# ---- mouse_pos_tracker ----
**mouse_pos_tracker: the metal 2 layer**

Scale: 4 px per um.
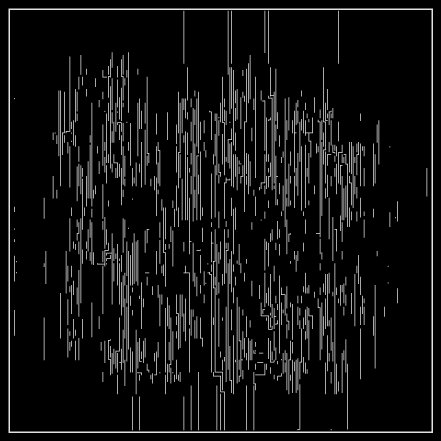

### config.mk
export PLATFORM = sky130hd
export DESIGN_NAME = mouse_pos_tracker
export DESIGN_NICKNAME = d
export VERILOG_FILES = /design/src/rtl/mouse_pos_tracker.sv
export SDC_FILE = /design/constraint.sdc
export NUM_CORES = 1
export LEC_CHECK = 0
export CORE_MARGIN = 8
export CORE_UTILIZATION = 50
export CTS_BUF_LIST = sky130_fd_sc_hd__clkbuf_4 sky130_fd_sc_hd__clkbuf_8
export CTS_CLUSTER_SIZE = 12
export DETAILED_ROUTE_END_ITERATION = 8
export PLACE_DENSITY = 0.71
export REMOVE_ABC_BUFFERS = 1
export SLEW_MARGIN = 25
export SYNTH_ARGS = -nofsm -noshare
export SYNTH_HDL_FRONTEND = slang
export SYNTH_SLANG_ARGS = --single-unit
### constraint.sdc
create_clock -name pclk -period 5.11 [get_ports pclk]
set_clock_uncertainty 0.2 [all_clocks]
set_input_delay 0.7665 -clock pclk [delete_from_list [all_inputs] [get_ports pclk]]
set_output_delay 0.7665 -clock pclk [all_outputs]
set_load 0.01 [all_outputs]
### src/rtl/mouse_pos_tracker.sv
// mouse_pos_tracker: assembles 3-byte PS/2 mouse packets into an absolute,
// clamped cursor position plus button levels.
//
// Ports:
//   pclk        in   system clock, rising edge
//   rst         in   synchronous active-high reset
//   rx_data     in   [7:0] byte from the PS/2 byte receiver
//   rx_valid    in   one-cycle strobe qualifying rx_data
//   mouse_xpos  out  [11:0] absolute X (0..MAX_X)
//   mouse_ypos  out  [11:0] absolute Y (0..MAX_Y), 0 = top of screen
//   mouse_left  out  left button level
//   mouse_right out  right button level
//   pkt_done    out  one-cycle strobe, outputs just updated from a packet
//   sync_err    out  one-cycle strobe, byte discarded or packet aborted
module mouse_pos_tracker #(
    parameter int unsigned MAX_X   = 799,
    parameter int unsigned MAX_Y   = 599,
    parameter int unsigned X_INIT  = 400,
    parameter int unsigned Y_INIT  = 300,
    parameter int unsigned TIMEOUT = 40000
) (
    input  logic        pclk,
    input  logic        rst,
    input  logic [7:0]  rx_data,
    input  logic        rx_valid,
    output logic [11:0] mouse_xpos,
    output logic [11:0] mouse_ypos,
    output logic        mouse_left,
    output logic        mouse_right,
    output logic        pkt_done,
    output logic        sync_err
);

    localparam int unsigned CNT_W = $clog2(TIMEOUT + 1);
    localparam logic [CNT_W-1:0]   CNT_MAX  = CNT_W'(TIMEOUT);
    localparam logic [CNT_W-1:0]   CNT_LAST = CNT_W'(TIMEOUT - 1);
    localparam logic signed [13:0] MAX_X_S  = 14'(MAX_X);
    localparam logic signed [13:0] MAX_Y_S  = 14'(MAX_Y);

    typedef enum logic [1:0] {
        WAIT_B0 = 2'd0,
        WAIT_B1 = 2'd1,
        WAIT_B2 = 2'd2,
        UPDATE  = 2'd3
    } state_t;

    state_t            state_q, state_d;
    logic [7:0]        b0_q, b0_d;
    logic [7:0]        b1_q, b1_d;
    logic [7:0]        b2_q, b2_d;
    logic [CNT_W-1:0]  cnt_q, cnt_d;
    logic [11:0]       xpos_q, xpos_d;
    logic [11:0]       ypos_q, ypos_d;
    logic              left_q, left_d;
    logic              right_q, right_d;
    logic              pkt_done_q, pkt_done_d;
    logic              sync_err_q, sync_err_d;

    logic signed [13:0] dx, dy, x_sum, y_sum;
    logic [11:0]        x_new, y_new;
    logic               timeout_hit;

    // Signed position update with clamping to the visible area
    always_comb begin
        dx    = 14'($signed({b0_q[4], b1_q}));
        dy    = 14'($signed({b0_q[5], b2_q}));
        x_sum = $signed({2'b00, xpos_q}) + dx;
        // PS/2 reports +Y as up while screen Y grows downward
        y_sum = $signed({2'b00, ypos_q}) - dy;

        if (x_sum < 14'sd0) begin
            x_new = 12'd0;
        end else if (x_sum > MAX_X_S) begin
            x_new = 12'(MAX_X);
        end else begin
            x_new = x_sum[11:0];
        end

        if (y_sum < 14'sd0) begin
            y_new = 12'd0;
        end else if (y_sum > MAX_Y_S) begin
            y_new = 12'(MAX_Y);
        end else begin
            y_new = y_sum[11:0];
        end
    end

    assign timeout_hit = (cnt_q >= CNT_LAST);

    // Packet framing FSM, inter-byte timeout and output update
    always_comb begin
        state_d    = state_q;
        b0_d       = b0_q;
        b1_d       = b1_q;
        b2_d       = b2_q;
        cnt_d      = (cnt_q == CNT_MAX) ? cnt_q : cnt_q + CNT_W'(1);
        xpos_d     = xpos_q;
        ypos_d     = ypos_q;
        left_d     = left_q;
        right_d    = right_q;
        pkt_done_d = 1'b0;
        sync_err_d = 1'b0;

        case (state_q)
            WAIT_B0: begin
                if (rx_valid) begin
                    // bit3 is always set in a genuine first byte
                    if (rx_data[3]) begin
                        b0_d    = rx_data;
                        cnt_d   = '0;
                        state_d = WAIT_B1;
                    end else begin
                        sync_err_d = 1'b1;
                    end
                end
            end
            WAIT_B1: begin
                // a byte arriving on the timeout cycle still wins
                if (rx_valid) begin
                    b1_d    = rx_data;
                    cnt_d   = '0;
                    state_d = WAIT_B2;
                end else if (timeout_hit) begin
                    sync_err_d = 1'b1;
                    state_d    = WAIT_B0;
                end
            end
            WAIT_B2: begin
                if (rx_valid) begin
                    b2_d    = rx_data;
                    cnt_d   = '0;
                    state_d = UPDATE;
                end else if (timeout_hit) begin
                    sync_err_d = 1'b1;
                    state_d    = WAIT_B0;
                end
            end
            UPDATE: begin
                // any rx_valid here is silently dropped
                pkt_done_d = 1'b1;
                left_d     = b0_q[0];
                right_d    = b0_q[1];
                if (!b0_q[6]) begin
                    xpos_d = x_new;
                end
                if (!b0_q[7]) begin
                    ypos_d = y_new;
                end
                state_d = WAIT_B0;
            end
            default: begin
                state_d = WAIT_B0;
            end
        endcase
    end

    // State and output registers
    always_ff @(posedge pclk) begin
        if (rst) begin
            state_q    <= WAIT_B0;
            b0_q       <= '0;
            b1_q       <= '0;
            b2_q       <= '0;
            cnt_q      <= '0;
            xpos_q     <= 12'(X_INIT);
            ypos_q     <= 12'(Y_INIT);
            left_q     <= 1'b0;
            right_q    <= 1'b0;
            pkt_done_q <= 1'b0;
            sync_err_q <= 1'b0;
        end else begin
            state_q    <= state_d;
            b0_q       <= b0_d;
            b1_q       <= b1_d;
            b2_q       <= b2_d;
            cnt_q      <= cnt_d;
            xpos_q     <= xpos_d;
            ypos_q     <= ypos_d;
            left_q     <= left_d;
            right_q    <= right_d;
            pkt_done_q <= pkt_done_d;
            sync_err_q <= sync_err_d;
        end
    end

    assign mouse_xpos  = xpos_q;
    assign mouse_ypos  = ypos_q;
    assign mouse_left  = left_q;
    assign mouse_right = right_q;
    assign pkt_done    = pkt_done_q;
    assign sync_err    = sync_err_q;

endmodule

# ---- fibo_bcd_converter_flat ----
==> src/rtl/fibo_pkg.sv <==
// Shared constants and state encoding for the Fibonacci counter slice.
package fibo_pkg;

  localparam int R_SIZE = 16;
  localparam int C_SIZE = 8;
  localparam int BCD_W  = 4;

  // One-hot converter states; also visible on the bus state field.
  typedef enum logic [2:0] {
    ST_IDLE  = 3'b001,
    ST_SHIFT = 3'b010,
    ST_DONE  = 3'b100
  } state_e;

endpackage

==> src/rtl/fibo_bcd_converter_if.sv <==
// Bus between the Fibonacci counter side and the BCD converter.
// Optional macro: FIBO_AUTO_CAPTURE_EN adds the counter's Ready line.
//
// Handshake: the converter accepts start on a rising clock edge only while
// ready=1 (IDLE); start while ready=0 is dropped, never queued. done is a
// one-cycle pulse, and bcd is valid from that cycle until the next done.
interface fibo_bcd_converter_if #(
  parameter int R_SIZE = fibo_pkg::R_SIZE,
  parameter int DIGITS = 5
);

  logic                             start;
  logic [R_SIZE-1:0]                bin;
  logic                             ready;
  logic                             done;
  logic [fibo_pkg::BCD_W*DIGITS-1:0] bcd;
  logic [2:0]                       state;  // FSM state for monitoring
`ifdef FIBO_AUTO_CAPTURE_EN
  logic                             fibo_ready;

  modport master (output start, bin, fibo_ready, input ready, done, bcd, state);
  modport slave  (input start, bin, fibo_ready, output ready, done, bcd, state);
`else
  modport master (output start, bin, input ready, done, bcd, state);
  modport slave  (input start, bin, output ready, done, bcd, state);
`endif

endinterface

==> src/rtl/bcd_digit_adj.sv <==
// Double-dabble digit correction: a digit of 5 or more gets +3 so that the
// following left shift carries into the next decimal digit.
module bcd_digit_adj (
  input  logic [3:0] digit_i,
  output logic [3:0] digit_o
);

  // Result is at most 12, so the 4-bit add never wraps for legal digits.
  assign digit_o = (digit_i >= 4'd5) ? (digit_i + 4'd3) : digit_i;

endmodule

==> src/rtl/fibo_bcd_converter.sv <==
// Binary-to-packed-BCD converter, one shift-add-3 step per clock.
// Optional macro: FIBO_AUTO_CAPTURE_EN starts a conversion on a rising edge
// of the counter's Ready line as well as on start.
module fibo_bcd_converter
  import fibo_pkg::*;
#(
  parameter int R_SIZE = fibo_pkg::R_SIZE,
  parameter int DIGITS = 5
) (
  input  logic                  clock,
  input  logic                  reset,
  fibo_bcd_converter_if.slave   bus
);

  localparam int W  = BCD_W * DIGITS;
  localparam int CW = $clog2(R_SIZE + 1);

  state_e            state_q, state_d;
  logic [R_SIZE-1:0] bin_sr_q, bin_sr_d;
  logic [W-1:0]      work_q, work_d;
  logic [W-1:0]      bcd_q, bcd_d;
  logic [CW-1:0]     cnt_q, cnt_d;
  logic [W-1:0]      work_adj;
  logic [W+R_SIZE-1:0] shift_v;
  logic              start_eff;

  for (genvar g = 0; g < DIGITS; g++) begin : g_adj
    bcd_digit_adj u_adj (
      .digit_i (work_q[g*BCD_W +: BCD_W]),
      .digit_o (work_adj[g*BCD_W +: BCD_W])
    );
  end

  // Corrected digits and remaining binary bits shift left as one word; the
  // carry out of the top digit is dropped (truncation when DIGITS is small).
  assign shift_v = {work_adj[W-2:0], bin_sr_q, 1'b0};

`ifdef FIBO_AUTO_CAPTURE_EN
  logic fibo_ready_q;

  // Ready history for edge detection; reset high so a level held out of
  // reset is not mistaken for a new result.
  always_ff @(posedge clock) begin
    if (reset) fibo_ready_q <= 1'b1;
    else       fibo_ready_q <= bus.fibo_ready;
  end

  assign start_eff = bus.start | (bus.fibo_ready & ~fibo_ready_q);
`else
  assign start_eff = bus.start;
`endif

  // State and datapath registers.
  always_ff @(posedge clock) begin
    if (reset) begin
      state_q  <= ST_IDLE;
      bin_sr_q <= '0;
      work_q   <= '0;
      bcd_q    <= '0;
      cnt_q    <= '0;
    end else begin
      state_q  <= state_d;
      bin_sr_q <= bin_sr_d;
      work_q   <= work_d;
      bcd_q    <= bcd_d;
      cnt_q    <= cnt_d;
    end
  end

  // Next-state and datapath update for IDLE -> SHIFT x R_SIZE -> DONE.
  always_comb begin
    state_d  = state_q;
    bin_sr_d = bin_sr_q;
    work_d   = work_q;
    bcd_d    = bcd_q;
    cnt_d    = cnt_q;
    unique case (state_q)
      ST_IDLE: begin
        if (start_eff) begin
          bin_sr_d = bus.bin;
          work_d   = '0;
          cnt_d    = CW'(R_SIZE);
          state_d  = ST_SHIFT;
        end
      end
      ST_SHIFT: begin
        work_d   = shift_v[W+R_SIZE-1:R_SIZE];
        bin_sr_d = shift_v[R_SIZE-1:0];
        cnt_d    = cnt_q - CW'(1);
        if (cnt_q == CW'(1)) begin
          bcd_d   = shift_v[W+R_SIZE-1:R_SIZE];
          state_d = ST_DONE;
        end
      end
      ST_DONE: state_d = ST_IDLE;
      default: state_d = ST_IDLE;
    endcase
  end

  assign bus.ready = (state_q == ST_IDLE);
  assign bus.done  = (state_q == ST_DONE);
  assign bus.bcd   = bcd_q;
  assign bus.state = state_q;

endmodule

==> src/flat_wrapper.sv <==
// flat-port wrapper written by rule: the top's interface ports become plain ports
module fibo_bcd_converter_flat import fibo_pkg::*;
#(
  parameter int R_SIZE = fibo_pkg::R_SIZE,
  parameter int DIGITS = 5
)
  (clock, reset, bus_start, bus_bin, bus_ready, bus_done, bus_bcd, bus_state);
  fibo_bcd_converter_if #(.R_SIZE(R_SIZE), .DIGITS(DIGITS)) bus_i ();
  input  logic clock;
  input  logic reset;
  input wire logic [$bits(bus_i.start)-1:0] bus_start;
  input wire logic [$bits(bus_i.bin)-1:0] bus_bin;
  output wire logic [$bits(bus_i.ready)-1:0] bus_ready;
  output wire logic [$bits(bus_i.done)-1:0] bus_done;
  output wire logic [$bits(bus_i.bcd)-1:0] bus_bcd;
  output wire logic [$bits(bus_i.state)-1:0] bus_state;
  assign bus_i.start = bus_start;
  assign bus_i.bin = bus_bin;
  assign bus_ready = bus_i.ready;
  assign bus_done = bus_i.done;
  assign bus_bcd = bus_i.bcd;
  assign bus_state = bus_i.state;
  fibo_bcd_converter #(.R_SIZE(R_SIZE), .DIGITS(DIGITS)) u_core (.clock(clock), .reset(reset), .bus(bus_i));
endmodule
==> config.mk <==
export PLATFORM = sky130hd
export DESIGN_NAME = fibo_bcd_converter_flat
export DESIGN_NICKNAME = d
export VERILOG_FILES = /design/src/rtl/fibo_pkg.sv /design/src/rtl/fibo_bcd_converter_if.sv /design/src/rtl/bcd_digit_adj.sv /design/src/rtl/fibo_bcd_converter.sv /design/src/flat_wrapper.sv
export SDC_FILE = /design/constraint.sdc
export NUM_CORES = 1
export LEC_CHECK = 0
export ABC_AREA = 1
export CAP_MARGIN = 20
export CORE_UTILIZATION = 31
export DETAILED_ROUTE_END_ITERATION = 10
export SYNTH_ARGS = -nofsm -noshare
export SYNTH_HDL_FRONTEND = slang
export SYNTH_SLANG_ARGS = --single-unit
==> constraint.sdc <==
create_clock -name clock -period 1.3 [get_ports clock]
set_input_delay 0.39 -clock clock [delete_from_list [all_inputs] [get_ports clock]]
set_output_delay 0.39 -clock clock [all_outputs]
set_load 0.02 [all_outputs]
# ---- wash_cycle_sequencer ----
$ cat config.mk
export PLATFORM = sky130hd
export DESIGN_NAME = wash_cycle_sequencer
export DESIGN_NICKNAME = d
export VERILOG_FILES = /design/src/rtl/wash_cycle_sequencer.sv
export SDC_FILE = /design/constraint.sdc
export NUM_CORES = 1
export LEC_CHECK = 0
export CAP_MARGIN = 20
export CORE_MARGIN = 10
export CORE_UTILIZATION = 63
export CTS_BUF_LIST = sky130_fd_sc_hd__clkbuf_8
export CTS_CLUSTER_SIZE = 30
export DETAILED_ROUTE_END_ITERATION = 10
export PLACE_DENSITY = 0.95
export SYNTH_ARGS = -nofsm -noshare
export SYNTH_HDL_FRONTEND = slang
export SYNTH_SLANG_ARGS = --single-unit
export TNS_END_PERCENT = 30
$ cat constraint.sdc
create_clock -name clk -period 3.9 [get_ports clk]
set_clock_uncertainty 0.15 [all_clocks]
set_input_delay 0.975 -clock clk [delete_from_list [all_inputs] [get_ports clk]]
set_output_delay 0.975 -clock clk [all_outputs]
set_load 0.01 [all_outputs]
$ cat src/rtl/wash_cycle_sequencer.sv
// Wash-cycle phase sequencer: FILL -> WASH -> RINSE -> (WASH -> RINSE) -> SPIN -> IDLE.
// Phase timing is in seconds of a clock whose rate is latched from clk_freq when the coin is taken.
module wash_cycle_sequencer #(
    parameter int unsigned FILL_SEC  = 60,
    parameter int unsigned WASH_SEC  = 300,
    parameter int unsigned RINSE_SEC = 120,
    parameter int unsigned SPIN_SEC  = 60
) (
    input  logic       clk,
    input  logic       rst_n,
    input  logic [1:0] clk_freq,
    input  logic       coin_in,
    input  logic       double_wash,
    input  logic       timer_pause,
    output logic [2:0] state_o,
    output logic       busy,
    output logic       paused,
    output logic       wash_done
);

    typedef enum logic [2:0] {
        StIdle  = 3'd0,
        StFill  = 3'd1,
        StWash  = 3'd2,
        StRinse = 3'd3,
        StSpin  = 3'd4
    } state_e;

    state_e     r_state;
    logic [1:0] r_freq;
    logic       r_dbl;
    logic       r_second;
    logic [2:0] r_presc;
    logic [8:0] r_sec;
    logic       r_paused;
    logic       r_wash_done;

    logic [2:0] w_presc_max;
    logic [8:0] w_dur_m1;
    logic       w_tick;
    logic       w_end;

    always_comb begin
        w_presc_max = 3'd0;
        unique case (r_freq)
            2'd0: w_presc_max = 3'd0;
            2'd1: w_presc_max = 3'd1;
            2'd2: w_presc_max = 3'd3;
            2'd3: w_presc_max = 3'd7;
            default: w_presc_max = 3'd0;
        endcase
    end

    always_comb begin
        w_dur_m1 = 9'd0;
        case (r_state)
            StFill:  w_dur_m1 = 9'(FILL_SEC - 1);
            StWash:  w_dur_m1 = 9'(WASH_SEC - 1);
            StRinse: w_dur_m1 = 9'(RINSE_SEC - 1);
            StSpin:  w_dur_m1 = 9'(SPIN_SEC - 1);
            default: w_dur_m1 = 9'd0;
        endcase
    end

    assign w_tick = (r_presc == w_presc_max);
    assign w_end  = w_tick && (r_sec == w_dur_m1);

    always_ff @(posedge clk or negedge rst_n) begin
        if (!rst_n) begin
            r_state     <= StIdle;
            r_freq      <= 2'd0;
            r_dbl       <= 1'b0;
            r_second    <= 1'b0;
            r_presc     <= 3'd0;
            r_sec       <= 9'd0;
            r_paused    <= 1'b0;
            r_wash_done <= 1'b0;
        end else begin
            r_paused    <= 1'b0;
            r_wash_done <= 1'b0;
            case (r_state)
                StIdle: begin
                    if (coin_in) begin
                        r_state  <= StFill;
                        r_freq   <= clk_freq;
                        r_dbl    <= double_wash;
                        r_second <= 1'b0;
                        r_presc  <= 3'd0;
                        r_sec    <= 9'd0;
                    end
                end
                StFill, StWash, StRinse, StSpin: begin
                    if (r_state == StSpin && timer_pause) begin
                        // Frozen: counters hold, so no phase end can fire.
                        r_paused <= 1'b1;
                    end else if (w_end) begin
                        r_presc <= 3'd0;
                        r_sec   <= 9'd0;
                        case (r_state)
                            StFill: r_state <= StWash;
                            StWash: r_state <= StRinse;
                            StRinse: begin
                                if (r_dbl && !r_second) begin
                                    r_state  <= StWash;
                                    r_second <= 1'b1;
                                end else begin
                                    r_state <= StSpin;
                                end
                            end
                            default: begin
                                r_state     <= StIdle;
                                r_wash_done <= 1'b1;
                            end
                        endcase
                    end else if (w_tick) begin
                        r_presc <= 3'd0;
                        r_sec   <= r_sec + 9'd1;
                    end else begin
                        r_presc <= r_presc + 3'd1;
                    end
                end
                default: begin
                    r_state <= StIdle;
                    r_presc <= 3'd0;
                    r_sec   <= 9'd0;
                end
            endcase
        end
    end

    assign state_o   = r_state;
    assign busy      = (r_state != StIdle);
    assign paused    = r_paused;
    assign wash_done = r_wash_done;

endmodule

# ---- scroll_controller ----
===== config.mk =====
export PLATFORM = sky130hd
export DESIGN_NAME = scroll_controller
export DESIGN_NICKNAME = d
export VERILOG_FILES = /design/src/rtl/scroll_pkg.sv /design/src/rtl/scroll_controller_tick_divider.sv /design/src/rtl/scroll_controller.sv
export VERILOG_INCLUDE_DIRS = /design/src /design/src/rtl
export SDC_FILE = /design/constraint.sdc
export NUM_CORES = 1
export LEC_CHECK = 0
export ABC_CLOCK_PERIOD_IN_PS = 6500
export CAP_MARGIN = 20
export CELL_PAD_IN_SITES_DETAIL_PLACEMENT = 1
export CELL_PAD_IN_SITES_GLOBAL_PLACEMENT = 2
export CORE_ASPECT_RATIO = 0.75
export CORE_MARGIN = 2
export CORE_UTILIZATION = 36
export DETAILED_ROUTE_END_ITERATION = 6
export PLACE_DENSITY_LB_ADDON = 0.12
export SYNTH_ARGS = -nofsm -noshare
export SYNTH_HDL_FRONTEND = slang
export SYNTH_HIERARCHICAL = 1
export SYNTH_SLANG_ARGS = --single-unit

===== constraint.sdc =====
create_clock -name clk -period 6.5 [get_ports clk]
set_input_delay 1.95 -clock clk [delete_from_list [all_inputs] [get_ports clk]]
set_output_delay 1.95 -clock clk [all_outputs]
set_load 0.005 [all_outputs]

===== src/rtl/defines.sv =====
// Board-level constants shared by the design and its benches.
`ifndef DEFINES_SV
`define DEFINES_SV

`define CLOCK_CYCLE 10

// Active-low seven-segment codes, bit order {g,f,e,d,c,b,a}
`define HEX_C   7'b1000110
`define HEX_P   7'b0001100
`define HEX_E   7'b0000110
`define HEX_N   7'b0101011
`define HEX_OFF 7'b1111111
`define HEX_3   7'b0110000
`define HEX_1   7'b1111001

`endif


===== src/rtl/scroll_pkg.sv =====
// Types, message ROM and window helper for the scrolling display controller.
`include "defines.sv"

package scroll_pkg;

    typedef enum logic [1:0] {INIT, RUN, PAUSED} state_t;

    localparam int MSG_LEN = 8;
    localparam int SW      = $clog2(MSG_LEN);

    typedef logic [SW-1:0] idx_t;

    localparam logic [6:0] MSG_ROM [MSG_LEN] = '{
        `HEX_C, `HEX_P, `HEX_E, `HEX_N, `HEX_OFF, `HEX_3, `HEX_1, `HEX_1
    };

    // Six-character window starting at s; element 5 is HEX5 (leftmost)
    function automatic logic [5:0][6:0] window(idx_t s);
        logic [5:0][6:0] w;
        for (int i = 0; i < 6; i++) begin
            w[5-i] = MSG_ROM[idx_t'((int'(s) + i) % MSG_LEN)];
        end
        return w;
    endfunction

endpackage


===== src/rtl/scroll_controller_tick_divider.sv =====
// Rate divider: counts 0..TICKS_PER_STEP-1 while run is high and pulses tick
// during the terminal-count cycle. Holds its value while run is low.
module tick_divider #(
    parameter int TICKS_PER_STEP = 50_000_000
) (
    input  logic clk,
    input  logic reset,
    input  logic run,
    output logic tick
);

    localparam int CW = (TICKS_PER_STEP > 2) ? $clog2(TICKS_PER_STEP) : 1;
    localparam logic [CW-1:0] TERM = CW'(TICKS_PER_STEP - 1);

    logic [CW-1:0] count;

    assign tick = run && (count == TERM);

    // Advance only while running; wrap at terminal count
    always_ff @(posedge clk) begin
        if (reset)
            count <= '0;
        else if (run)
            count <= (count == TERM) ? '0 : count + 1'b1;
    end

endmodule


===== src/rtl/scroll_controller.sv =====
// Scroll controller: FSM, start index and registered six-character window
// with one-cycle load strobes for the display datapath.
import scroll_pkg::*;

module scroll_controller #(
    parameter int TICKS_PER_STEP = 50_000_000,
    parameter int MSG_LEN        = scroll_pkg::MSG_LEN
) (
    input  logic       clk,
    input  logic       reset,
    input  logic       pause,
    input  logic       dir,
    output logic       hex_en,
    output logic       ledr_en,
    output logic [6:0] next_hex0,
    output logic [6:0] next_hex1,
    output logic [6:0] next_hex2,
    output logic [6:0] next_hex3,
    output logic [6:0] next_hex4,
    output logic [6:0] next_hex5
);

    state_t          state, state_nxt;
    idx_t            s, s_nxt;
    logic            hex_d, ledr_d;
    logic            tick;
    logic [5:0][6:0] hex_q;

    // The divider runs in RUN and also in the PAUSED cycle where pause has
    // already dropped, so each paused cycle costs exactly one cycle.
    tick_divider #(.TICKS_PER_STEP(TICKS_PER_STEP)) u_div (
        .clk   (clk),
        .reset (reset),
        .run   ((state != INIT) && !pause),
        .tick  (tick)
    );

    // Next state, next start index and strobe requests
    always_comb begin
        state_nxt = state;
        s_nxt     = s;
        hex_d     = 1'b0;
        ledr_d    = 1'b0;
        case (state)
            INIT: begin
                state_nxt = RUN;
                s_nxt     = '0;
                hex_d     = 1'b1;
            end
            RUN:     if (pause)  state_nxt = PAUSED;
            PAUSED:  if (!pause) state_nxt = RUN;
            default: state_nxt = INIT;
        endcase
        if (tick) begin
            if (dir)
                s_nxt = (s == idx_t'(MSG_LEN - 1)) ? '0 : s + 1'b1;
            else
                s_nxt = (s == '0) ? idx_t'(MSG_LEN - 1) : s - 1'b1;
            hex_d  = 1'b1;
            ledr_d = (s_nxt == '0);
        end
    end

    // State, index, strobes and window registers; window loads with the strobe
    always_ff @(posedge clk) begin
        if (reset) begin
            state   <= INIT;
            s       <= '0;
            hex_en  <= 1'b0;
            ledr_en <= 1'b0;
            hex_q   <= window('0);
        end else begin
            state   <= state_nxt;
            s       <= s_nxt;
            hex_en  <= hex_d;
            ledr_en <= ledr_d;
            if (hex_d)
                hex_q <= window(s_nxt);
        end
    end

    assign next_hex0 = hex_q[0];
    assign next_hex1 = hex_q[1];
    assign next_hex2 = hex_q[2];
    assign next_hex3 = hex_q[3];
    assign next_hex4 = hex_q[4];
    assign next_hex5 = hex_q[5];

endmodule



## Gallery

Routing congestion map.
image #1
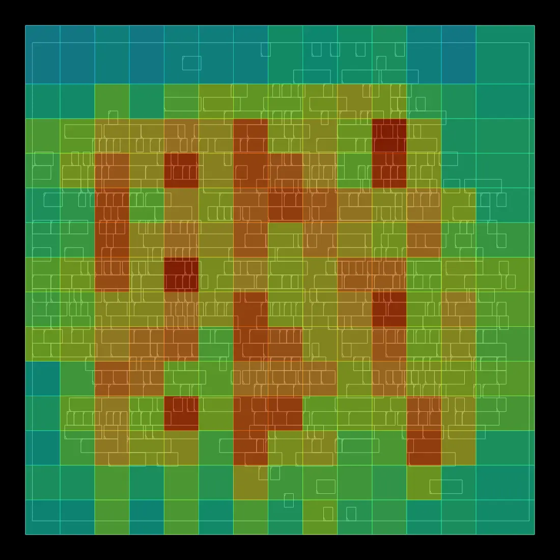
image #2
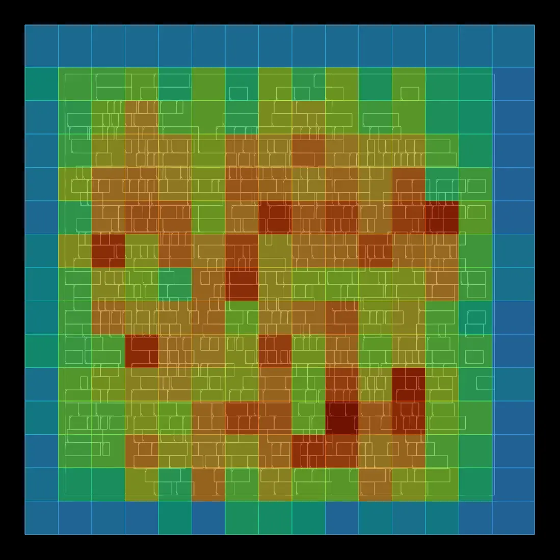
image #3
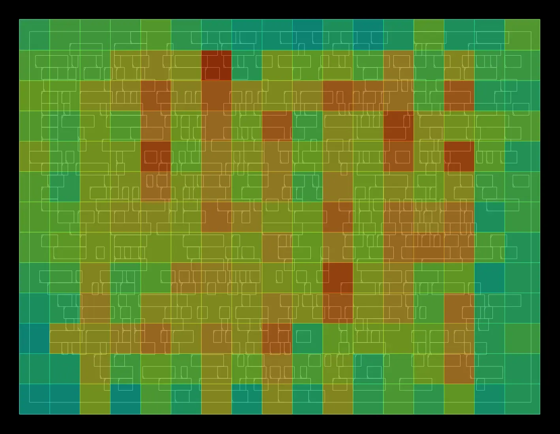
The one with the highest track usage is image #3.
For fibo_bcd_converter_flat, see image #1.
For mouse_pos_tracker, see image #2.
For scroll_controller, see image #3.

**fibo_bcd_converter_flat: cells by drive strength**

Scale: 4 px per um.
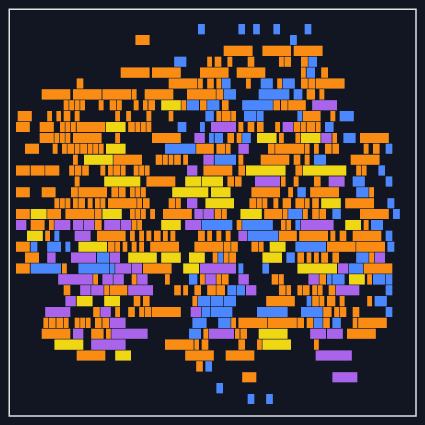
drive 2: marked blue, cells 92. drive 6 and up: marked yellow, cells 36. drive 3 to 4: marked purple, cells 56. drive 1 or less: marked orange, cells 339.
post-route cell area: 4580 um^2
Non-clk bufs: 89
Syn-to-layout area delta: 49.7%

==> flow_metrics.tcl, fibo_bcd_converter_flat <==
# implementation run metrics
set metrics [dict create \
    powerSeq_w 0.00204 \
    violations "setup timing" \
    grt_use_met2_pct 28.9 \
    ys_seq_share_pct 41.9 \
    layout_top_cells "nand2_1 (114), dfxtp_1 (52), a21oi_1 (47)" \
    route.met2.wl_um 4310 \
    p_per_area_nw_per_um2 925 \
    vias 3166 \
    hpwl_um 4830 \
    ys_sh_simple_pct 28.9 \
    fp_util_pct 32.5 \
    finalSetupViolCount 8 \
    nWellTaps 129 \
    max_stage_delay_ns 0.34 \
    layoutNonFillerInstCount 652 \
    syn_area_per_cell_um2 7.02 \
    fin_ws_ns -0.138 \
    cts_max_level 3 \
    synth-main-ff-cell "dfxtp_1" \
    postRouteAntennaNets 0 \
    first_global_vias 2887 \
    min_path_type "reg2reg" \
    numCtsBuffers 9 \
    outcome "complete, but fails checks" \
]
**mouse_pos_tracker: cells by drive strength**

Scale: 4 px per um.
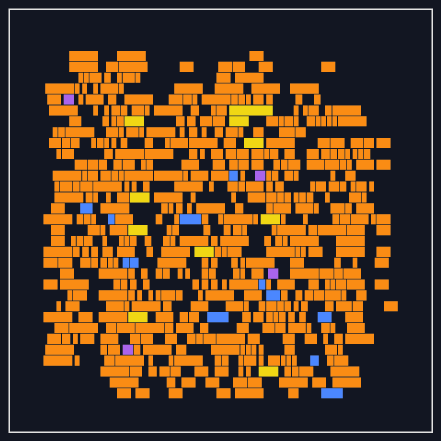
drive 1 or less: marked orange, cells 501. drive 2: marked blue, cells 12. drive 3 to 4: marked purple, cells 4. drive 6 and up: marked yellow, cells 10.
post-route cell area: 4640 um^2
Non-clk bufs: 39
PnR worst setup slack: 1.91 ns
Syn-to-layout area delta: 16.3%

**mouse_pos_tracker: a small window of the routed layout**

Window x 40 to 65, y 40 to 65 um. Cells in gray, sequential cells in the stronger gray; small squares are vias.
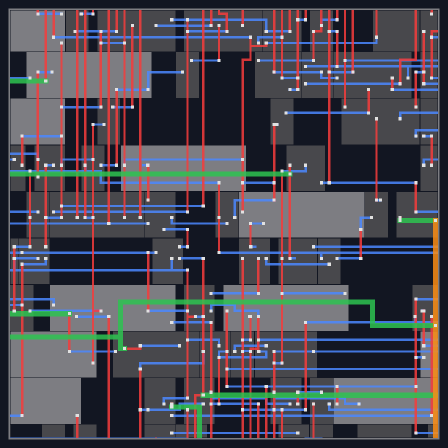
met4: marked orange. met1: marked blue. met2: marked red. met3: marked green.
Most frequent: nand2_1 (8), dfxtp_1 (8), a21oi_1 (7). 49 logic cells have their middle in the window. Netlist names of flops here include b2_q (4), b1_q (3). Sequential cells in the window: 8.

Notes on 'the metal 2 layer' of mouse_pos_tracker above:
The layer carries 4260 um of wire. The wires run mostly vertical. The layer holds 46% of the routed length.
Routed WL: 9290 um
via count: 3553
met2 usage: 29.3%

==> flow_metrics.tcl, mouse_pos_tracker <==
# implementation run metrics
set metrics [dict create \
    outcome "complete, no violations" \
    place_inst 613 \
    drt_iter0_drc 172 \
    fin_tns_setup_ns 0 \
    holdWs_ns 0.257 \
    placement.io_buffers 38 \
    pwr.group.clock_w 0.000441 \
    leakage_nw 1.75 \
    dr.pass1.iters 6 \
    internal_power_w 0.000848 \
    grt_use_total_pct 17.3 \
    clockPowerShare_pct 37.2 \
    largest_class "multi-input combinational cells" \
    crit_cells 9 \
    rr_endpoint "mouse_xpos[4]" \
    worstMarginPinSlew_ns 0.784 \
    comb_area_share_pct 53.4 \
]
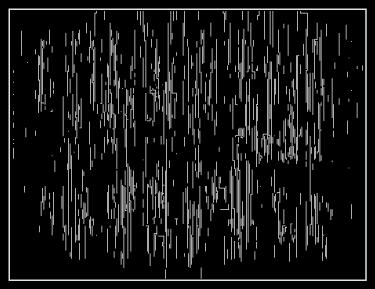
**Above:** scroll_controller (the metal 2 layer).
Scale: 3 px per um.
The longest straight run is 42.8 um. 396 nets have wire on it.
Routed WL: 10100 um
met2 usage: 26.3%

**scroll_controller: a small window of the routed layout**

Window x 47 to 72, y 32 to 57 um. Cells in gray, sequential cells in the stronger gray; small squares are vias.
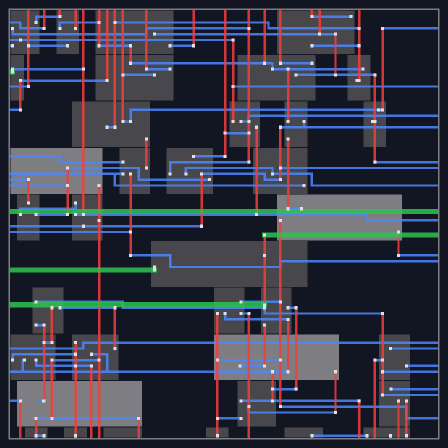
met1: marked blue. met2: marked red. met3: marked green.
Most frequent: ha_1 (5), nor3_1 (4), dfxtp_1 (4). Sequential cells in the window: 4. 29 logic cells have their middle in the window. Netlist names of flops here include u_div/count (2).

==> flow_metrics.tcl, scroll_controller <==
# implementation run metrics
set metrics [dict create \
    outcome "complete, no violations" \
    grt_use_met3_pct 5.27 \
    nets 469 \
    ys_sh_xor_pct 4.42 \
    top_usage_layer "met1" \
    seqPwrFrac_pct 40.3 \
    crit_chain "clkdlybuf4s50_1 > nor2_1 > buf_4 > and4_1 > nand4_1 > nor3_1 > buf_4 > nor2b_1 > a21boi_0 > a311o_1 > ha_1 > inv_1 > ha_1 > inv_1 > a211o_1 > a21oi_1" \
    ys_ff 73 \
    synth-main-ff-cell "dfxtp_1" \
    clkCellAreaFrac_pct 8.45 \
    crit_end "next_hex0[6]" \
    diodes 0 \
    placement.io_buffers 47 \
    syn_area_per_cell_um2 8.66 \
    path_clk_slew_ns 0.06 \
]
**wash_cycle_sequencer: register map, names as in the netlist**

Scale: 6 px per um. Other sequential cells in the stronger gray, the rest of the logic in the fainter gray.
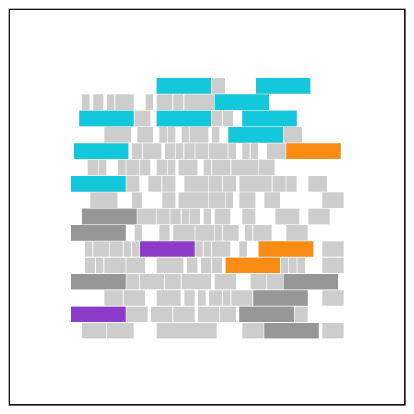
r_sec: marked cyan, sequential cells 9. r_freq: marked purple, sequential cells 2. state_o: marked orange, sequential cells 3.
Another 7 sequential cells are not colored.
Seq. pwr: 0.000389 W
Storage cell area: 526 um^2
flop share of the area: 35.2%

==> flow_metrics.tcl, wash_cycle_sequencer <==
# implementation run metrics
set metrics [dict create \
    grt_first_pass_wirelength_um 5270 \
    ys_cells 140 \
    min_from "r_second" \
    clockRootBuffer "clkbuf_8" \
    final_common_cell "dfrtp_1" \
    period_used_pct 76.3 \
    nWellTaps 27 \
    grt_use_total_pct 15.3 \
    hold_buffers 0 \
    outcome "complete, no violations" \
    crit_chain "nor2_1 > nand2_1 > clkdlybuf4s50_1" \
    slew_headroom_pct 37.9 \
    largest_register_ffs 9 \
    die-area_um2 4310 \
    power_leader "registers" \
    synth_cells 140 \
]

# ---- inst_queue ----
## config.mk

```make
export PLATFORM = sky130hd
export DESIGN_NAME = inst_queue
export DESIGN_NICKNAME = d
export VERILOG_FILES = /design/src/rtl/inst_queue.sv
export SDC_FILE = /design/constraint.sdc
export NUM_CORES = 1
export LEC_CHECK = 0
export CORE_UTILIZATION = 50
export DETAILED_ROUTE_END_ITERATION = 10
export PLACE_DENSITY = 0.73
export SKIP_LAST_GASP = 1
export SYNTH_ARGS = -nofsm -noshare
export SYNTH_HDL_FRONTEND = slang
export SYNTH_SLANG_ARGS = --single-unit
```

## constraint.sdc

```tcl
create_clock -name i_clk -period 12.02 [get_ports i_clk]
set_clock_uncertainty 0.2 [all_clocks]
set_input_delay 2.404 -clock i_clk [delete_from_list [all_inputs] [get_ports i_clk]]
set_output_delay 2.404 -clock i_clk [all_outputs]
set_load 0.03 [all_outputs]
```

## src/rtl/inst_queue.sv

```systemverilog
// Decoupling FIFO between fetch and decode. It captures {inst, pc} one cycle after
// each fetch completes, presents the head entry to decode, and back-pressures fetch.
module inst_queue #(
   parameter int DEPTH      = 4,
   parameter int DATA_WIDTH = 32
) (
   input  logic                    i_clk,
   input  logic                    i_rst,
   input  logic                    i_fetch_done,
   input  logic [DATA_WIDTH-1:0]   i_fetch_pc,
   input  logic [DATA_WIDTH-1:0]   i_inst,
   output logic                    o_stall,
   input  logic                    i_flush,
   output logic                    o_valid,
   output logic [DATA_WIDTH-1:0]   o_inst,
   output logic [DATA_WIDTH-1:0]   o_pc,
   input  logic                    i_ready,
   output logic [$clog2(DEPTH):0]  o_count
);

   localparam int IDX_W = $clog2(DEPTH);
   localparam int PTR_W = IDX_W + 1;
   localparam logic [PTR_W:0] STALL_LVL = (PTR_W + 1)'(DEPTH);

   logic [PTR_W-1:0]      head_q, head_d;
   logic [PTR_W-1:0]      tail_q, tail_d;
   logic                  pending_q, pending_d;
   logic [DATA_WIDTH-1:0] pc_hold_q, pc_hold_d;
   logic [DATA_WIDTH-1:0] inst_mem_q [DEPTH];
   logic [DATA_WIDTH-1:0] inst_mem_d [DEPTH];
   logic [DATA_WIDTH-1:0] pc_mem_q   [DEPTH];
   logic [DATA_WIDTH-1:0] pc_mem_d   [DEPTH];

   logic [PTR_W-1:0] count;
   logic [PTR_W:0]   occupancy;
   logic             empty;
   logic             wr_en;
   logic             deq_en;

   always_comb begin
      count     = tail_q - head_q;
      empty     = (tail_q == head_q);
      // Stall counts the in-flight pending entry and ignores a same-cycle dequeue,
      // so a write can never land on a full queue.
      occupancy = {1'b0, count} + {{PTR_W{1'b0}}, pending_q};
      o_stall   = (occupancy >= STALL_LVL);
      o_valid   = !empty;
      o_count   = count;
      o_inst    = '0;
      o_pc      = '0;
      if (!empty) begin
         o_inst = inst_mem_q[head_q[IDX_W-1:0]];
         o_pc   = pc_mem_q[head_q[IDX_W-1:0]];
      end
   end

   always_comb begin
      wr_en      = pending_q && !i_flush;
      deq_en     = !empty && i_ready && !i_flush;
      pending_d  = i_fetch_done && !i_flush;
      pc_hold_d  = i_fetch_done ? i_fetch_pc : pc_hold_q;
      head_d     = head_q + {{(PTR_W-1){1'b0}}, deq_en};
      tail_d     = tail_q + {{(PTR_W-1){1'b0}}, wr_en};
      if (i_flush) begin
         head_d = '0;
         tail_d = '0;
      end
      inst_mem_d = inst_mem_q;
      pc_mem_d   = pc_mem_q;
      if (wr_en) begin
         inst_mem_d[tail_q[IDX_W-1:0]] = i_inst;
         pc_mem_d[tail_q[IDX_W-1:0]]   = pc_hold_q;
      end
   end

   always_ff @(posedge i_clk) begin
      if (i_rst) begin
         head_q    <= '0;
         tail_q    <= '0;
         pending_q <= 1'b0;
      end else begin
         head_q    <= head_d;
         tail_q    <= tail_d;
         pending_q <= pending_d;
      end
   end

   // Storage and the held PC carry data only; validity is tracked by the pointers.
   always_ff @(posedge i_clk) begin
      pc_hold_q  <= pc_hold_d;
      inst_mem_q <= inst_mem_d;
      pc_mem_q   <= pc_mem_d;
   end

endmodule
```

# ---- byte_serializer ----
`src/rtl/byte_serializer.sv`:
```
// Byte FIFO feeding an LSB-first bit serializer that drives the deserializer's
// data_in/write_in pins, launching each byte only when the receiver reports ready.
module byte_serializer #(
    parameter int unsigned DEPTH       = 8,
    parameter int unsigned START_DELAY = 10,
    parameter int unsigned BIT_HIGH    = 10,
    parameter int unsigned BIT_LOW     = 10
) (
    input  logic                         clock,
    input  logic                         reset,
    input  logic [7:0]                   data_in,
    input  logic                         write_in,
    output logic [$clog2(DEPTH+1)-1:0]   len_out,
    output logic                         full_out,
    output logic                         overflow_out,
    input  logic                         status_in,
    output logic                         data_out,
    output logic                         write_out,
    output logic                         busy_out
);

    localparam int unsigned PW   = $clog2(DEPTH);
    localparam int unsigned LW   = $clog2(DEPTH + 1);
    localparam int unsigned TM0  = (START_DELAY > BIT_HIGH) ? START_DELAY : BIT_HIGH;
    localparam int unsigned TMAX = (TM0 > BIT_LOW) ? TM0 : BIT_LOW;
    localparam int unsigned TW   = $clog2(TMAX + 1);

    typedef enum logic [1:0] {
        IDLE,
        DELAY,
        STROBE,
        GAP
    } state_t;

    logic [7:0]    mem_q [DEPTH];
    logic [PW-1:0] wr_ptr_q, wr_ptr_d;
    logic [PW-1:0] rd_ptr_q, rd_ptr_d;
    logic [LW-1:0] count_q, count_d;
    logic          overflow_q, overflow_d;

    state_t        state_q, state_d;
    logic [TW-1:0] timer_q, timer_d;
    logic [2:0]    idx_q, idx_d;
    logic [7:0]    shift_q, shift_d;
    logic          data_q, data_d;
    logic          wr_q, wr_d;
    logic          busy_q, busy_d;

    logic full;
    logic pop;
    logic push;

    // A pop frees a slot on the same edge, so a push at full still lands.
    always_comb begin
        full       = (count_q == LW'(DEPTH));
        pop        = (state_q == IDLE) && (count_q != '0) && status_in;
        push       = write_in && (!full || pop);
        overflow_d = write_in && full && !pop;
        wr_ptr_d   = push ? wr_ptr_q + 1'b1 : wr_ptr_q;
        rd_ptr_d   = pop  ? rd_ptr_q + 1'b1 : rd_ptr_q;
        case ({push, pop})
            2'b10:   count_d = count_q + LW'(1);
            2'b01:   count_d = count_q - LW'(1);
            default: count_d = count_q;
        endcase
    end

    always_ff @(posedge clock) begin
        if (push) begin
            mem_q[wr_ptr_q] <= data_in;
        end
    end

    always_comb begin
        state_d = state_q;
        timer_d = timer_q + 1'b1;
        idx_d   = idx_q;
        shift_d = shift_q;
        data_d  = data_q;
        wr_d    = wr_q;
        busy_d  = busy_q;
        case (state_q)
            IDLE: begin
                timer_d = '0;
                if (pop) begin
                    state_d = DELAY;
                    shift_d = mem_q[rd_ptr_q];
                    idx_d   = '0;
                    busy_d  = 1'b1;
                end
            end
            DELAY: begin
                if (timer_q == TW'(START_DELAY - 1)) begin
                    state_d = STROBE;
                    timer_d = '0;
                    data_d  = shift_q[idx_q];
                    wr_d    = 1'b1;
                end
            end
            STROBE: begin
                if (timer_q == TW'(BIT_HIGH - 1)) begin
                    state_d = GAP;
                    timer_d = '0;
                    wr_d    = 1'b0;
                end
            end
            GAP: begin
                if (timer_q == TW'(BIT_LOW - 1)) begin
                    timer_d = '0;
                    if (idx_q != 3'd7) begin
                        state_d = STROBE;
                        idx_d   = idx_q + 3'd1;
                        data_d  = shift_q[idx_q + 3'd1];
                        wr_d    = 1'b1;
                    end else begin
                        state_d = IDLE;
                        data_d  = 1'b0;
                        busy_d  = 1'b0;
                    end
                end
            end
            default: begin
                state_d = IDLE;
                timer_d = '0;
                data_d  = 1'b0;
                wr_d    = 1'b0;
                busy_d  = 1'b0;
            end
        endcase
    end

    always_ff @(posedge clock) begin
        if (reset) begin
            wr_ptr_q   <= '0;
            rd_ptr_q   <= '0;
            count_q    <= '0;
            overflow_q <= 1'b0;
            state_q    <= IDLE;
            timer_q    <= '0;
            idx_q      <= '0;
            shift_q    <= '0;
            data_q     <= 1'b0;
            wr_q       <= 1'b0;
            busy_q     <= 1'b0;
        end else begin
            wr_ptr_q   <= wr_ptr_d;
            rd_ptr_q   <= rd_ptr_d;
            count_q    <= count_d;
            overflow_q <= overflow_d;
            state_q    <= state_d;
            timer_q    <= timer_d;
            idx_q      <= idx_d;
            shift_q    <= shift_d;
            data_q     <= data_d;
            wr_q       <= wr_d;
            busy_q     <= busy_d;
        end
    end

    assign len_out      = count_q;
    assign full_out     = full;
    assign overflow_out = overflow_q;
    assign data_out     = data_q;
    assign write_out    = wr_q;
    assign busy_out     = busy_q;

endmodule

```
`config.mk`:
```
export PLATFORM = sky130hd
export DESIGN_NAME = byte_serializer
export DESIGN_NICKNAME = d
export VERILOG_FILES = /design/src/rtl/byte_serializer.sv
export SDC_FILE = /design/constraint.sdc
export NUM_CORES = 1
export LEC_CHECK = 0
export ABC_AREA = 1
export CAP_MARGIN = 40
export CORE_MARGIN = 3
export CORE_UTILIZATION = 25
export CTS_CLUSTER_DIAMETER = 150
export DETAILED_ROUTE_END_ITERATION = 10
export SYNTH_ARGS = -nofsm -noshare
export SYNTH_HDL_FRONTEND = slang
export SYNTH_SLANG_ARGS = --single-unit
```
`constraint.sdc`:
```
create_clock -name clock -period 2.7 [get_ports clock]
set_clock_uncertainty 0.15 [all_clocks]
set_input_delay 0.54 -clock clock [delete_from_list [all_inputs] [get_ports clock]]
set_output_delay 0.54 -clock clock [all_outputs]
set_load 0.005 [all_outputs]
```
**inst_queue: cells by drive strength**

Scale: 3 px per um.
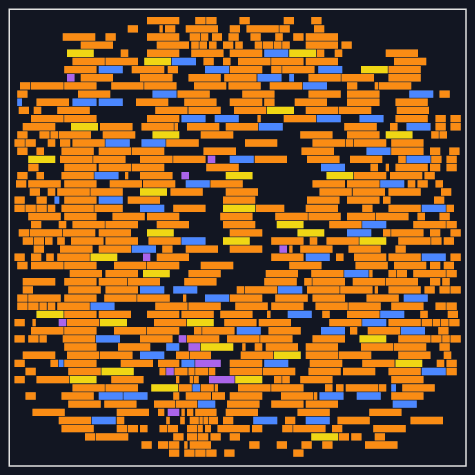
drive 1 or less: marked orange, cells 539. drive 2: marked blue, cells 69. drive 3 to 4: marked purple, cells 12. drive 6 and up: marked yellow, cells 32.
PnR worst setup slack: 5.36 ns
post-route cell area: 13700 um^2
Non-clk bufs: 142
Syn-to-layout area delta: 22.1%

**inst_queue: register map, names as in the netlist**

Scale: 2 px per um. Other sequential cells in the stronger gray, the rest of the logic in the fainter gray.
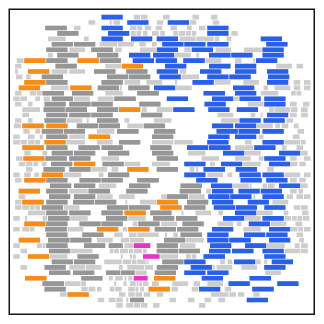
head_q: marked magenta, sequential cells 3. pc_hold_q: marked orange, sequential cells 32. inst_mem_q: marked blue, sequential cells 128.
Final Util: 62.6%
Storage cell area: 8800 um^2
flop share of the area: 64.2%
Seq. pwr: 0.00116 W

==> flow_metrics.tcl, inst_queue <==
# implementation run metrics
set metrics [dict create \
    clockRootBuffer "clkbuf_16" \
    die_x_um 152 \
    drt_iter0_drc 349 \
    outcome "complete, no violations" \
    nWellTaps 280 \
    place_inst 880 \
    layout-drive-gt1-share_pct 17.3 \
    p_comb_w 0.0000516 \
    cp_slowest_cell "dfxtp_4" \
    postRouteAntennaNets 0 \
    flops 295 \
    placement.io_buffers 137 \
    post_cts_resized 0 \
    ys_sh_aoi_pct 4.37 \
    hold_buffers 0 \
    ys_sh_mux_pct 13.0 \
    fp-row-count 54 \
    internal_power_w 0.00168 \
    min_from "pc_hold_q[21]" \
    wire_per_inst_um 21.3 \
    irDropWorstVdd_uv 120 \
]
**byte_serializer: register map, names as in the netlist**

Scale: 3 px per um. Other sequential cells in the stronger gray, the rest of the logic in the fainter gray.
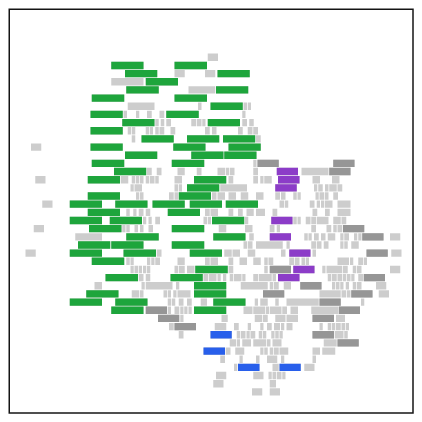
mem_q: marked green, sequential cells 64. shift_q: marked purple, sequential cells 8. len_out: marked blue, sequential cells 4, where bottom center.
Another 19 sequential cells are not colored.
Final Util: 30.9%
Seq. pwr: 0.00187 W

==> flow_metrics.tcl, byte_serializer <==
# implementation run metrics
set metrics [dict create \
    p_per_area_nw_per_um2 950 \
    hold_buffers 0 \
    core_um2 15900 \
    syn_area_per_cell_um2 10.2 \
    top_logic_kind "AND-OR/OR-AND gates" \
    slew_headroom_pct 54.4 \
    wl_met1_um 4270 \
    layout-drive-gt1-share_pct 10.3 \
    outcome "complete, no violations" \
    rr_startpoint "len_out[0]" \
    top_regs "mem_q x64, shift_q x8" \
    edf_count 64 \
    cp.required_ns 2.01 \
    fmax_mhz 430 \
    total_power_w 0.00468 \
    post_cts_resized 0 \
    crit_cells 4 \
]

==> layout pictures side by side <==
The metal 2 layer.
panel A
Scale: 2 px per um.
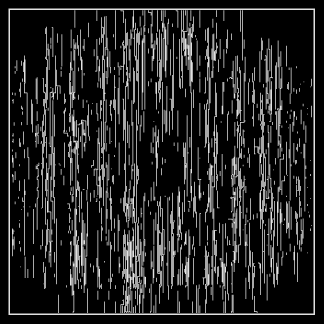
panel B
Scale: 3 px per um.
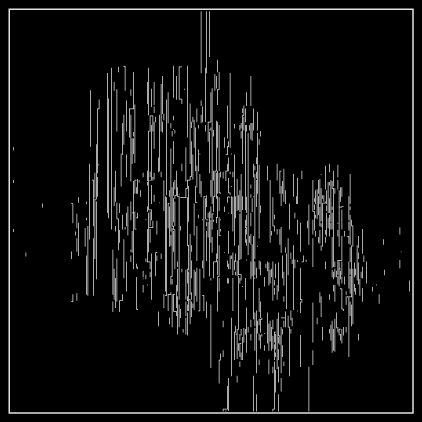
| from | picture |
|---|---|
| byte_serializer | panel B |
| inst_queue | panel A |
- largest die: panel A


# ---- palette_lookup_arbiter ----
**palette_lookup_arbiter: routing congestion map**

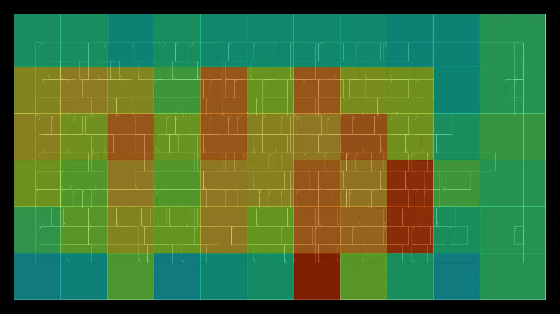

[src/rtl/palette_lookup_arbiter.sv]
// Round-robin arbiter sharing one combinational palette ROM between pixel
// sources; returns the registered RGB lookup tagged with the requester ID.
//
// Ports:
//   Clk, Reset        clock, synchronous active-high reset
//   req, req_index    per-requester request and packed 4-bit colour index
//   grant, pal_index  combinational one-hot grant and ROM index
//   pal_red/green/blue ROM colour for pal_index (combinational input)
//   rsp_valid, rsp_id, rsp_red/green/blue  registered response, 1 cycle later
//   max_wait          sticky worst-case wait, built only when
//                     PAL_ARB_WAIT_MON_EN is defined (else tied to 0)
module palette_lookup_arbiter #(
  parameter int NUM_REQ = 3,
  parameter int IDX_W   = 4,
  parameter int ID_W    = 2
) (
  input  logic                     Clk,
  input  logic                     Reset,
  input  logic [NUM_REQ-1:0]       req,
  input  logic [NUM_REQ*IDX_W-1:0] req_index,
  output logic [NUM_REQ-1:0]       grant,
  output logic [IDX_W-1:0]         pal_index,
  input  logic [3:0]               pal_red,
  input  logic [3:0]               pal_green,
  input  logic [3:0]               pal_blue,
  output logic                     rsp_valid,
  output logic [ID_W-1:0]          rsp_id,
  output logic [3:0]               rsp_red,
  output logic [3:0]               rsp_green,
  output logic [3:0]               rsp_blue,
  output logic [7:0]               max_wait
);

  localparam logic [ID_W-1:0] LAST = ID_W'(NUM_REQ - 1);

  logic [ID_W-1:0] ptr;
  logic [ID_W-1:0] win;
  logic            found;

  // Scan from ptr upward, wrapping; first requester seen wins.
  always_comb begin
    int j;
    found     = 1'b0;
    win       = '0;
    grant     = '0;
    pal_index = '0;
    j         = 0;
    if (!Reset) begin
      for (int k = 0; k < NUM_REQ; k++) begin
        j = int'(ptr) + k;
        if (j >= NUM_REQ) j = j - NUM_REQ;
        if (!found && req[j]) begin
          found = 1'b1;
          win   = j[ID_W-1:0];
        end
      end
      for (int i = 0; i < NUM_REQ; i++) begin
        if (found && (int'(win) == i)) begin
          grant[i]  = 1'b1;
          pal_index = req_index[i*IDX_W +: IDX_W];
        end
      end
    end
  end

  always_ff @(posedge Clk) begin
    if (Reset) begin
      ptr       <= '0;
      rsp_valid <= 1'b0;
      rsp_id    <= '0;
      rsp_red   <= '0;
      rsp_green <= '0;
      rsp_blue  <= '0;
    end else begin
      rsp_valid <= found;
      if (found) begin
        rsp_id    <= win;
        rsp_red   <= pal_red;
        rsp_green <= pal_green;
        rsp_blue  <= pal_blue;
        ptr       <= (win == LAST) ? '0 : win + 1'b1;
      end
    end
  end

`ifdef PAL_ARB_WAIT_MON_EN
  logic [7:0] cnt     [NUM_REQ];
  logic [7:0] cnt_nxt [NUM_REQ];
  logic [7:0] max_nxt;

  // A counter only runs while its owner is requesting and losing;
  // max tracks next values so a wait shows up on the same edge.
  always_comb begin
    max_nxt = max_wait;
    for (int i = 0; i < NUM_REQ; i++) begin
      cnt_nxt[i] = '0;
      if (req[i] && !grant[i]) begin
        cnt_nxt[i] = (cnt[i] == 8'hFF) ? 8'hFF : cnt[i] + 8'd1;
      end
      if (cnt_nxt[i] > max_nxt) max_nxt = cnt_nxt[i];
    end
  end

  always_ff @(posedge Clk) begin
    if (Reset) begin
      max_wait <= '0;
      for (int i = 0; i < NUM_REQ; i++) cnt[i] <= '0;
    end else begin
      max_wait <= max_nxt;
      for (int i = 0; i < NUM_REQ; i++) cnt[i] <= cnt_nxt[i];
    end
  end
`else
  assign max_wait = 8'd0;
`endif

endmodule

[config.mk]
export PLATFORM = sky130hd
export DESIGN_NAME = palette_lookup_arbiter
export DESIGN_NICKNAME = d
export VERILOG_FILES = /design/src/rtl/palette_lookup_arbiter.sv
export SDC_FILE = /design/constraint.sdc
export NUM_CORES = 1
export LEC_CHECK = 0
export CAP_MARGIN = 20
export CORE_ASPECT_RATIO = 0.5
export CORE_MARGIN = 3
export CORE_UTILIZATION = 45
export CTS_BUF_LIST = sky130_fd_sc_hd__clkbuf_4
export CTS_CLUSTER_SIZE = 28
export DETAILED_ROUTE_END_ITERATION = 10
export GPL_TIMING_DRIVEN = 1
export PLACE_DENSITY = 0.95
export SYNTH_ARGS = -nofsm -noshare
export SYNTH_HDL_FRONTEND = slang
export SYNTH_SLANG_ARGS = --single-unit
[constraint.sdc]
create_clock -name Clk -period 5.6 [get_ports Clk]
set_input_delay 1.12 -clock Clk [delete_from_list [all_inputs] [get_ports Clk]]
set_output_delay 1.12 -clock Clk [all_outputs]
set_load 0.01 [all_outputs]
# ---- seq_multiplier ----
File: config.mk
export PLATFORM = sky130hd
export DESIGN_NAME = seq_multiplier
export DESIGN_NICKNAME = d
export VERILOG_FILES = /design/src/rtl/seq_multiplier.sv
export SDC_FILE = /design/constraint.sdc
export NUM_CORES = 1
export LEC_CHECK = 0
export CAP_MARGIN = 10
export CORE_MARGIN = 8
export CORE_UTILIZATION = 37
export CTS_CLUSTER_DIAMETER = 150
export DETAILED_ROUTE_END_ITERATION = 16
export DONT_BUFFER_PORTS = 1
export GPL_TIMING_DRIVEN = 0
export PLACE_DENSITY = 0.48
export RECOVER_POWER = 25
export SETUP_SLACK_MARGIN = 0.2
export SYNTH_ARGS = -nofsm -noshare
export SYNTH_HDL_FRONTEND = slang
export SYNTH_SLANG_ARGS = --single-unit
File: constraint.sdc
create_clock -name clk -period 3.15 [get_ports clk]
set_input_delay 0.4725 -clock clk [delete_from_list [all_inputs] [get_ports clk]]
set_output_delay 0.4725 -clock clk [all_outputs]
set_load 0.02 [all_outputs]
File: src/rtl/seq_multiplier.sv
// Iterative radix-2 shift-add multiplier, one multiplier bit per cycle.
// Ports: clk, rst_n (sync, active-low), in_valid/in_ready + A/B/Signed_mode
// in, out_valid/out_ready + Sum out, busy while not IDLE.
module seq_multiplier #(
  parameter int N = 8
) (
  input  logic           clk,
  input  logic           rst_n,
  input  logic           in_valid,
  output logic           in_ready,
  input  logic [N-1:0]   A,
  input  logic [N-1:0]   B,
  input  logic           Signed_mode,
  output logic           out_valid,
  input  logic           out_ready,
  output logic [2*N-1:0] Sum,
  output logic           busy
);

  localparam int CW = (N > 1) ? $clog2(N) : 1;

  typedef enum logic [1:0] {
    IDLE = 2'd0,
    CALC = 2'd1,
    DONE = 2'd2
  } state_t;

  state_t         state;
  logic [CW-1:0]  cnt;
  logic [N-1:0]   a_mag;
  logic [2*N-1:0] prod;
  logic           neg;
  logic [N:0]     hi_sum;
  logic [2*N-1:0] prod_nx;

  function automatic logic [N-1:0] mag(
    input logic [N-1:0] v,
    input logic         s
  );
    return (s && v[N-1]) ? (~v + 1'b1) : v;
  endfunction

  // prod = {partial, remaining multiplier bits}; add then shift right
  always_comb begin
    hi_sum  = {1'b0, prod[2*N-1:N]}
            + (prod[0] ? {1'b0, a_mag} : '0);
    prod_nx = {hi_sum, prod[N-1:1]};
  end

  assign in_ready = (state == IDLE);
  assign busy     = (state != IDLE);

  always_ff @(posedge clk) begin
    if (!rst_n) begin
      state     <= IDLE;
      cnt       <= '0;
      a_mag     <= '0;
      prod      <= '0;
      neg       <= 1'b0;
      Sum       <= '0;
      out_valid <= 1'b0;
    end else begin
      case (state)
        IDLE: begin
          if (in_valid) begin
            a_mag <= mag(A, Signed_mode);
            prod  <= {{N{1'b0}}, mag(B, Signed_mode)};
            neg   <= Signed_mode & (A[N-1] ^ B[N-1]);
            cnt   <= '0;
            state <= CALC;
          end
        end
        CALC: begin
          prod <= prod_nx;
          cnt  <= cnt + 1'b1;
          if (cnt == CW'(N - 1)) begin
            // zero magnitude negates to zero, so no negative zero
            Sum       <= neg ? -prod_nx : prod_nx;
            out_valid <= 1'b1;
            state     <= DONE;
          end
        end
        DONE: begin
          if (out_ready) begin
            out_valid <= 1'b0;
            state     <= IDLE;
          end
        end
        default: begin
          out_valid <= 1'b0;
          state     <= IDLE;
        end
      endcase
    end
  end

endmodule

# ---- layer_serializer_flat ----
**src/rtl/layer_serializer_if.sv**
```systemverilog
// Parallel-to-serial layer link: upstream lane vector in, {addr, data, valid} stream out.
// master = upstream/consumer side, slave = the serializer.
interface layer_serializer_if #(
  parameter int NUM_VALUES = 128,
  parameter int IN_WIDTH   = 4,
  parameter int ADDR_WIDTH = 32
);
  logic [NUM_VALUES-1:0]          in_valids;
  logic [NUM_VALUES*IN_WIDTH-1:0] layer_in;
  logic                           pause;
  logic [ADDR_WIDTH-1:0]          local_addr;
  logic [IN_WIDTH-1:0]            data_out;
  logic                           out_valid;
  logic                           busy;
  logic                           done;

  modport master (
    output in_valids, layer_in, pause,
    input  local_addr, data_out, out_valid, busy, done
  );

  modport slave (
    input  in_valids, layer_in, pause,
    output local_addr, data_out, out_valid, busy, done
  );
endinterface

```
**src/rtl/layer_serializer.sv**
```systemverilog
// Captures a full layer result vector on the rising edge of "all lanes valid" and
// replays it one lane per cycle, with local_addr leading data by one cycle.
module layer_serializer_lane #(
  parameter int W = 4
) (
  input  logic         clk_i,
  input  logic         rst_ni,
  input  logic         load_i,
  input  logic [W-1:0] d_i,
  output logic [W-1:0] q_o
);
  logic [W-1:0] q_q;

  always_ff @(posedge clk_i or negedge rst_ni) begin
    if (!rst_ni)     q_q <= '0;
    else if (load_i) q_q <= d_i;
  end

  assign q_o = q_q;
endmodule

module layer_serializer #(
  parameter int NUM_VALUES = 128,
  parameter int IN_WIDTH   = 4,
  parameter int ADDR_WIDTH = 32
) (
  input  logic                  clk_i,
  input  logic                  rst_ni,
  layer_serializer_if.slave     bus
);
  localparam int IDX_W = (NUM_VALUES > 1) ? $clog2(NUM_VALUES) : 1;
  localparam logic [IDX_W-1:0] LAST_IDX = IDX_W'(NUM_VALUES - 1);

  typedef enum logic {IDLE, STREAM} state_t;

  state_t                              state_q, state_d;
  logic [IDX_W-1:0]                    idx_q, idx_d;
  logic [IN_WIDTH-1:0]                 data_q, data_d;
  logic                                out_valid_q, out_valid_d;
  logic                                done_q, done_d;
  logic                                all_d_q;
  logic                                all_valid;
  logic                                trigger;
  logic                                load;
  logic [NUM_VALUES-1:0][IN_WIDTH-1:0] lane_q;

  assign all_valid = &bus.in_valids;
  // Edge-triggered so a level left high after a vector never restarts the stream.
  assign trigger   = all_valid & ~all_d_q;
  assign load      = (state_q == IDLE) && trigger;

  for (genvar g = 0; g < NUM_VALUES; g++) begin : g_lane
    layer_serializer_lane #(.W(IN_WIDTH)) u_lane (
      .clk_i  (clk_i),
      .rst_ni (rst_ni),
      .load_i (load),
      .d_i    (bus.layer_in[g*IN_WIDTH +: IN_WIDTH]),
      .q_o    (lane_q[g])
    );
  end

  always_ff @(posedge clk_i or negedge rst_ni) begin
    if (!rst_ni) begin
      state_q     <= IDLE;
      idx_q       <= '0;
      data_q      <= '0;
      out_valid_q <= 1'b0;
      done_q      <= 1'b0;
      all_d_q     <= 1'b0;
    end else begin
      state_q     <= state_d;
      idx_q       <= idx_d;
      data_q      <= data_d;
      out_valid_q <= out_valid_d;
      done_q      <= done_d;
      all_d_q     <= all_valid;
    end
  end

  always_comb begin
    state_d     = state_q;
    idx_d       = idx_q;
    data_d      = data_q;
    out_valid_d = 1'b0;
    done_d      = 1'b0;
    unique case (state_q)
      IDLE: begin
        if (trigger) begin
          idx_d   = '0;
          state_d = STREAM;
        end
      end
      STREAM: begin
        // On pause idx and data stay put, so the addressed memory word stays stable.
        if (!bus.pause) begin
          data_d      = lane_q[idx_q];
          out_valid_d = 1'b1;
          if (idx_q == LAST_IDX) begin
            done_d  = 1'b1;
            idx_d   = '0;
            state_d = IDLE;
          end else begin
            idx_d = idx_q + 1'b1;
          end
        end
      end
      default: state_d = IDLE;
    endcase
  end

  assign bus.local_addr = (state_q == STREAM) ? ADDR_WIDTH'(idx_q) : '0;
  assign bus.busy       = (state_q == STREAM);
  assign bus.data_out   = data_q;
  assign bus.out_valid  = out_valid_q;
  assign bus.done       = done_q;
endmodule

```
**src/flat_wrapper.sv**
```systemverilog
// flat-port wrapper written by rule: the top's interface ports become plain ports
module layer_serializer_flat 
#(
  parameter int NUM_VALUES = 128,
  parameter int IN_WIDTH   = 4,
  parameter int ADDR_WIDTH = 32
)
  (clk_i, rst_ni, bus_in_valids, bus_layer_in, bus_pause, bus_local_addr, bus_data_out, bus_out_valid, bus_busy, bus_done);
  layer_serializer_if #(.NUM_VALUES(NUM_VALUES), .IN_WIDTH(IN_WIDTH), .ADDR_WIDTH(ADDR_WIDTH)) bus_i ();
  input  logic clk_i;
  input  logic rst_ni;
  input wire logic [$bits(bus_i.in_valids)-1:0] bus_in_valids;
  input wire logic [$bits(bus_i.layer_in)-1:0] bus_layer_in;
  input wire logic [$bits(bus_i.pause)-1:0] bus_pause;
  output wire logic [$bits(bus_i.local_addr)-1:0] bus_local_addr;
  output wire logic [$bits(bus_i.data_out)-1:0] bus_data_out;
  output wire logic [$bits(bus_i.out_valid)-1:0] bus_out_valid;
  output wire logic [$bits(bus_i.busy)-1:0] bus_busy;
  output wire logic [$bits(bus_i.done)-1:0] bus_done;
  assign bus_i.in_valids = bus_in_valids;
  assign bus_i.layer_in = bus_layer_in;
  assign bus_i.pause = bus_pause;
  assign bus_local_addr = bus_i.local_addr;
  assign bus_data_out = bus_i.data_out;
  assign bus_out_valid = bus_i.out_valid;
  assign bus_busy = bus_i.busy;
  assign bus_done = bus_i.done;
  layer_serializer #(.NUM_VALUES(NUM_VALUES), .IN_WIDTH(IN_WIDTH), .ADDR_WIDTH(ADDR_WIDTH)) u_core (.clk_i(clk_i), .rst_ni(rst_ni), .bus(bus_i));
endmodule
```
**config.mk**
```make
export PLATFORM = sky130hd
export DESIGN_NAME = layer_serializer_flat
export DESIGN_NICKNAME = d
export VERILOG_FILES = /design/src/rtl/layer_serializer_if.sv /design/src/rtl/layer_serializer.sv /design/src/flat_wrapper.sv
export SDC_FILE = /design/constraint.sdc
export NUM_CORES = 1
export LEC_CHECK = 0
export CAP_MARGIN = 30
export CORE_AREA = 8 8 261 263
export CTS_CLUSTER_SIZE = 10
export DETAILED_ROUTE_END_ITERATION = 10
export DIE_AREA = 0 0 269 271
export HOLD_SLACK_MARGIN = 0.15
export PLACE_DENSITY_LB_ADDON = 0.12
export SKIP_CTS_REPAIR_TIMING = 1
export SYNTH_ARGS = -nofsm -noshare
export SYNTH_HDL_FRONTEND = slang
export SYNTH_SLANG_ARGS = --single-unit
```
**constraint.sdc**
```tcl
create_clock -name clk_i -period 3 [get_ports clk_i]
set_input_delay 0.6 -clock clk_i [delete_from_list [all_inputs] [get_ports clk_i]]
set_output_delay 0.6 -clock clk_i [all_outputs]
set_load 0.05 [all_outputs]
```
# ---- aes_st_serializer_flat ----
$ cat config.mk
export PLATFORM = sky130hd
export DESIGN_NAME = aes_st_serializer_flat
export DESIGN_NICKNAME = d
export VERILOG_FILES = /design/src/rtl/aes_pkg.sv /design/src/rtl/avalon_st_if.sv /design/src/rtl/aes_st_serializer.sv /design/src/flat_wrapper.sv
export SDC_FILE = /design/constraint.sdc
export NUM_CORES = 1
export LEC_CHECK = 0
export ABC_AREA = 0
export ABC_CLOCK_PERIOD_IN_PS = 2700
export CORE_ASPECT_RATIO = 1.1
export CORE_MARGIN = 2
export CORE_UTILIZATION = 25
export CTS_CLUSTER_DIAMETER = 50
export CTS_CLUSTER_SIZE = 20
export DETAILED_ROUTE_END_ITERATION = 7
export REMOVE_ABC_BUFFERS = 1
export SLEW_MARGIN = 10
export SYNTH_ARGS = -nofsm -noshare
export SYNTH_HDL_FRONTEND = slang
export SYNTH_SLANG_ARGS = --single-unit
$ cat constraint.sdc
create_clock -name clk -period 2.7 [get_ports clk]
set_input_delay 0.54 -clock clk [delete_from_list [all_inputs] [get_ports clk]]
set_output_delay 0.54 -clock clk [all_outputs]
set_load 0.01 [all_outputs]
$ cat src/rtl/aes_pkg.sv
// -----------------------------------------------------------------------------
// aes_pkg
// Shared constants, state type and framing helpers for the AES Avalon-ST
// transmit serializer.
//
// Contents:
//   BLOCK_W, ST_DATA_W, BEATS, EMPTY_W : datapath geometry
//   state_t                            : serializer FSM states (IDLE, SEND)
//   bytes_to_beats(bytes)              : beats needed for a final block
//   bytes_to_empty(bytes)              : empty field on the final beat
// -----------------------------------------------------------------------------
package aes_pkg;

    localparam int BLOCK_W   = 128;
    localparam int ST_DATA_W = 32;
    localparam int BEATS     = BLOCK_W / ST_DATA_W;
    localparam int EMPTY_W   = $clog2(ST_DATA_W / 8);

    typedef enum logic {
        IDLE,
        SEND
    } state_t;

    // A byte count of 0 stands for a full 16-byte block. The beat count is
    // ceil(bytes / 4) for the 32-bit beat width.
    function automatic logic [2:0] bytes_to_beats(input logic [3:0] bytes);
        logic [4:0] n;
        n = (bytes == 4'd0) ? 5'd16 : {1'b0, bytes};
        return 3'((n + 5'd3) >> 2);
    endfunction

    // Unused byte lanes in the last beat: (4 - bytes % 4) % 4, which is the
    // two's-complement negation of the count modulo 4.
    function automatic logic [1:0] bytes_to_empty(input logic [3:0] bytes);
        return 2'(4'd0 - bytes);
    endfunction

endpackage

$ cat src/rtl/avalon_st_if.sv
// -----------------------------------------------------------------------------
// avalon_st_if
// Avalon-ST streaming bundle with sop/eop/empty framing, ready latency 0.
//
// Signals:
//   data  [DATA_W-1:0]  : beat payload, first byte in the top byte lane
//   valid               : beat offered by the source
//   ready               : beat accepted by the sink when valid && ready
//   sop / eop           : first / last beat of a packet
//   empty [EMPTY_W-1:0] : unused byte lanes on the eop beat
// Modports: master (source side), slave (sink side).
// -----------------------------------------------------------------------------
interface avalon_st_if #(
    parameter int DATA_W  = 32,
    parameter int EMPTY_W = 2
);

    logic [DATA_W-1:0]  data;
    logic               valid;
    logic               ready;
    logic               sop;
    logic               eop;
    logic [EMPTY_W-1:0] empty;

    modport master (
        output data,
        output valid,
        input  ready,
        output sop,
        output eop,
        output empty
    );

    modport slave (
        input  data,
        input  valid,
        output ready,
        input  sop,
        input  eop,
        input  empty
    );

endinterface

$ cat src/rtl/aes_st_serializer.sv
// -----------------------------------------------------------------------------
// aes_st_serializer
// Transmit side of the AES Avalon-ST stream. Takes 128-bit AES blocks over a
// valid/ready handshake and emits them as 32-bit Avalon-ST beats, most
// significant word first, with sop/eop/empty message framing. Messages may
// span several blocks; the final block may be partial.
//
// Ports:
//   clk        : clock
//   rst_n      : synchronous reset, active low
//   blk_data   : AES block, byte 0 in [127:120]
//   blk_valid  : block offered
//   blk_ready  : block accepted when blk_valid && blk_ready
//   blk_last   : block is the final block of its message
//   blk_bytes  : valid bytes in a final block, 0 meaning 16
//   data_out   : Avalon-ST source (data, valid, ready, sop, eop, empty)
// -----------------------------------------------------------------------------
module aes_st_serializer #(
    parameter int ST_DATA_W = aes_pkg::ST_DATA_W,
    parameter int BLOCK_W   = aes_pkg::BLOCK_W
) (
    input  logic               clk,
    input  logic               rst_n,
    input  logic [BLOCK_W-1:0] blk_data,
    input  logic               blk_valid,
    output logic               blk_ready,
    input  logic               blk_last,
    input  logic [3:0]         blk_bytes,
    avalon_st_if.master        data_out
);

    import aes_pkg::*;

    localparam int NBEATS  = BLOCK_W / ST_DATA_W;
    localparam int EMPTY_B = $clog2(ST_DATA_W / 8);

    state_t               state_q,  state_d;
    logic [BLOCK_W-1:0]   blk_q,    blk_d;
    logic                 last_q,   last_d;
    logic [2:0]           nbeats_q, nbeats_d;
    logic [EMPTY_B-1:0]   empty_q,  empty_d;
    logic [2:0]           beat_q,   beat_d;
    logic                 in_msg_q, in_msg_d;

    logic                 sending;
    logic                 final_beat;
    logic                 beat_acc;
    logic                 blk_acc;
    logic                 sop_int;
    logic                 eop_int;
    logic [ST_DATA_W-1:0] beat_data;

    // Handshake decode. blk_ready opens on the final beat of a block only
    // when that beat is being taken, giving back-to-back blocks without a
    // bubble while never looking at blk_valid.
    always_comb begin
        sending    = (state_q == SEND);
        final_beat = sending && (beat_q == (nbeats_q - 3'd1));
        beat_acc   = sending && data_out.ready;
        blk_ready  = rst_n && ((state_q == IDLE) || (final_beat && data_out.ready));
        blk_acc    = blk_valid && blk_ready;
        sop_int    = (beat_q == 3'd0) && !in_msg_q;
        eop_int    = last_q && final_beat;
    end

    // Select the current word, most significant word first.
    always_comb begin
        beat_data = '0;
        for (int i = 0; i < NBEATS; i++) begin
            if (beat_q == 3'(i)) begin
                beat_data = blk_q[BLOCK_W-1-ST_DATA_W*i -: ST_DATA_W];
            end
        end
    end

    // Stream outputs are pure functions of the registered state, so they stay
    // put while the sink stalls. Everything is forced low while in reset.
    always_comb begin
        data_out.valid = rst_n && sending;
        data_out.data  = data_out.valid ? beat_data : '0;
        data_out.sop   = data_out.valid && sop_int;
        data_out.eop   = data_out.valid && eop_int;
        data_out.empty = (data_out.valid && eop_int) ? empty_q : '0;
    end

    // Next-state logic. A block load overrides the end-of-block return to
    // IDLE so a queued block starts on the very next cycle.
    always_comb begin
        state_d  = state_q;
        blk_d    = blk_q;
        last_d   = last_q;
        nbeats_d = nbeats_q;
        empty_d  = empty_q;
        beat_d   = beat_q;
        in_msg_d = in_msg_q;

        if (beat_acc) begin
            // sop and eop on the same beat leave the message closed.
            if (sop_int) begin
                in_msg_d = 1'b1;
            end
            if (eop_int) begin
                in_msg_d = 1'b0;
            end
            if (final_beat) begin
                state_d = IDLE;
                beat_d  = 3'd0;
            end else begin
                beat_d = beat_q + 3'd1;
            end
        end

        if (blk_acc) begin
            state_d  = SEND;
            blk_d    = blk_data;
            last_d   = blk_last;
            nbeats_d = blk_last ? bytes_to_beats(blk_bytes) : 3'(NBEATS);
            empty_d  = blk_last ? EMPTY_B'(bytes_to_empty(blk_bytes)) : '0;
            beat_d   = 3'd0;
        end
    end

    // State registers. Reset drops any partial block without an eop and
    // clears in_msg so the next beat opens a new message with sop.
    always_ff @(posedge clk) begin
        if (!rst_n) begin
            state_q  <= IDLE;
            blk_q    <= '0;
            last_q   <= 1'b0;
            nbeats_q <= 3'd0;
            empty_q  <= '0;
            beat_q   <= 3'd0;
            in_msg_q <= 1'b0;
        end else begin
            state_q  <= state_d;
            blk_q    <= blk_d;
            last_q   <= last_d;
            nbeats_q <= nbeats_d;
            empty_q  <= empty_d;
            beat_q   <= beat_d;
            in_msg_q <= in_msg_d;
        end
    end

endmodule

$ cat src/flat_wrapper.sv
// flat-port wrapper written by rule: the top's interface ports become plain ports
module aes_st_serializer_flat import aes_pkg::*;
#(
    parameter int ST_DATA_W = aes_pkg::ST_DATA_W,
    parameter int BLOCK_W   = aes_pkg::BLOCK_W
)
  (clk, rst_n, blk_data, blk_valid, blk_ready, blk_last, blk_bytes, data_out_data, data_out_valid, data_out_ready, data_out_sop, data_out_eop, data_out_empty);
  avalon_st_if #(.DATA_W(32), .EMPTY_W(2)) data_out_i ();
  input  logic clk;
  input  logic rst_n;
  input  logic [BLOCK_W-1:0] blk_data;
  input  logic blk_valid;
  output logic blk_ready;
  input  logic blk_last;
  input  logic [3:0] blk_bytes;
  output wire logic [$bits(data_out_i.data)-1:0] data_out_data;
  output wire logic [$bits(data_out_i.valid)-1:0] data_out_valid;
  input wire logic [$bits(data_out_i.ready)-1:0] data_out_ready;
  output wire logic [$bits(data_out_i.sop)-1:0] data_out_sop;
  output wire logic [$bits(data_out_i.eop)-1:0] data_out_eop;
  output wire logic [$bits(data_out_i.empty)-1:0] data_out_empty;
  assign data_out_data = data_out_i.data;
  assign data_out_valid = data_out_i.valid;
  assign data_out_i.ready = data_out_ready;
  assign data_out_sop = data_out_i.sop;
  assign data_out_eop = data_out_i.eop;
  assign data_out_empty = data_out_i.empty;
  aes_st_serializer #(.ST_DATA_W(ST_DATA_W), .BLOCK_W(BLOCK_W)) u_core (.clk(clk), .rst_n(rst_n), .blk_data(blk_data), .blk_valid(blk_valid), .blk_ready(blk_ready), .blk_last(blk_last), .blk_bytes(blk_bytes), .data_out(data_out_i));
endmodule

==> notes/layouts.md <==
Pictures saved along the way, in no particular order.

Routing congestion map.
picture 1
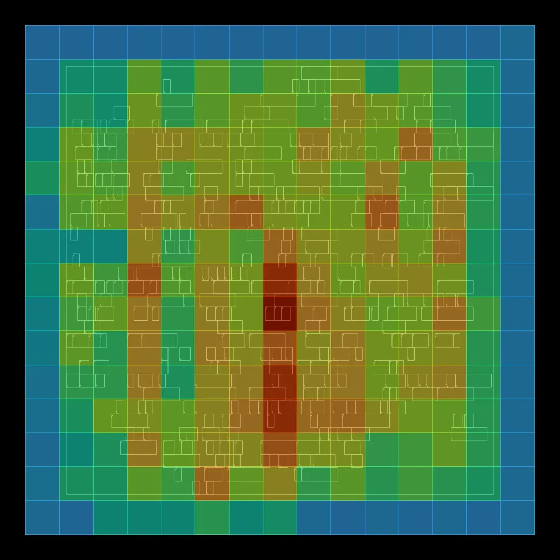
picture 2
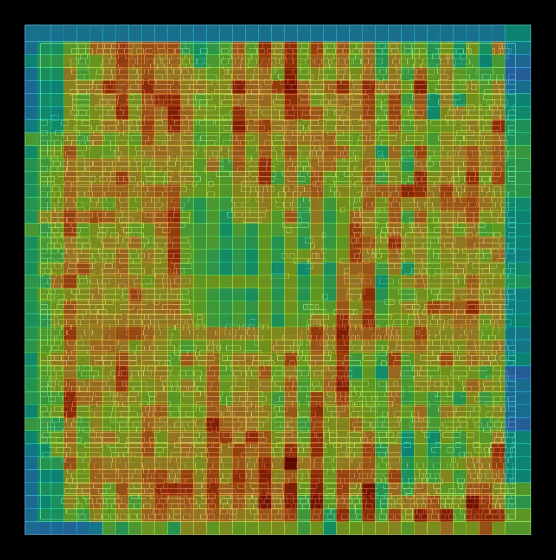
picture 3
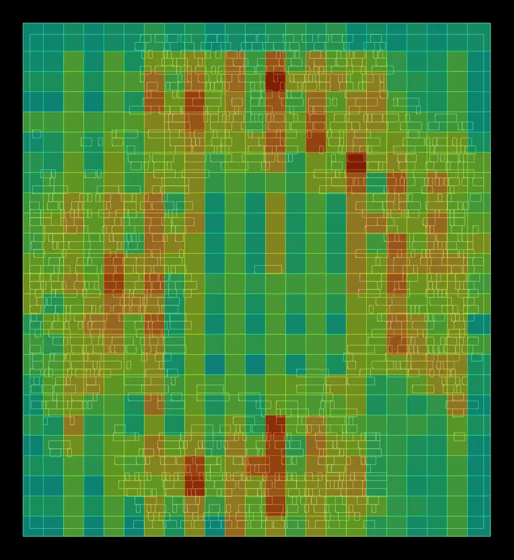
Of these, highest track usage: picture 2
Of these, most wire per cell: picture 2
- layer_serializer_flat = picture 2
- aes_st_serializer_flat = picture 3
- seq_multiplier = picture 1

**aes_st_serializer_flat: the metal 2 layer**

Scale: 2 px per um.
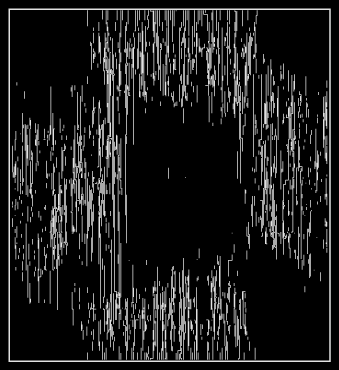
The layer holds 48% of the routed length. The longest straight run is 76.2 um.
Routed WL: 18300 um
met2 usage: 22.6%

==> flow_metrics.tcl, aes_st_serializer_flat <==
# implementation run metrics
set metrics [dict create \
    ys_sh_xor_pct 0.864 \
    die_h_um 175 \
    cts_tree "built" \
    buffer_area_share_pct 20.9 \
    wl_met3_um 832 \
    min_from "u_core.blk_q[20]" \
    crit_cells 7 \
    drt_iter0_drc 292 \
    topCellsByArea "dfxtp_1 (42%), mux2i_1 (20%), nand2_1 (9.9%), inv_1 (7.8%), a221oi_1 (4.2%)" \
    ys_types 31 \
    grt_first_pass_wirelength_um 29600 \
    rr_startpoint "u_core.nbeats_q[0]" \
    fp-row-count 62 \
    internal_power_w 0.00416 \
    placement.io_buffers 174 \
    reg2reg_slack_ns 0.47 \
    numClockSinks 139 \
    largest_class "multi-input combinational cells" \
    outcome "complete, no violations" \
    leakage_nw 4.21 \
    ys_cells 777 \
    slew_headroom_pct 38.1 \
    crit_end "data_out_empty[0]" \
    crit_chain "inv_1 > ha_1 > xor2_1 > and4_4 > and3_4 > and2_1 > dlygate4sd2_1" \
]
**palette_lookup_arbiter: register map, names as in the netlist**

Scale: 6 px per um. Other sequential cells in the stronger gray, the rest of the logic in the fainter gray.
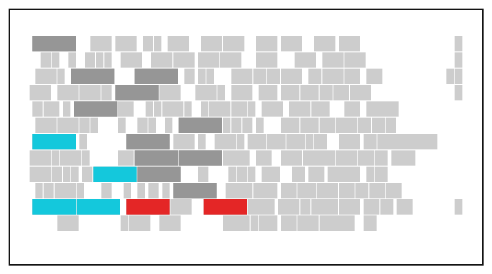
rsp_blue: marked cyan, sequential cells 4. ptr: marked red, sequential cells 2.
flop share of the area: 20.2%
Final Util: 71.6%
Storage cell area: 340 um^2

**palette_lookup_arbiter: the metal 2 layer**

Scale: 6 px per um.
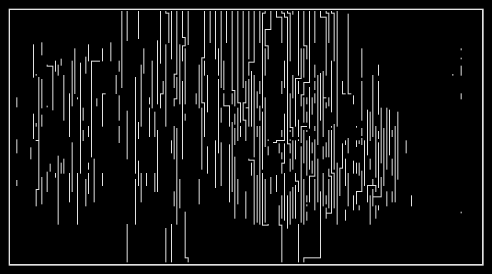
The wires run mostly vertical. 196 nets have wire on it. The layer holds 52% of the routed length. The longest straight run is 21.1 um. The layer carries 1610 um of wire.
met2 usage: 36.9%
Routed WL: 3120 um
via count: 1239

Notes on 'routing congestion map' of palette_lookup_arbiter above:
met1 Use GR: 25.2%
drt wl/cell: 13.8 um
gr usage total: 20.2%
most used routing layer: met2

==> flow_metrics.tcl, palette_lookup_arbiter <==
# implementation run metrics
set metrics [dict create \
    outcome "complete, no violations" \
    rr_startpoint "ptr[0]" \
    switchingPower_w 0.000343 \
    cpMostUsedCell "clkdlybuf4s50_1" \
    post_dp_cell_area_um2 1660 \
    ys_sh_simple_pct 22.1 \
    cp_slowest_cell "a21oi_1" \
    nets 225 \
    cts_setup_buffers 0 \
    top_regs "rsp_blue x4, rsp_green x4, rsp_red x4" \
    route.met2.wl_um 1610 \
    cts_max_level 1 \
    synthTopCellsByCount "nand2_1 (28), dfxtp_1 (17), a21oi_1 (16)" \
    numCtsBuffers 3 \
    num-fill-cells 176 \
    ys_sh_xor_pct 0 \
    ys_cells 146 \
    combinationalPowerShare_pct 69.0 \
    maxCapViolCount 0 \
    first_global_vias 1194 \
    powerSeq_w 0.000176 \
    finalHoldViolCount 0 \
]
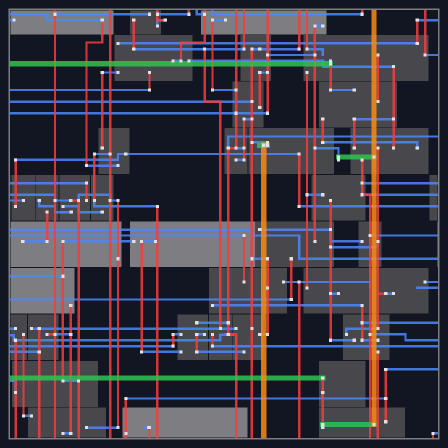
**Above:** seq_multiplier (a small window of the routed layout).
Window x 39 to 64, y 39 to 64 um. Cells in gray, sequential cells in the stronger gray; small squares are vias.
met2: marked red. met4: marked orange. met1: marked blue. met3: marked green.
Sequential cells in the window: 6. Netlist names of flops here include prod (4), cnt (2). Most frequent: dfxtp_1 (6), ha_1 (5), nand3_1 (4). 35 logic cells have their middle in the window.

==> flow_metrics.tcl, seq_multiplier <==
# implementation run metrics
set metrics [dict create \
    outcome "complete, no violations" \
    clockPowerShare_pct 33.7 \
    cts_setup_buffers 0 \
    rr_startpoint "prod[0]" \
    finalHoldViolCount 0 \
    fp_util_pct 37.4 \
    async_flop_share_pct 0 \
    fin_ws_ns 0.378 \
    cp_max_fo 9 \
    die_h_um 104 \
    path_clk_slew_ns 0.09 \
    comb_area_um2 1740 \
    post_dp_cell_area_um2 2960 \
    cp_slowest_cell "or4_4" \
    rr_endpoint "Sum[15]" \
    ys_area_um2 2830 \
    seq_area_share_pct 30.7 \
    syn_area_per_cell_um2 8.23 \
    edf_count 0 \
    max_stage_delay_ns 0.52 \
    irDropWorstVdd_uv 134 \
    num-fill-cells 784 \
    ys_sh_simple_pct 20.9 \
    hpwl_um 5690 \
    endpoint_kind "flop" \
]
**layer_serializer_flat: the metal 2 layer**

Scale: 1.5 px per um.
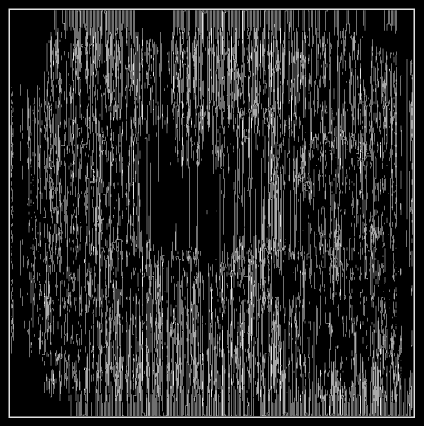
The longest straight run is 107 um. The layer holds 50% of the routed length.
Routed WL: 83300 um
met2 usage: 38.4%
via count: 16526

==> flow_metrics.tcl, layer_serializer_flat <==
# implementation run metrics
set metrics [dict create \
    vias_per_cell 5.19 \
    synth_warnings 0 \
    crit_chain "and2_1 > clkdlybuf4s50_1" \
    ys_seq_share_pct 54.0 \
    clockPowerShare_pct 44.2 \
    ys_ff 527 \
    critPathLaunchType "flop" \
    grt_overflow_total 0 \
    path_class "reg2out" \
    power_leader "registers" \
    outcome "complete, no violations" \
    powerSeq_w 0.00711 \
    pwr.group.clock_w 0.00660 \
    routed.top_layer "met5" \
    grt_max_degree 92 \
    place_inst 3088 \
    wl_met3_um 6160 \
    nonClockInverterCount 2 \
    max_stage_delay_ns 0.83 \
    min_from "u_core.g_lane[56].u_lane.q_o[1]" \
    synth-main-ff-cell "dfrtp_1" \
    top_logic_kind "multiplexers" \
    grt_use_met3_pct 5.44 \
    regArea_um2 13200 \
]

# ---- cfg_logic_tile ----
$ cat src/rtl/cfg_logic_tile.sv
// cfg_logic_tile: K-input LUT tile whose truth table, bypass select and flop init
// arrive through a daisy-chained serial shift register.
module cfg_logic_tile #(
  parameter int LUT_K = 5
) (
  input  logic             clock,
  input  logic             reset,
  input  logic             cfg_en,
  input  logic             cfg_in,
  output logic             cfg_out,
  output logic             cfg_done,
  output logic             cfg_err,
  input  logic             ce,
  input  logic [LUT_K-1:0] in,
  output logic             out
);
  localparam int N = 2**LUT_K;
  localparam int CFG_W = N + 2;
  localparam int CW = $clog2(CFG_W + 1);
  typedef enum logic [1:0] {UNCFG, LOAD, ACTIVE} state_t;
  state_t state;
  logic [CFG_W-1:0] cfg_mem;
  logic [N-1:0] lut;
  logic [CW-1:0] bit_cnt;
  logic q;
  logic lut_d;
  logic full;
  assign lut = cfg_mem[N-1:0];
  assign lut_d = lut[in];
  assign full = bit_cnt == CW'(CFG_W);
  assign cfg_out = cfg_mem[0];
  assign cfg_done = state == ACTIVE;
  assign out = (state == ACTIVE) & (cfg_mem[N] ? q : lut_d);
  // The chain shifts on cfg_en in every state so extra bits flow on to the next tile.
  always_ff @(posedge clock) begin
    if (reset) begin
      state <= UNCFG;
      cfg_mem <= '0;
      bit_cnt <= '0;
      q <= 1'b0;
      cfg_err <= 1'b0;
    end else begin
      if (cfg_en) cfg_mem <= {cfg_in, cfg_mem[CFG_W-1:1]};
      case (state)
        UNCFG: if (cfg_en) begin
          state <= LOAD;
          bit_cnt <= CW'(1);
        end
        LOAD: if (cfg_en) begin
          bit_cnt <= full ? bit_cnt : bit_cnt + CW'(1);
        end else if (full) begin
          state <= ACTIVE;
          q <= cfg_mem[N+1];
        end else begin
          state <= UNCFG;
          cfg_err <= 1'b1;
          bit_cnt <= '0;
        end
        ACTIVE: if (cfg_en) begin
          state <= LOAD;
          bit_cnt <= CW'(1);
        end else if (ce) begin
          q <= lut_d;
        end
        default: state <= UNCFG;
      endcase
    end
  end
endmodule

$ cat config.mk
export PLATFORM = sky130hd
export DESIGN_NAME = cfg_logic_tile
export DESIGN_NICKNAME = d
export VERILOG_FILES = /design/src/rtl/cfg_logic_tile.sv
export SDC_FILE = /design/constraint.sdc
export NUM_CORES = 1
export LEC_CHECK = 0
export ABC_CLOCK_PERIOD_IN_PS = 3260
export CAP_MARGIN = 20
export CORE_ASPECT_RATIO = 0.5
export CORE_MARGIN = 5
export CORE_UTILIZATION = 32
export CTS_CLUSTER_DIAMETER = 200
export DETAILED_ROUTE_END_ITERATION = 12
export GPL_ROUTABILITY_DRIVEN = 1
export GPL_TIMING_DRIVEN = 0
export PLACE_DENSITY = 0.55
export SYNTH_ARGS = -nofsm -noshare
export SYNTH_HDL_FRONTEND = slang
export SYNTH_SLANG_ARGS = --single-unit
$ cat constraint.sdc
create_clock -name clock -period 3.26 [get_ports clock]
set_input_delay 0.326 -clock clock [delete_from_list [all_inputs] [get_ports clock]]
set_output_delay 0.326 -clock clock [all_outputs]
set_load 0.01 [all_outputs]
# ---- cache_axi_line_master_flat ----
--- config.mk ---
export PLATFORM = sky130hd
export DESIGN_NAME = cache_axi_line_master_flat
export DESIGN_NICKNAME = d
export VERILOG_FILES = /design/src/rtl/cache_axi_line_master_pkg.sv /design/src/rtl/cache_axi_line_master_if.sv /design/src/rtl/cache_axi_line_master.sv /design/src/flat_wrapper.sv
export SDC_FILE = /design/constraint.sdc
export NUM_CORES = 1
export LEC_CHECK = 0
export CAP_MARGIN = 5
export CORE_MARGIN = 8
export CORE_UTILIZATION = 41
export CTS_CLUSTER_DIAMETER = 40
export DETAILED_ROUTE_END_ITERATION = 10
export PLACE_DENSITY = 0.87
export SLEW_MARGIN = 0
export SYNTH_ARGS = -nofsm -noshare
export SYNTH_HDL_FRONTEND = slang
export SYNTH_SLANG_ARGS = --single-unit
--- constraint.sdc ---
create_clock -name clk -period 1.8 [get_ports clk]
set_input_delay 0.36 -clock clk [delete_from_list [all_inputs] [get_ports clk]]
set_output_delay 0.36 -clock clk [all_outputs]
set_load 0.005 [all_outputs]
--- src/rtl/cache_axi_line_master_pkg.sv ---
// Purpose : shared AXI4 encodings and the line-master FSM state type.
// Latency : n/a (types only).
// Backpressure: n/a.
package kuuga_axi_pkg;

    typedef enum logic [1:0] {
        AXI_BURST_FIXED = 2'b00,
        AXI_BURST_INCR  = 2'b01,
        AXI_BURST_WRAP  = 2'b10
    } axi_burst_t;

    typedef enum logic [1:0] {
        AXI_RESP_OKAY   = 2'b00,
        AXI_RESP_EXOKAY = 2'b01,
        AXI_RESP_SLVERR = 2'b10,
        AXI_RESP_DECERR = 2'b11
    } axi_resp_t;

    typedef enum logic [2:0] {
        ST_IDLE = 3'd0,
        ST_AR   = 3'd1,
        ST_RD   = 3'd2,
        ST_AW   = 3'd3,
        ST_WR   = 3'd4,
        ST_BR   = 3'd5,
        ST_DONE = 3'd6
    } line_master_state_t;

endpackage

--- src/rtl/cache_axi_line_master_if.sv ---
// Purpose : AXI4 AR/R/AW/W/B channel bundle between the line master and memory.
// Latency : n/a (wires only).
// Backpressure: plain AXI valid/ready on every channel.
// Modports: master (drives AR/AW/W valids and R/B readies), slave (the reverse).
interface cache_axi_line_master_if #(
    parameter int ADDR_W = 32,
    parameter int DATA_W = 32
);
    logic [ADDR_W-1:0]   araddr;
    logic [7:0]          arlen;
    logic [2:0]          arsize;
    logic [1:0]          arburst;
    logic [3:0]          arid;
    logic                arvalid;
    logic                arready;

    logic [DATA_W-1:0]   rdata;
    logic [1:0]          rresp;
    logic                rlast;
    logic                rvalid;
    logic                rready;

    logic [ADDR_W-1:0]   awaddr;
    logic [7:0]          awlen;
    logic [2:0]          awsize;
    logic [1:0]          awburst;
    logic [3:0]          awid;
    logic                awvalid;
    logic                awready;

    logic [DATA_W-1:0]   wdata;
    logic [DATA_W/8-1:0] wstrb;
    logic                wlast;
    logic                wvalid;
    logic                wready;

    logic [1:0]          bresp;
    logic                bvalid;
    logic                bready;

    modport master (
        output araddr, arlen, arsize, arburst, arid, arvalid,
        input  arready,
        input  rdata, rresp, rlast, rvalid,
        output rready,
        output awaddr, awlen, awsize, awburst, awid, awvalid,
        input  awready,
        output wdata, wstrb, wlast, wvalid,
        input  wready,
        input  bresp, bvalid,
        output bready
    );

    modport slave (
        input  araddr, arlen, arsize, arburst, arid, arvalid,
        output arready,
        output rdata, rresp, rlast, rvalid,
        input  rready,
        input  awaddr, awlen, awsize, awburst, awid, awvalid,
        output awready,
        input  wdata, wstrb, wlast, wvalid,
        output wready,
        output bresp, bvalid,
        input  bready
    );

endinterface

--- src/rtl/cache_axi_line_master.sv ---
// Purpose : turns one cache miss request into one AXI4 burst (line refill or line write-back).
// Latency : zero-wait refill = 1 (AR) + LINE_WORDS + 1 cycles from acceptance to rsp_valid.
// Backpressure: one transaction in flight; req_ready only in IDLE; AR/AW/W hold until ready.
// Ports   : clk, rst_n (async active-low); req_* cache request; rsp_* one-cycle completion
//           with refill line; m_axi AXI4 master modport.
// Option  : define CACHE_AXI_LINE_MASTER_WRAP_EN for critical-word-first WRAP refills.
module cache_axi_line_master
    import kuuga_axi_pkg::*;
#(
    parameter int         ADDR_W     = 32,
    parameter int         DATA_W     = 32,
    parameter int         LINE_WORDS = 4,   // power of 2, 2..16
    parameter logic [3:0] AXI_ID     = 4'd0
) (
    input  logic                         clk,
    input  logic                         rst_n,
    input  logic                         req_valid,
    output logic                         req_ready,
    input  logic                         req_write,
    input  logic [ADDR_W-1:0]            req_addr,
    input  logic [LINE_WORDS*DATA_W-1:0] req_line,
    output logic                         rsp_valid,
    output logic                         rsp_err,
    output logic [LINE_WORDS*DATA_W-1:0] rsp_line,
    cache_axi_line_master_if.master      m_axi
);

    localparam int WORD_BYTES = DATA_W / 8;
    localparam int LINE_BYTES = LINE_WORDS * WORD_BYTES;
    localparam int IDX_W      = $clog2(LINE_WORDS);
    localparam int WOFF_W     = $clog2(WORD_BYTES);
    localparam int LOFF_W     = $clog2(LINE_BYTES);

    localparam logic [7:0]        AXI_LEN   = 8'(LINE_WORDS - 1);
    localparam logic [2:0]        AXI_SIZE  = 3'(WOFF_W);
    localparam logic [IDX_W-1:0]  LAST_BEAT = IDX_W'(LINE_WORDS - 1);
    localparam logic [ADDR_W-1:0] LINE_MASK = ~(ADDR_W'(LINE_BYTES - 1));
`ifdef CACHE_AXI_LINE_MASTER_WRAP_EN
    localparam logic [ADDR_W-1:0] WORD_MASK = ~(ADDR_W'(WORD_BYTES - 1));
`endif

    line_master_state_t                   state_q, state_d;
    logic [ADDR_W-1:0]                    addr_q, addr_d;
    logic [LINE_WORDS-1:0][DATA_W-1:0]    line_q, line_d;
    logic [LINE_WORDS-1:0][DATA_W-1:0]    rsp_line_q, rsp_line_d;
    logic                                 err_q, err_d;
    // beat_cnt_q is the word slot of the current beat; beat_num_q counts beats
    // so the final beat is found even when a WRAP refill starts mid-line.
    logic [IDX_W-1:0]                     beat_cnt_q, beat_cnt_d;
    logic [IDX_W-1:0]                     beat_num_q, beat_num_d;
    // Registered so it is low while reset is asserted and never follows req_valid.
    logic                                 req_ready_q, req_ready_d;

    // The write flag is carried by the AR vs AW branch of the FSM.
    always_comb begin
        state_d     = state_q;
        addr_d      = addr_q;
        line_d      = line_q;
        rsp_line_d  = rsp_line_q;
        err_d       = err_q;
        beat_cnt_d  = beat_cnt_q;
        beat_num_d  = beat_num_q;

        case (state_q)
            ST_IDLE: begin
                if (req_valid && req_ready_q) begin
                    err_d      = 1'b0;
                    line_d     = req_line;
                    beat_num_d = '0;
                    if (req_write) begin
                        addr_d     = req_addr & LINE_MASK;
                        beat_cnt_d = '0;
                        state_d    = ST_AW;
                    end else begin
`ifdef CACHE_AXI_LINE_MASTER_WRAP_EN
                        addr_d     = req_addr & WORD_MASK;
                        beat_cnt_d = req_addr[LOFF_W-1:WOFF_W];
`else
                        addr_d     = req_addr & LINE_MASK;
                        beat_cnt_d = '0;
`endif
                        state_d    = ST_AR;
                    end
                end
            end
            ST_AR: begin
                if (m_axi.arready) begin
                    state_d = ST_RD;
                end
            end
            ST_RD: begin
                if (m_axi.rvalid) begin
                    rsp_line_d[beat_cnt_q] = m_axi.rdata;
                    if (m_axi.rresp != AXI_RESP_OKAY) begin
                        err_d = 1'b1;
                    end
                    beat_cnt_d = beat_cnt_q + IDX_W'(1);
                    beat_num_d = beat_num_q + IDX_W'(1);
                    // An early or missing RLAST ends the burst with an error.
                    if (beat_num_q == LAST_BEAT) begin
                        if (!m_axi.rlast) begin
                            err_d = 1'b1;
                        end
                        state_d = ST_DONE;
                    end else if (m_axi.rlast) begin
                        err_d   = 1'b1;
                        state_d = ST_DONE;
                    end
                end
            end
            ST_AW: begin
                if (m_axi.awready) begin
                    state_d = ST_WR;
                end
            end
            ST_WR: begin
                if (m_axi.wready) begin
                    beat_cnt_d = beat_cnt_q + IDX_W'(1);
                    if (beat_cnt_q == LAST_BEAT) begin
                        state_d = ST_BR;
                    end
                end
            end
            ST_BR: begin
                if (m_axi.bvalid) begin
                    err_d   = (m_axi.bresp != AXI_RESP_OKAY);
                    state_d = ST_DONE;
                end
            end
            ST_DONE: begin
                state_d = ST_IDLE;
            end
            default: begin
                state_d = ST_IDLE;
            end
        endcase

        req_ready_d = (state_d == ST_IDLE);
    end

    always_ff @(posedge clk or negedge rst_n) begin
        if (!rst_n) begin
            state_q     <= ST_IDLE;
            addr_q      <= '0;
            line_q      <= '0;
            rsp_line_q  <= '0;
            err_q       <= 1'b0;
            beat_cnt_q  <= '0;
            beat_num_q  <= '0;
            req_ready_q <= 1'b0;
        end else begin
            state_q     <= state_d;
            addr_q      <= addr_d;
            line_q      <= line_d;
            rsp_line_q  <= rsp_line_d;
            err_q       <= err_d;
            beat_cnt_q  <= beat_cnt_d;
            beat_num_q  <= beat_num_d;
            req_ready_q <= req_ready_d;
        end
    end

    // All channel controls decode the registered state only, so no ready
    // input can reach a valid output combinationally.
    assign req_ready = req_ready_q;

    assign m_axi.arvalid = (state_q == ST_AR);
    assign m_axi.araddr  = addr_q;
    assign m_axi.arlen   = AXI_LEN;
    assign m_axi.arsize  = AXI_SIZE;
`ifdef CACHE_AXI_LINE_MASTER_WRAP_EN
    assign m_axi.arburst = AXI_BURST_WRAP;
`else
    assign m_axi.arburst = AXI_BURST_INCR;
`endif
    assign m_axi.arid    = AXI_ID;
    assign m_axi.rready  = (state_q == ST_RD);

    assign m_axi.awvalid = (state_q == ST_AW);
    assign m_axi.awaddr  = addr_q;
    assign m_axi.awlen   = AXI_LEN;
    assign m_axi.awsize  = AXI_SIZE;
    assign m_axi.awburst = AXI_BURST_INCR;
    assign m_axi.awid    = AXI_ID;

    assign m_axi.wvalid  = (state_q == ST_WR);
    assign m_axi.wdata   = line_q[beat_cnt_q];
    assign m_axi.wstrb   = '1;
    assign m_axi.wlast   = (state_q == ST_WR) && (beat_cnt_q == LAST_BEAT);
    assign m_axi.bready  = (state_q == ST_BR);

    assign rsp_valid = (state_q == ST_DONE);
    assign rsp_err   = (state_q == ST_DONE) && err_q;
    assign rsp_line  = rsp_line_q;

endmodule

--- src/flat_wrapper.sv ---
// flat-port wrapper written by rule: the top's interface ports become plain ports
module cache_axi_line_master_flat import kuuga_axi_pkg::*;
#(
    parameter int         ADDR_W     = 32,
    parameter int         DATA_W     = 32,
    parameter int         LINE_WORDS = 4,                       
    parameter logic [3:0] AXI_ID     = 4'd0
)
  (clk, rst_n, req_valid, req_ready, req_write, req_addr, req_line, rsp_valid, rsp_err, rsp_line, m_axi_araddr, m_axi_arlen, m_axi_arsize, m_axi_arburst, m_axi_arid, m_axi_arvalid, m_axi_arready, m_axi_rdata, m_axi_rresp, m_axi_rlast, m_axi_rvalid, m_axi_rready, m_axi_awaddr, m_axi_awlen, m_axi_awsize, m_axi_awburst, m_axi_awid, m_axi_awvalid, m_axi_awready, m_axi_wdata, m_axi_wstrb, m_axi_wlast, m_axi_wvalid, m_axi_wready, m_axi_bresp, m_axi_bvalid, m_axi_bready);
  cache_axi_line_master_if #(.ADDR_W(ADDR_W), .DATA_W(DATA_W)) m_axi_i ();
  input  logic clk;
  input  logic rst_n;
  input  logic req_valid;
  output logic req_ready;
  input  logic req_write;
  input  logic [ADDR_W-1:0] req_addr;
  input  logic [LINE_WORDS*DATA_W-1:0] req_line;
  output logic rsp_valid;
  output logic rsp_err;
  output logic [LINE_WORDS*DATA_W-1:0] rsp_line;
  output wire logic [$bits(m_axi_i.araddr)-1:0] m_axi_araddr;
  output wire logic [$bits(m_axi_i.arlen)-1:0] m_axi_arlen;
  output wire logic [$bits(m_axi_i.arsize)-1:0] m_axi_arsize;
  output wire logic [$bits(m_axi_i.arburst)-1:0] m_axi_arburst;
  output wire logic [$bits(m_axi_i.arid)-1:0] m_axi_arid;
  output wire logic [$bits(m_axi_i.arvalid)-1:0] m_axi_arvalid;
  input wire logic [$bits(m_axi_i.arready)-1:0] m_axi_arready;
  input wire logic [$bits(m_axi_i.rdata)-1:0] m_axi_rdata;
  input wire logic [$bits(m_axi_i.rresp)-1:0] m_axi_rresp;
  input wire logic [$bits(m_axi_i.rlast)-1:0] m_axi_rlast;
  input wire logic [$bits(m_axi_i.rvalid)-1:0] m_axi_rvalid;
  output wire logic [$bits(m_axi_i.rready)-1:0] m_axi_rready;
  output wire logic [$bits(m_axi_i.awaddr)-1:0] m_axi_awaddr;
  output wire logic [$bits(m_axi_i.awlen)-1:0] m_axi_awlen;
  output wire logic [$bits(m_axi_i.awsize)-1:0] m_axi_awsize;
  output wire logic [$bits(m_axi_i.awburst)-1:0] m_axi_awburst;
  output wire logic [$bits(m_axi_i.awid)-1:0] m_axi_awid;
  output wire logic [$bits(m_axi_i.awvalid)-1:0] m_axi_awvalid;
  input wire logic [$bits(m_axi_i.awready)-1:0] m_axi_awready;
  output wire logic [$bits(m_axi_i.wdata)-1:0] m_axi_wdata;
  output wire logic [$bits(m_axi_i.wstrb)-1:0] m_axi_wstrb;
  output wire logic [$bits(m_axi_i.wlast)-1:0] m_axi_wlast;
  output wire logic [$bits(m_axi_i.wvalid)-1:0] m_axi_wvalid;
  input wire logic [$bits(m_axi_i.wready)-1:0] m_axi_wready;
  input wire logic [$bits(m_axi_i.bresp)-1:0] m_axi_bresp;
  input wire logic [$bits(m_axi_i.bvalid)-1:0] m_axi_bvalid;
  output wire logic [$bits(m_axi_i.bready)-1:0] m_axi_bready;
  assign m_axi_araddr = m_axi_i.araddr;
  assign m_axi_arlen = m_axi_i.arlen;
  assign m_axi_arsize = m_axi_i.arsize;
  assign m_axi_arburst = m_axi_i.arburst;
  assign m_axi_arid = m_axi_i.arid;
  assign m_axi_arvalid = m_axi_i.arvalid;
  assign m_axi_i.arready = m_axi_arready;
  assign m_axi_i.rdata = m_axi_rdata;
  assign m_axi_i.rresp = m_axi_rresp;
  assign m_axi_i.rlast = m_axi_rlast;
  assign m_axi_i.rvalid = m_axi_rvalid;
  assign m_axi_rready = m_axi_i.rready;
  assign m_axi_awaddr = m_axi_i.awaddr;
  assign m_axi_awlen = m_axi_i.awlen;
  assign m_axi_awsize = m_axi_i.awsize;
  assign m_axi_awburst = m_axi_i.awburst;
  assign m_axi_awid = m_axi_i.awid;
  assign m_axi_awvalid = m_axi_i.awvalid;
  assign m_axi_i.awready = m_axi_awready;
  assign m_axi_wdata = m_axi_i.wdata;
  assign m_axi_wstrb = m_axi_i.wstrb;
  assign m_axi_wlast = m_axi_i.wlast;
  assign m_axi_wvalid = m_axi_i.wvalid;
  assign m_axi_i.wready = m_axi_wready;
  assign m_axi_i.bresp = m_axi_bresp;
  assign m_axi_i.bvalid = m_axi_bvalid;
  assign m_axi_bready = m_axi_i.bready;
  cache_axi_line_master #(.ADDR_W(ADDR_W), .DATA_W(DATA_W), .LINE_WORDS(LINE_WORDS), .AXI_ID(AXI_ID)) u_core (.clk(clk), .rst_n(rst_n), .req_valid(req_valid), .req_ready(req_ready), .req_write(req_write), .req_addr(req_addr), .req_line(req_line), .rsp_valid(rsp_valid), .rsp_err(rsp_err), .rsp_line(rsp_line), .m_axi(m_axi_i));
endmodule
# ---- i2c_bus_monitor ----
==> config.mk <==
export PLATFORM = sky130hd
export DESIGN_NAME = i2c_bus_monitor
export DESIGN_NICKNAME = d
export VERILOG_FILES = /design/src/rtl/i2c_bus_monitor.sv
export SDC_FILE = /design/constraint.sdc
export NUM_CORES = 1
export LEC_CHECK = 0
export CAP_MARGIN = 20
export CORE_UTILIZATION = 46
export CTS_BUF_LIST = sky130_fd_sc_hd__clkbuf_4 sky130_fd_sc_hd__clkbuf_8 sky130_fd_sc_hd__clkbuf_16
export DETAILED_ROUTE_END_ITERATION = 8
export PLACE_DENSITY_LB_ADDON = 0.05
export SYNTH_ARGS = -nofsm -noshare
export SYNTH_HDL_FRONTEND = slang
export SYNTH_SLANG_ARGS = --single-unit
==> constraint.sdc <==
create_clock -name system_clock -period 1.65 [get_ports system_clock]
set_input_delay 0.495 -clock system_clock [delete_from_list [all_inputs] [get_ports system_clock]]
set_output_delay 0.495 -clock system_clock [all_outputs]
set_load 0.02 [all_outputs]
==> src/rtl/i2c_bus_monitor.sv <==
// Multi-channel I2C bus monitor: synchronise and glitch-filter SCL/SDA, detect START/Sr/STOP,
// track the 9-bit frame position and count framing violations. Optional I2C_MON_BYTE_CAPTURE_EN adds byte capture.
module i2c_bus_monitor #(
    parameter int NUM_CH     = 1,
    parameter int FILT_DEPTH = 3,
    parameter int CNT_W      = 16
) (
    input  logic                    system_clock,
    input  logic                    reset,
    input  logic [NUM_CH-1:0]       scl_i,
    input  logic [NUM_CH-1:0]       sda_i,
    input  logic [NUM_CH-1:0]       clr_i,
    output logic [NUM_CH-1:0]       busy_o,
    output logic [NUM_CH-1:0]       start_o,
    output logic [NUM_CH-1:0]       rstart_o,
    output logic [NUM_CH-1:0]       stop_o,
    output logic [NUM_CH-1:0]       err_o,
    output logic [2*NUM_CH-1:0]     err_code_o,
    output logic [4*NUM_CH-1:0]     bit_cnt_o,
`ifdef I2C_MON_BYTE_CAPTURE_EN
    output logic [NUM_CH-1:0]       byte_vld_o,
    output logic [8*NUM_CH-1:0]     byte_o,
    output logic [NUM_CH-1:0]       ack_o,
`endif
    output logic [CNT_W*NUM_CH-1:0] err_cnt_o
);

    typedef enum logic {ST_IDLE = 1'b0, ST_BUSY = 1'b1} state_t;

    localparam int FCW = (FILT_DEPTH > 1) ? $clog2(FILT_DEPTH) : 1;
    localparam logic [FCW-1:0]   FILT_LAST = FCW'(FILT_DEPTH - 1);
    localparam logic [CNT_W-1:0] CNT_MAX   = '1;

    for (genvar gi = 0; gi < NUM_CH; gi++) begin : g_ch
        // Line index 0 is SCL, 1 is SDA.
        logic [1:0] line_raw, line_filt, line_prev;
        logic       scl_rise, scl_high, start_evt, stop_evt;

        assign line_raw = {sda_i[gi], scl_i[gi]};

        for (genvar li = 0; li < 2; li++) begin : g_line
            logic [1:0]     sync_reg;
            logic           filt_reg, prev_reg;
            logic [FCW-1:0] run_reg;

            // run_reg counts consecutive synchronised samples that disagree with the filtered level.
            always_ff @(posedge system_clock) begin
                if (reset) begin
                    sync_reg <= 2'b11;
                    filt_reg <= 1'b1;
                    prev_reg <= 1'b1;
                    run_reg  <= '0;
                end else begin
                    sync_reg <= {sync_reg[0], line_raw[li]};
                    prev_reg <= filt_reg;
                    if (sync_reg[1] == filt_reg) begin
                        run_reg <= '0;
                    end else if (run_reg == FILT_LAST) begin
                        filt_reg <= sync_reg[1];
                        run_reg  <= '0;
                    end else begin
                        run_reg <= run_reg + 1'b1;
                    end
                end
            end

            assign line_filt[li] = filt_reg;
            assign line_prev[li] = prev_reg;
        end

        // Bus conditions need SCL stably high across the SDA edge; anything else is a data change.
        assign scl_rise  = line_filt[0] & ~line_prev[0];
        assign scl_high  = line_filt[0] & line_prev[0];
        assign start_evt = scl_high & line_prev[1] & ~line_filt[1];
        assign stop_evt  = scl_high & ~line_prev[1] & line_filt[1];

        state_t           state_reg, state_next;
        logic [3:0]       bit_cnt_reg, bit_cnt_next;
        logic [1:0]       err_code_reg, err_code_next;
        logic             start_reg, start_next, rstart_reg, rstart_next;
        logic             stop_reg, stop_next, err_reg, err_next;
        logic [CNT_W-1:0] err_cnt_reg;

        always_ff @(posedge system_clock) begin
            if (reset) begin
                state_reg    <= ST_IDLE;
                bit_cnt_reg  <= 4'd0;
                err_code_reg <= 2'b00;
                start_reg    <= 1'b0;
                rstart_reg   <= 1'b0;
                stop_reg     <= 1'b0;
                err_reg      <= 1'b0;
            end else begin
                state_reg    <= state_next;
                bit_cnt_reg  <= bit_cnt_next;
                err_code_reg <= err_code_next;
                start_reg    <= start_next;
                rstart_reg   <= rstart_next;
                stop_reg     <= stop_next;
                err_reg      <= err_next;
            end
        end

        always_comb begin
            state_next    = state_reg;
            bit_cnt_next  = bit_cnt_reg;
            err_code_next = err_code_reg;
            start_next    = 1'b0;
            rstart_next   = 1'b0;
            stop_next     = 1'b0;
            err_next      = 1'b0;
            case (state_reg)
                ST_IDLE: begin
                    if (start_evt) begin
                        start_next   = 1'b1;
                        bit_cnt_next = 4'd0;
                        state_next   = ST_BUSY;
                    end else if (scl_rise) begin
                        err_next      = 1'b1;
                        err_code_next = 2'b11;
                    end
                end
                ST_BUSY: begin
                    // A condition is legal only right after the SCL rise that follows a complete 9-bit frame.
                    if (scl_rise) begin
                        bit_cnt_next = (bit_cnt_reg == 4'd8) ? 4'd0 : bit_cnt_reg + 4'd1;
                    end else if (start_evt) begin
                        rstart_next  = 1'b1;
                        bit_cnt_next = 4'd0;
                        if (bit_cnt_reg != 4'd1) begin
                            err_next      = 1'b1;
                            err_code_next = 2'b01;
                        end
                    end else if (stop_evt) begin
                        stop_next    = 1'b1;
                        bit_cnt_next = 4'd0;
                        state_next   = ST_IDLE;
                        if (bit_cnt_reg != 4'd1) begin
                            err_next      = 1'b1;
                            err_code_next = 2'b10;
                        end
                    end
                end
            endcase
        end

        always_ff @(posedge system_clock) begin
            if (reset || clr_i[gi]) begin
                err_cnt_reg <= '0;
            end else if (err_next && err_cnt_reg != CNT_MAX) begin
                err_cnt_reg <= err_cnt_reg + 1'b1;
            end
        end

        assign busy_o[gi]                   = (state_reg == ST_BUSY);
        assign start_o[gi]                  = start_reg;
        assign rstart_o[gi]                 = rstart_reg;
        assign stop_o[gi]                   = stop_reg;
        assign err_o[gi]                    = err_reg;
        assign err_code_o[2*gi +: 2]        = err_code_reg;
        assign bit_cnt_o[4*gi +: 4]         = bit_cnt_reg;
        assign err_cnt_o[CNT_W*gi +: CNT_W] = err_cnt_reg;

`ifdef I2C_MON_BYTE_CAPTURE_EN
        logic [7:0] shift_reg, byte_reg;
        logic       ack_reg, byte_vld_reg;

        always_ff @(posedge system_clock) begin
            if (reset) begin
                shift_reg    <= 8'h00;
                byte_reg     <= 8'h00;
                ack_reg      <= 1'b0;
                byte_vld_reg <= 1'b0;
            end else begin
                byte_vld_reg <= 1'b0;
                if (start_evt) begin
                    shift_reg <= 8'h00;
                end else if (scl_rise && state_reg == ST_BUSY) begin
                    if (bit_cnt_reg <= 4'd7) begin
                        shift_reg <= {shift_reg[6:0], line_filt[1]};
                    end else begin
                        byte_reg     <= shift_reg;
                        ack_reg      <= line_filt[1];
                        byte_vld_reg <= 1'b1;
                    end
                end
            end
        end

        assign byte_vld_o[gi]     = byte_vld_reg;
        assign byte_o[8*gi +: 8]  = byte_reg;
        assign ack_o[gi]          = ack_reg;
`endif
    end

endmodule

==> screenshots <==
Cells by drive strength.
shot_01.png
Scale: 8 px per um.
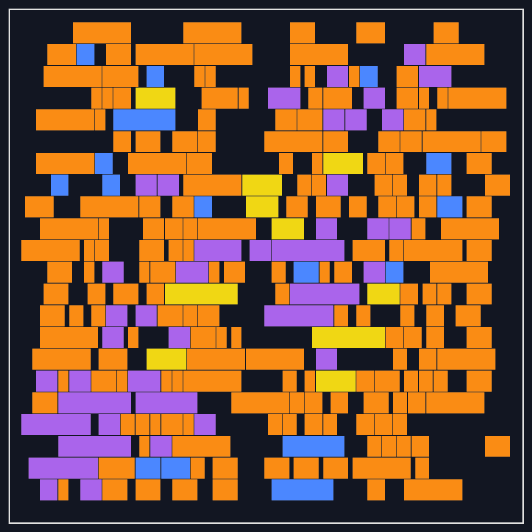
shot_02.png
Scale: 4 px per um.
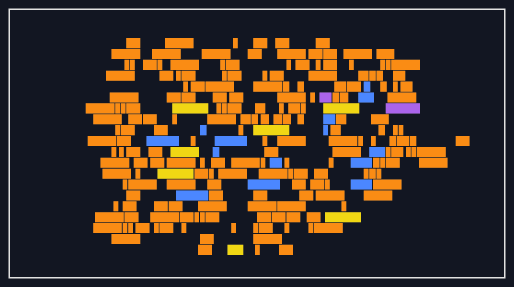
shot_03.png
Scale: 2 px per um.
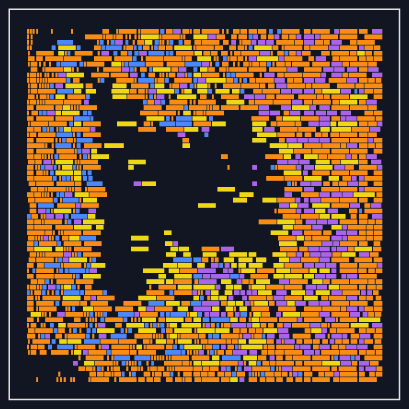
Of these, largest die: shot_03.png
Of these, smallest die: shot_01.png
- shot_01.png = i2c_bus_monitor
- shot_03.png = cache_axi_line_master_flat
- shot_02.png = cfg_logic_tile

Key to shot_02.png:
drive 3 to 4: marked purple, cells 2. drive 6 and up: marked yellow, cells 7. drive 2: marked blue, cells 14. drive 1 or less: marked orange, cells 197.

**cfg_logic_tile: a small window of the routed layout**

Window x 49 to 74, y 21 to 46 um. Cells in gray, sequential cells in the stronger gray; small squares are vias.
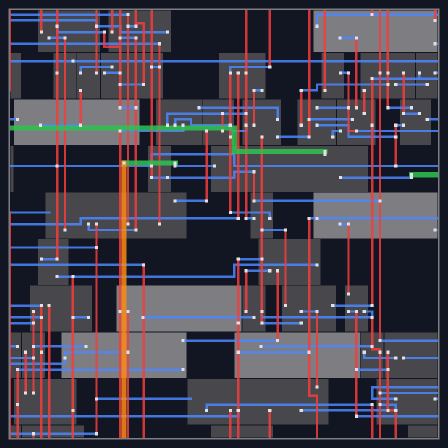
met3: marked green. met1: marked blue. met4: marked orange. met2: marked red.
Most frequent: mux2i_1 (8), nor2_1 (6), dfxtp_1 (6). Sequential cells in the window: 6. Netlist names of flops here include cfg_mem (5), q (1). 37 logic cells have their middle in the window.

==> flow_metrics.tcl, cfg_logic_tile <==
# implementation run metrics
set metrics [dict create \
    outcome "complete, no violations" \
    crit_family "buffers and inverters" \
    synthDominantCellAreaShare_pct 42.7 \
    powerSeq_w 0.000546 \
    ys_cells 202 \
    combinationalPowerShare_pct 7.0 \
    route.met2.wl_um 1810 \
    power_leader "registers" \
    areaGrowthSynthToFinish_pct 17.1 \
    wirelength_um 3920 \
    placement.io_buffers 10 \
    wl_met1_um 1940 \
    grt_max_degree 14 \
    grt_overflow_total 0 \
    path_class "in2out" \
    internal_power_w 0.000863 \
    crit_cells 6 \
    buffer_area_share_pct 7.31 \
    reg2reg_slack_ns 1.55 \
    design_area_um2 2410 \
    top_register "cfg_mem" \
]
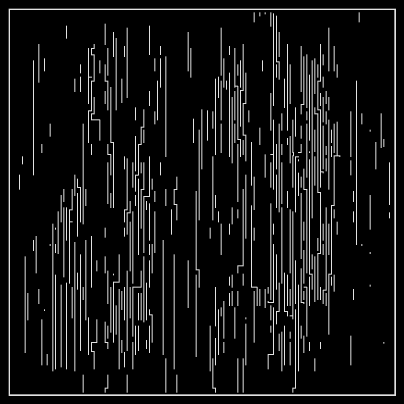
**Above:** i2c_bus_monitor (the metal 2 layer).
Scale: 6 px per um.
The layer holds 52% of the routed length. 237 nets have wire on it.
Routed WL: 3990 um
via count: 1656
met2 usage: 39.5%

==> flow_metrics.tcl, i2c_bus_monitor <==
# implementation run metrics
set metrics [dict create \
    nonClockInverterCount 10 \
    swShare_pct 20.8 \
    ctsLongestPathBuffers 2 \
    outcome "complete, but fails checks" \
    design_area_um2 2510 \
    cts_max_level 2 \
    async_flop_share_pct 0 \
    internal_power_w 0.00145 \
    reg2reg_slack_ns -0.16 \
    diodes 0 \
    r2r_cells 8 \
    fin_ws_ns -0.159 \
    violations "setup timing" \
    grt_use_met1_pct 24.0 \
    n_clock_buffer 7 \
    grt_first_pass_wirelength_um 6910 \
    log.warning_count 31 \
    crit_end "err_cnt_o[11]" \
    finalSetupViolCount 17 \
    pwr.group.clock_w 0.000835 \
    crit_cells 8 \
    io_pins 32 \
    post_cts_resized 35 \
    seqPwrFrac_pct 51.6 \
]
**cache_axi_line_master_flat: local utilization**

Scale: 2 px per um. 19 x 19 tiles, from black (low) to pale yellow (high), 0 to 100% covered.
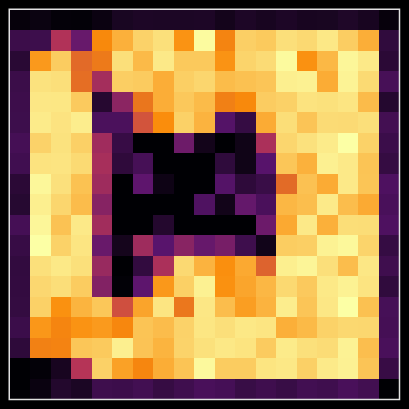
8.0% of the tiles are nearly empty. The emptiest ninth of the die: center. The fullest tile reaches 100%. 55% of the tiles are over 75% full. The mean over all tiles is 59%.
CORE AREA: 31500 um^2
Final Util: 71.8%
Starting Density: 41.4%

**cache_axi_line_master_flat: the metal 2 layer**

Scale: 2 px per um.
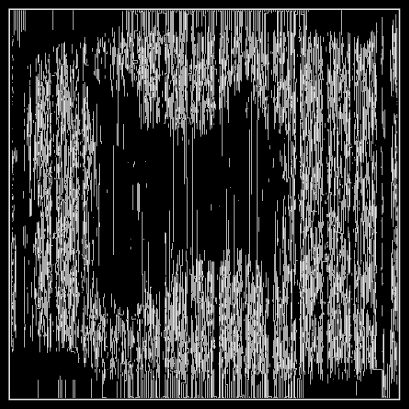
The layer holds 51% of the routed length. The layer carries 29.4 mm of wire. 1804 nets have wire on it. The wires run mostly vertical.
met2 usage: 46.3%
Routed WL: 58300 um
via count: 11586

==> flow_metrics.tcl, cache_axi_line_master_flat <==
# implementation run metrics
set metrics [dict create \
    nWellTaps 402 \
    num-fill-cells 1774 \
    violations "setup timing" \
    drc 0 \
    path_class "reg2out" \
    nets 1932 \
    startpoint "u_core.beat_cnt_q[0]" \
    vias_per_cell 5.38 \
    finalSetupViolCount 329 \
    grt_first_pass_wirelength_um 76700 \
    post_cts_resized 346 \
    grt_max_degree 54 \
    buffers 647 \
    flops 293 \
    outcome "complete, but fails checks" \
    n_clock_buffer 47 \
    fin_ws_ns -0.508 \
]


==> gallery <==
Routing congestion map.
(a)
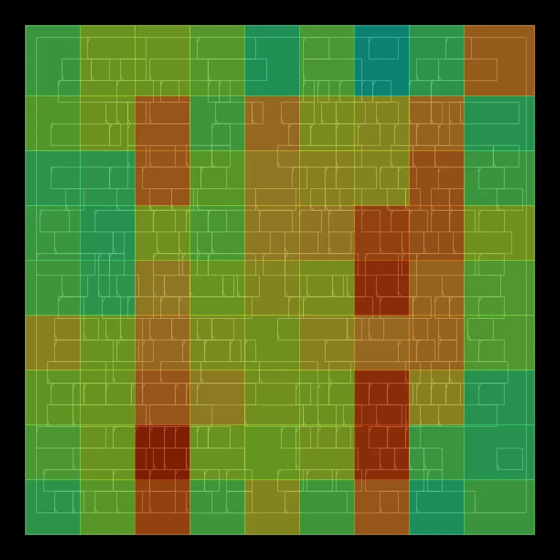
(b)
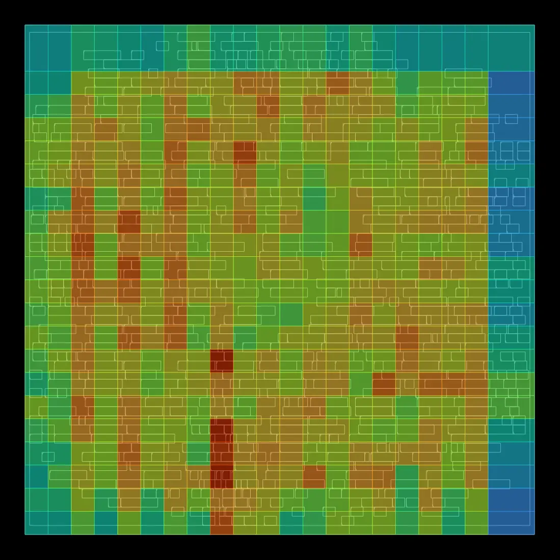
(c)
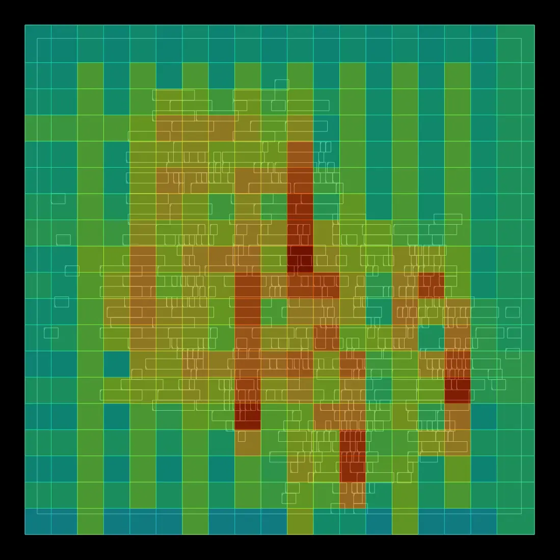
(d)
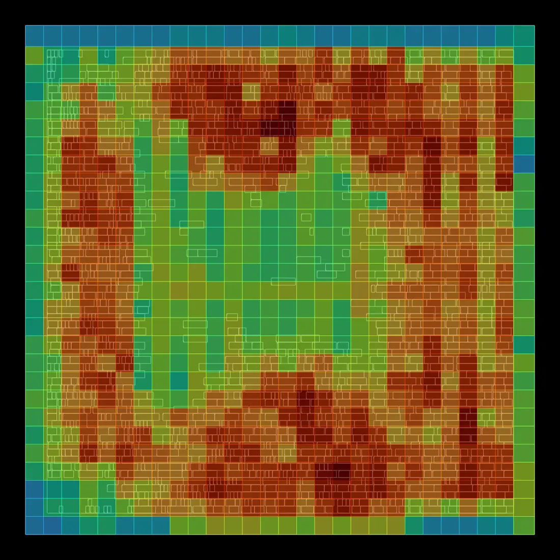
cache_axi_line_master_flat is (d).
byte_serializer is (c).
inst_queue is (b).
i2c_bus_monitor is (a).
The one with the highest track usage is (d).
The one with the most wire per cell is (d).


==> notes/layouts.md <==
Pictures saved along the way, in no particular order.

A small window of the routed layout.
Plate I
Window x 20 to 45, y 20 to 45 um. Cells in gray, sequential cells in the stronger gray; small squares are vias.
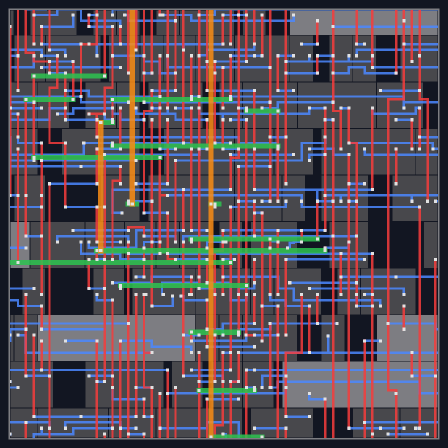
Plate II
Window x 55 to 80, y 55 to 80 um. Cells in gray, sequential cells in the stronger gray; small squares are vias.
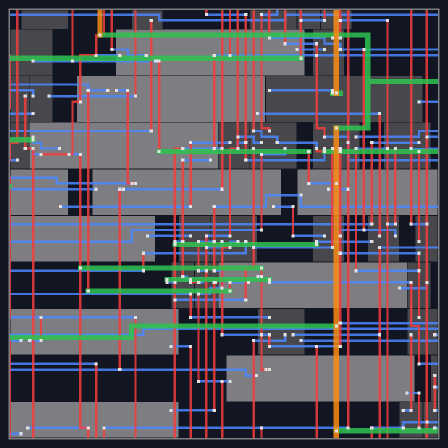
Plate III
Window x 27 to 52, y 9 to 34 um. Cells in gray, sequential cells in the stronger gray; small squares are vias.
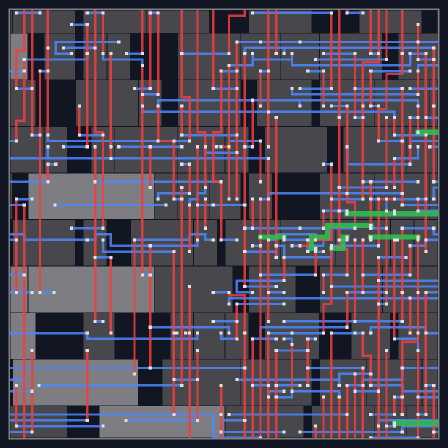
Plate IV
Window x 63 to 88, y 63 to 88 um. Cells in gray, sequential cells in the stronger gray; small squares are vias.
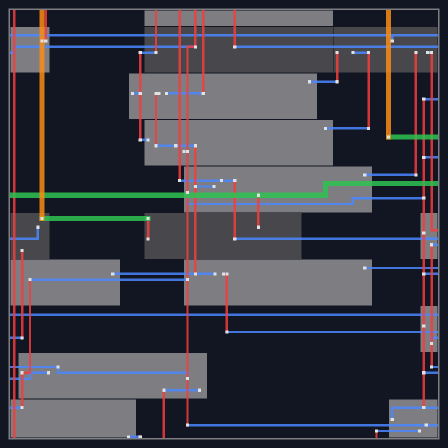
Plate V
Window x 20 to 45, y 20 to 45 um. Cells in gray, sequential cells in the stronger gray; small squares are vias.
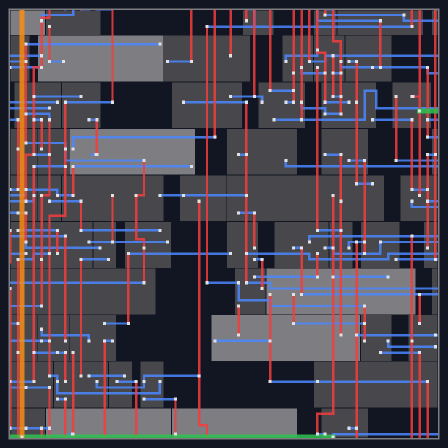
Plate VI
Window x 38 to 63, y 38 to 63 um. Cells in gray, sequential cells in the stronger gray; small squares are vias.
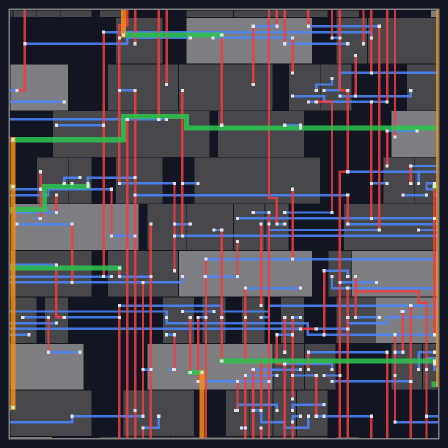
Plate II comes from byte_serializer.
Plate VI comes from fibo_bcd_converter_flat.
Plate I comes from wash_cycle_sequencer.
Plate V comes from i2c_bus_monitor.
Plate III comes from palette_lookup_arbiter.
Plate IV comes from inst_queue.

Key to Plate III:
met2: marked red. met1: marked blue. met3: marked green.
61 logic cells have their middle in the window. Sequential cells in the window: 4. Most frequent: clkdlybuf4s50_1 (13), nand2_1 (7), o2111ai_1 (5). Netlist names of flops here include rsp_id (2).

Power figures rest on the tool's default switching activity, not on a simulated workload.
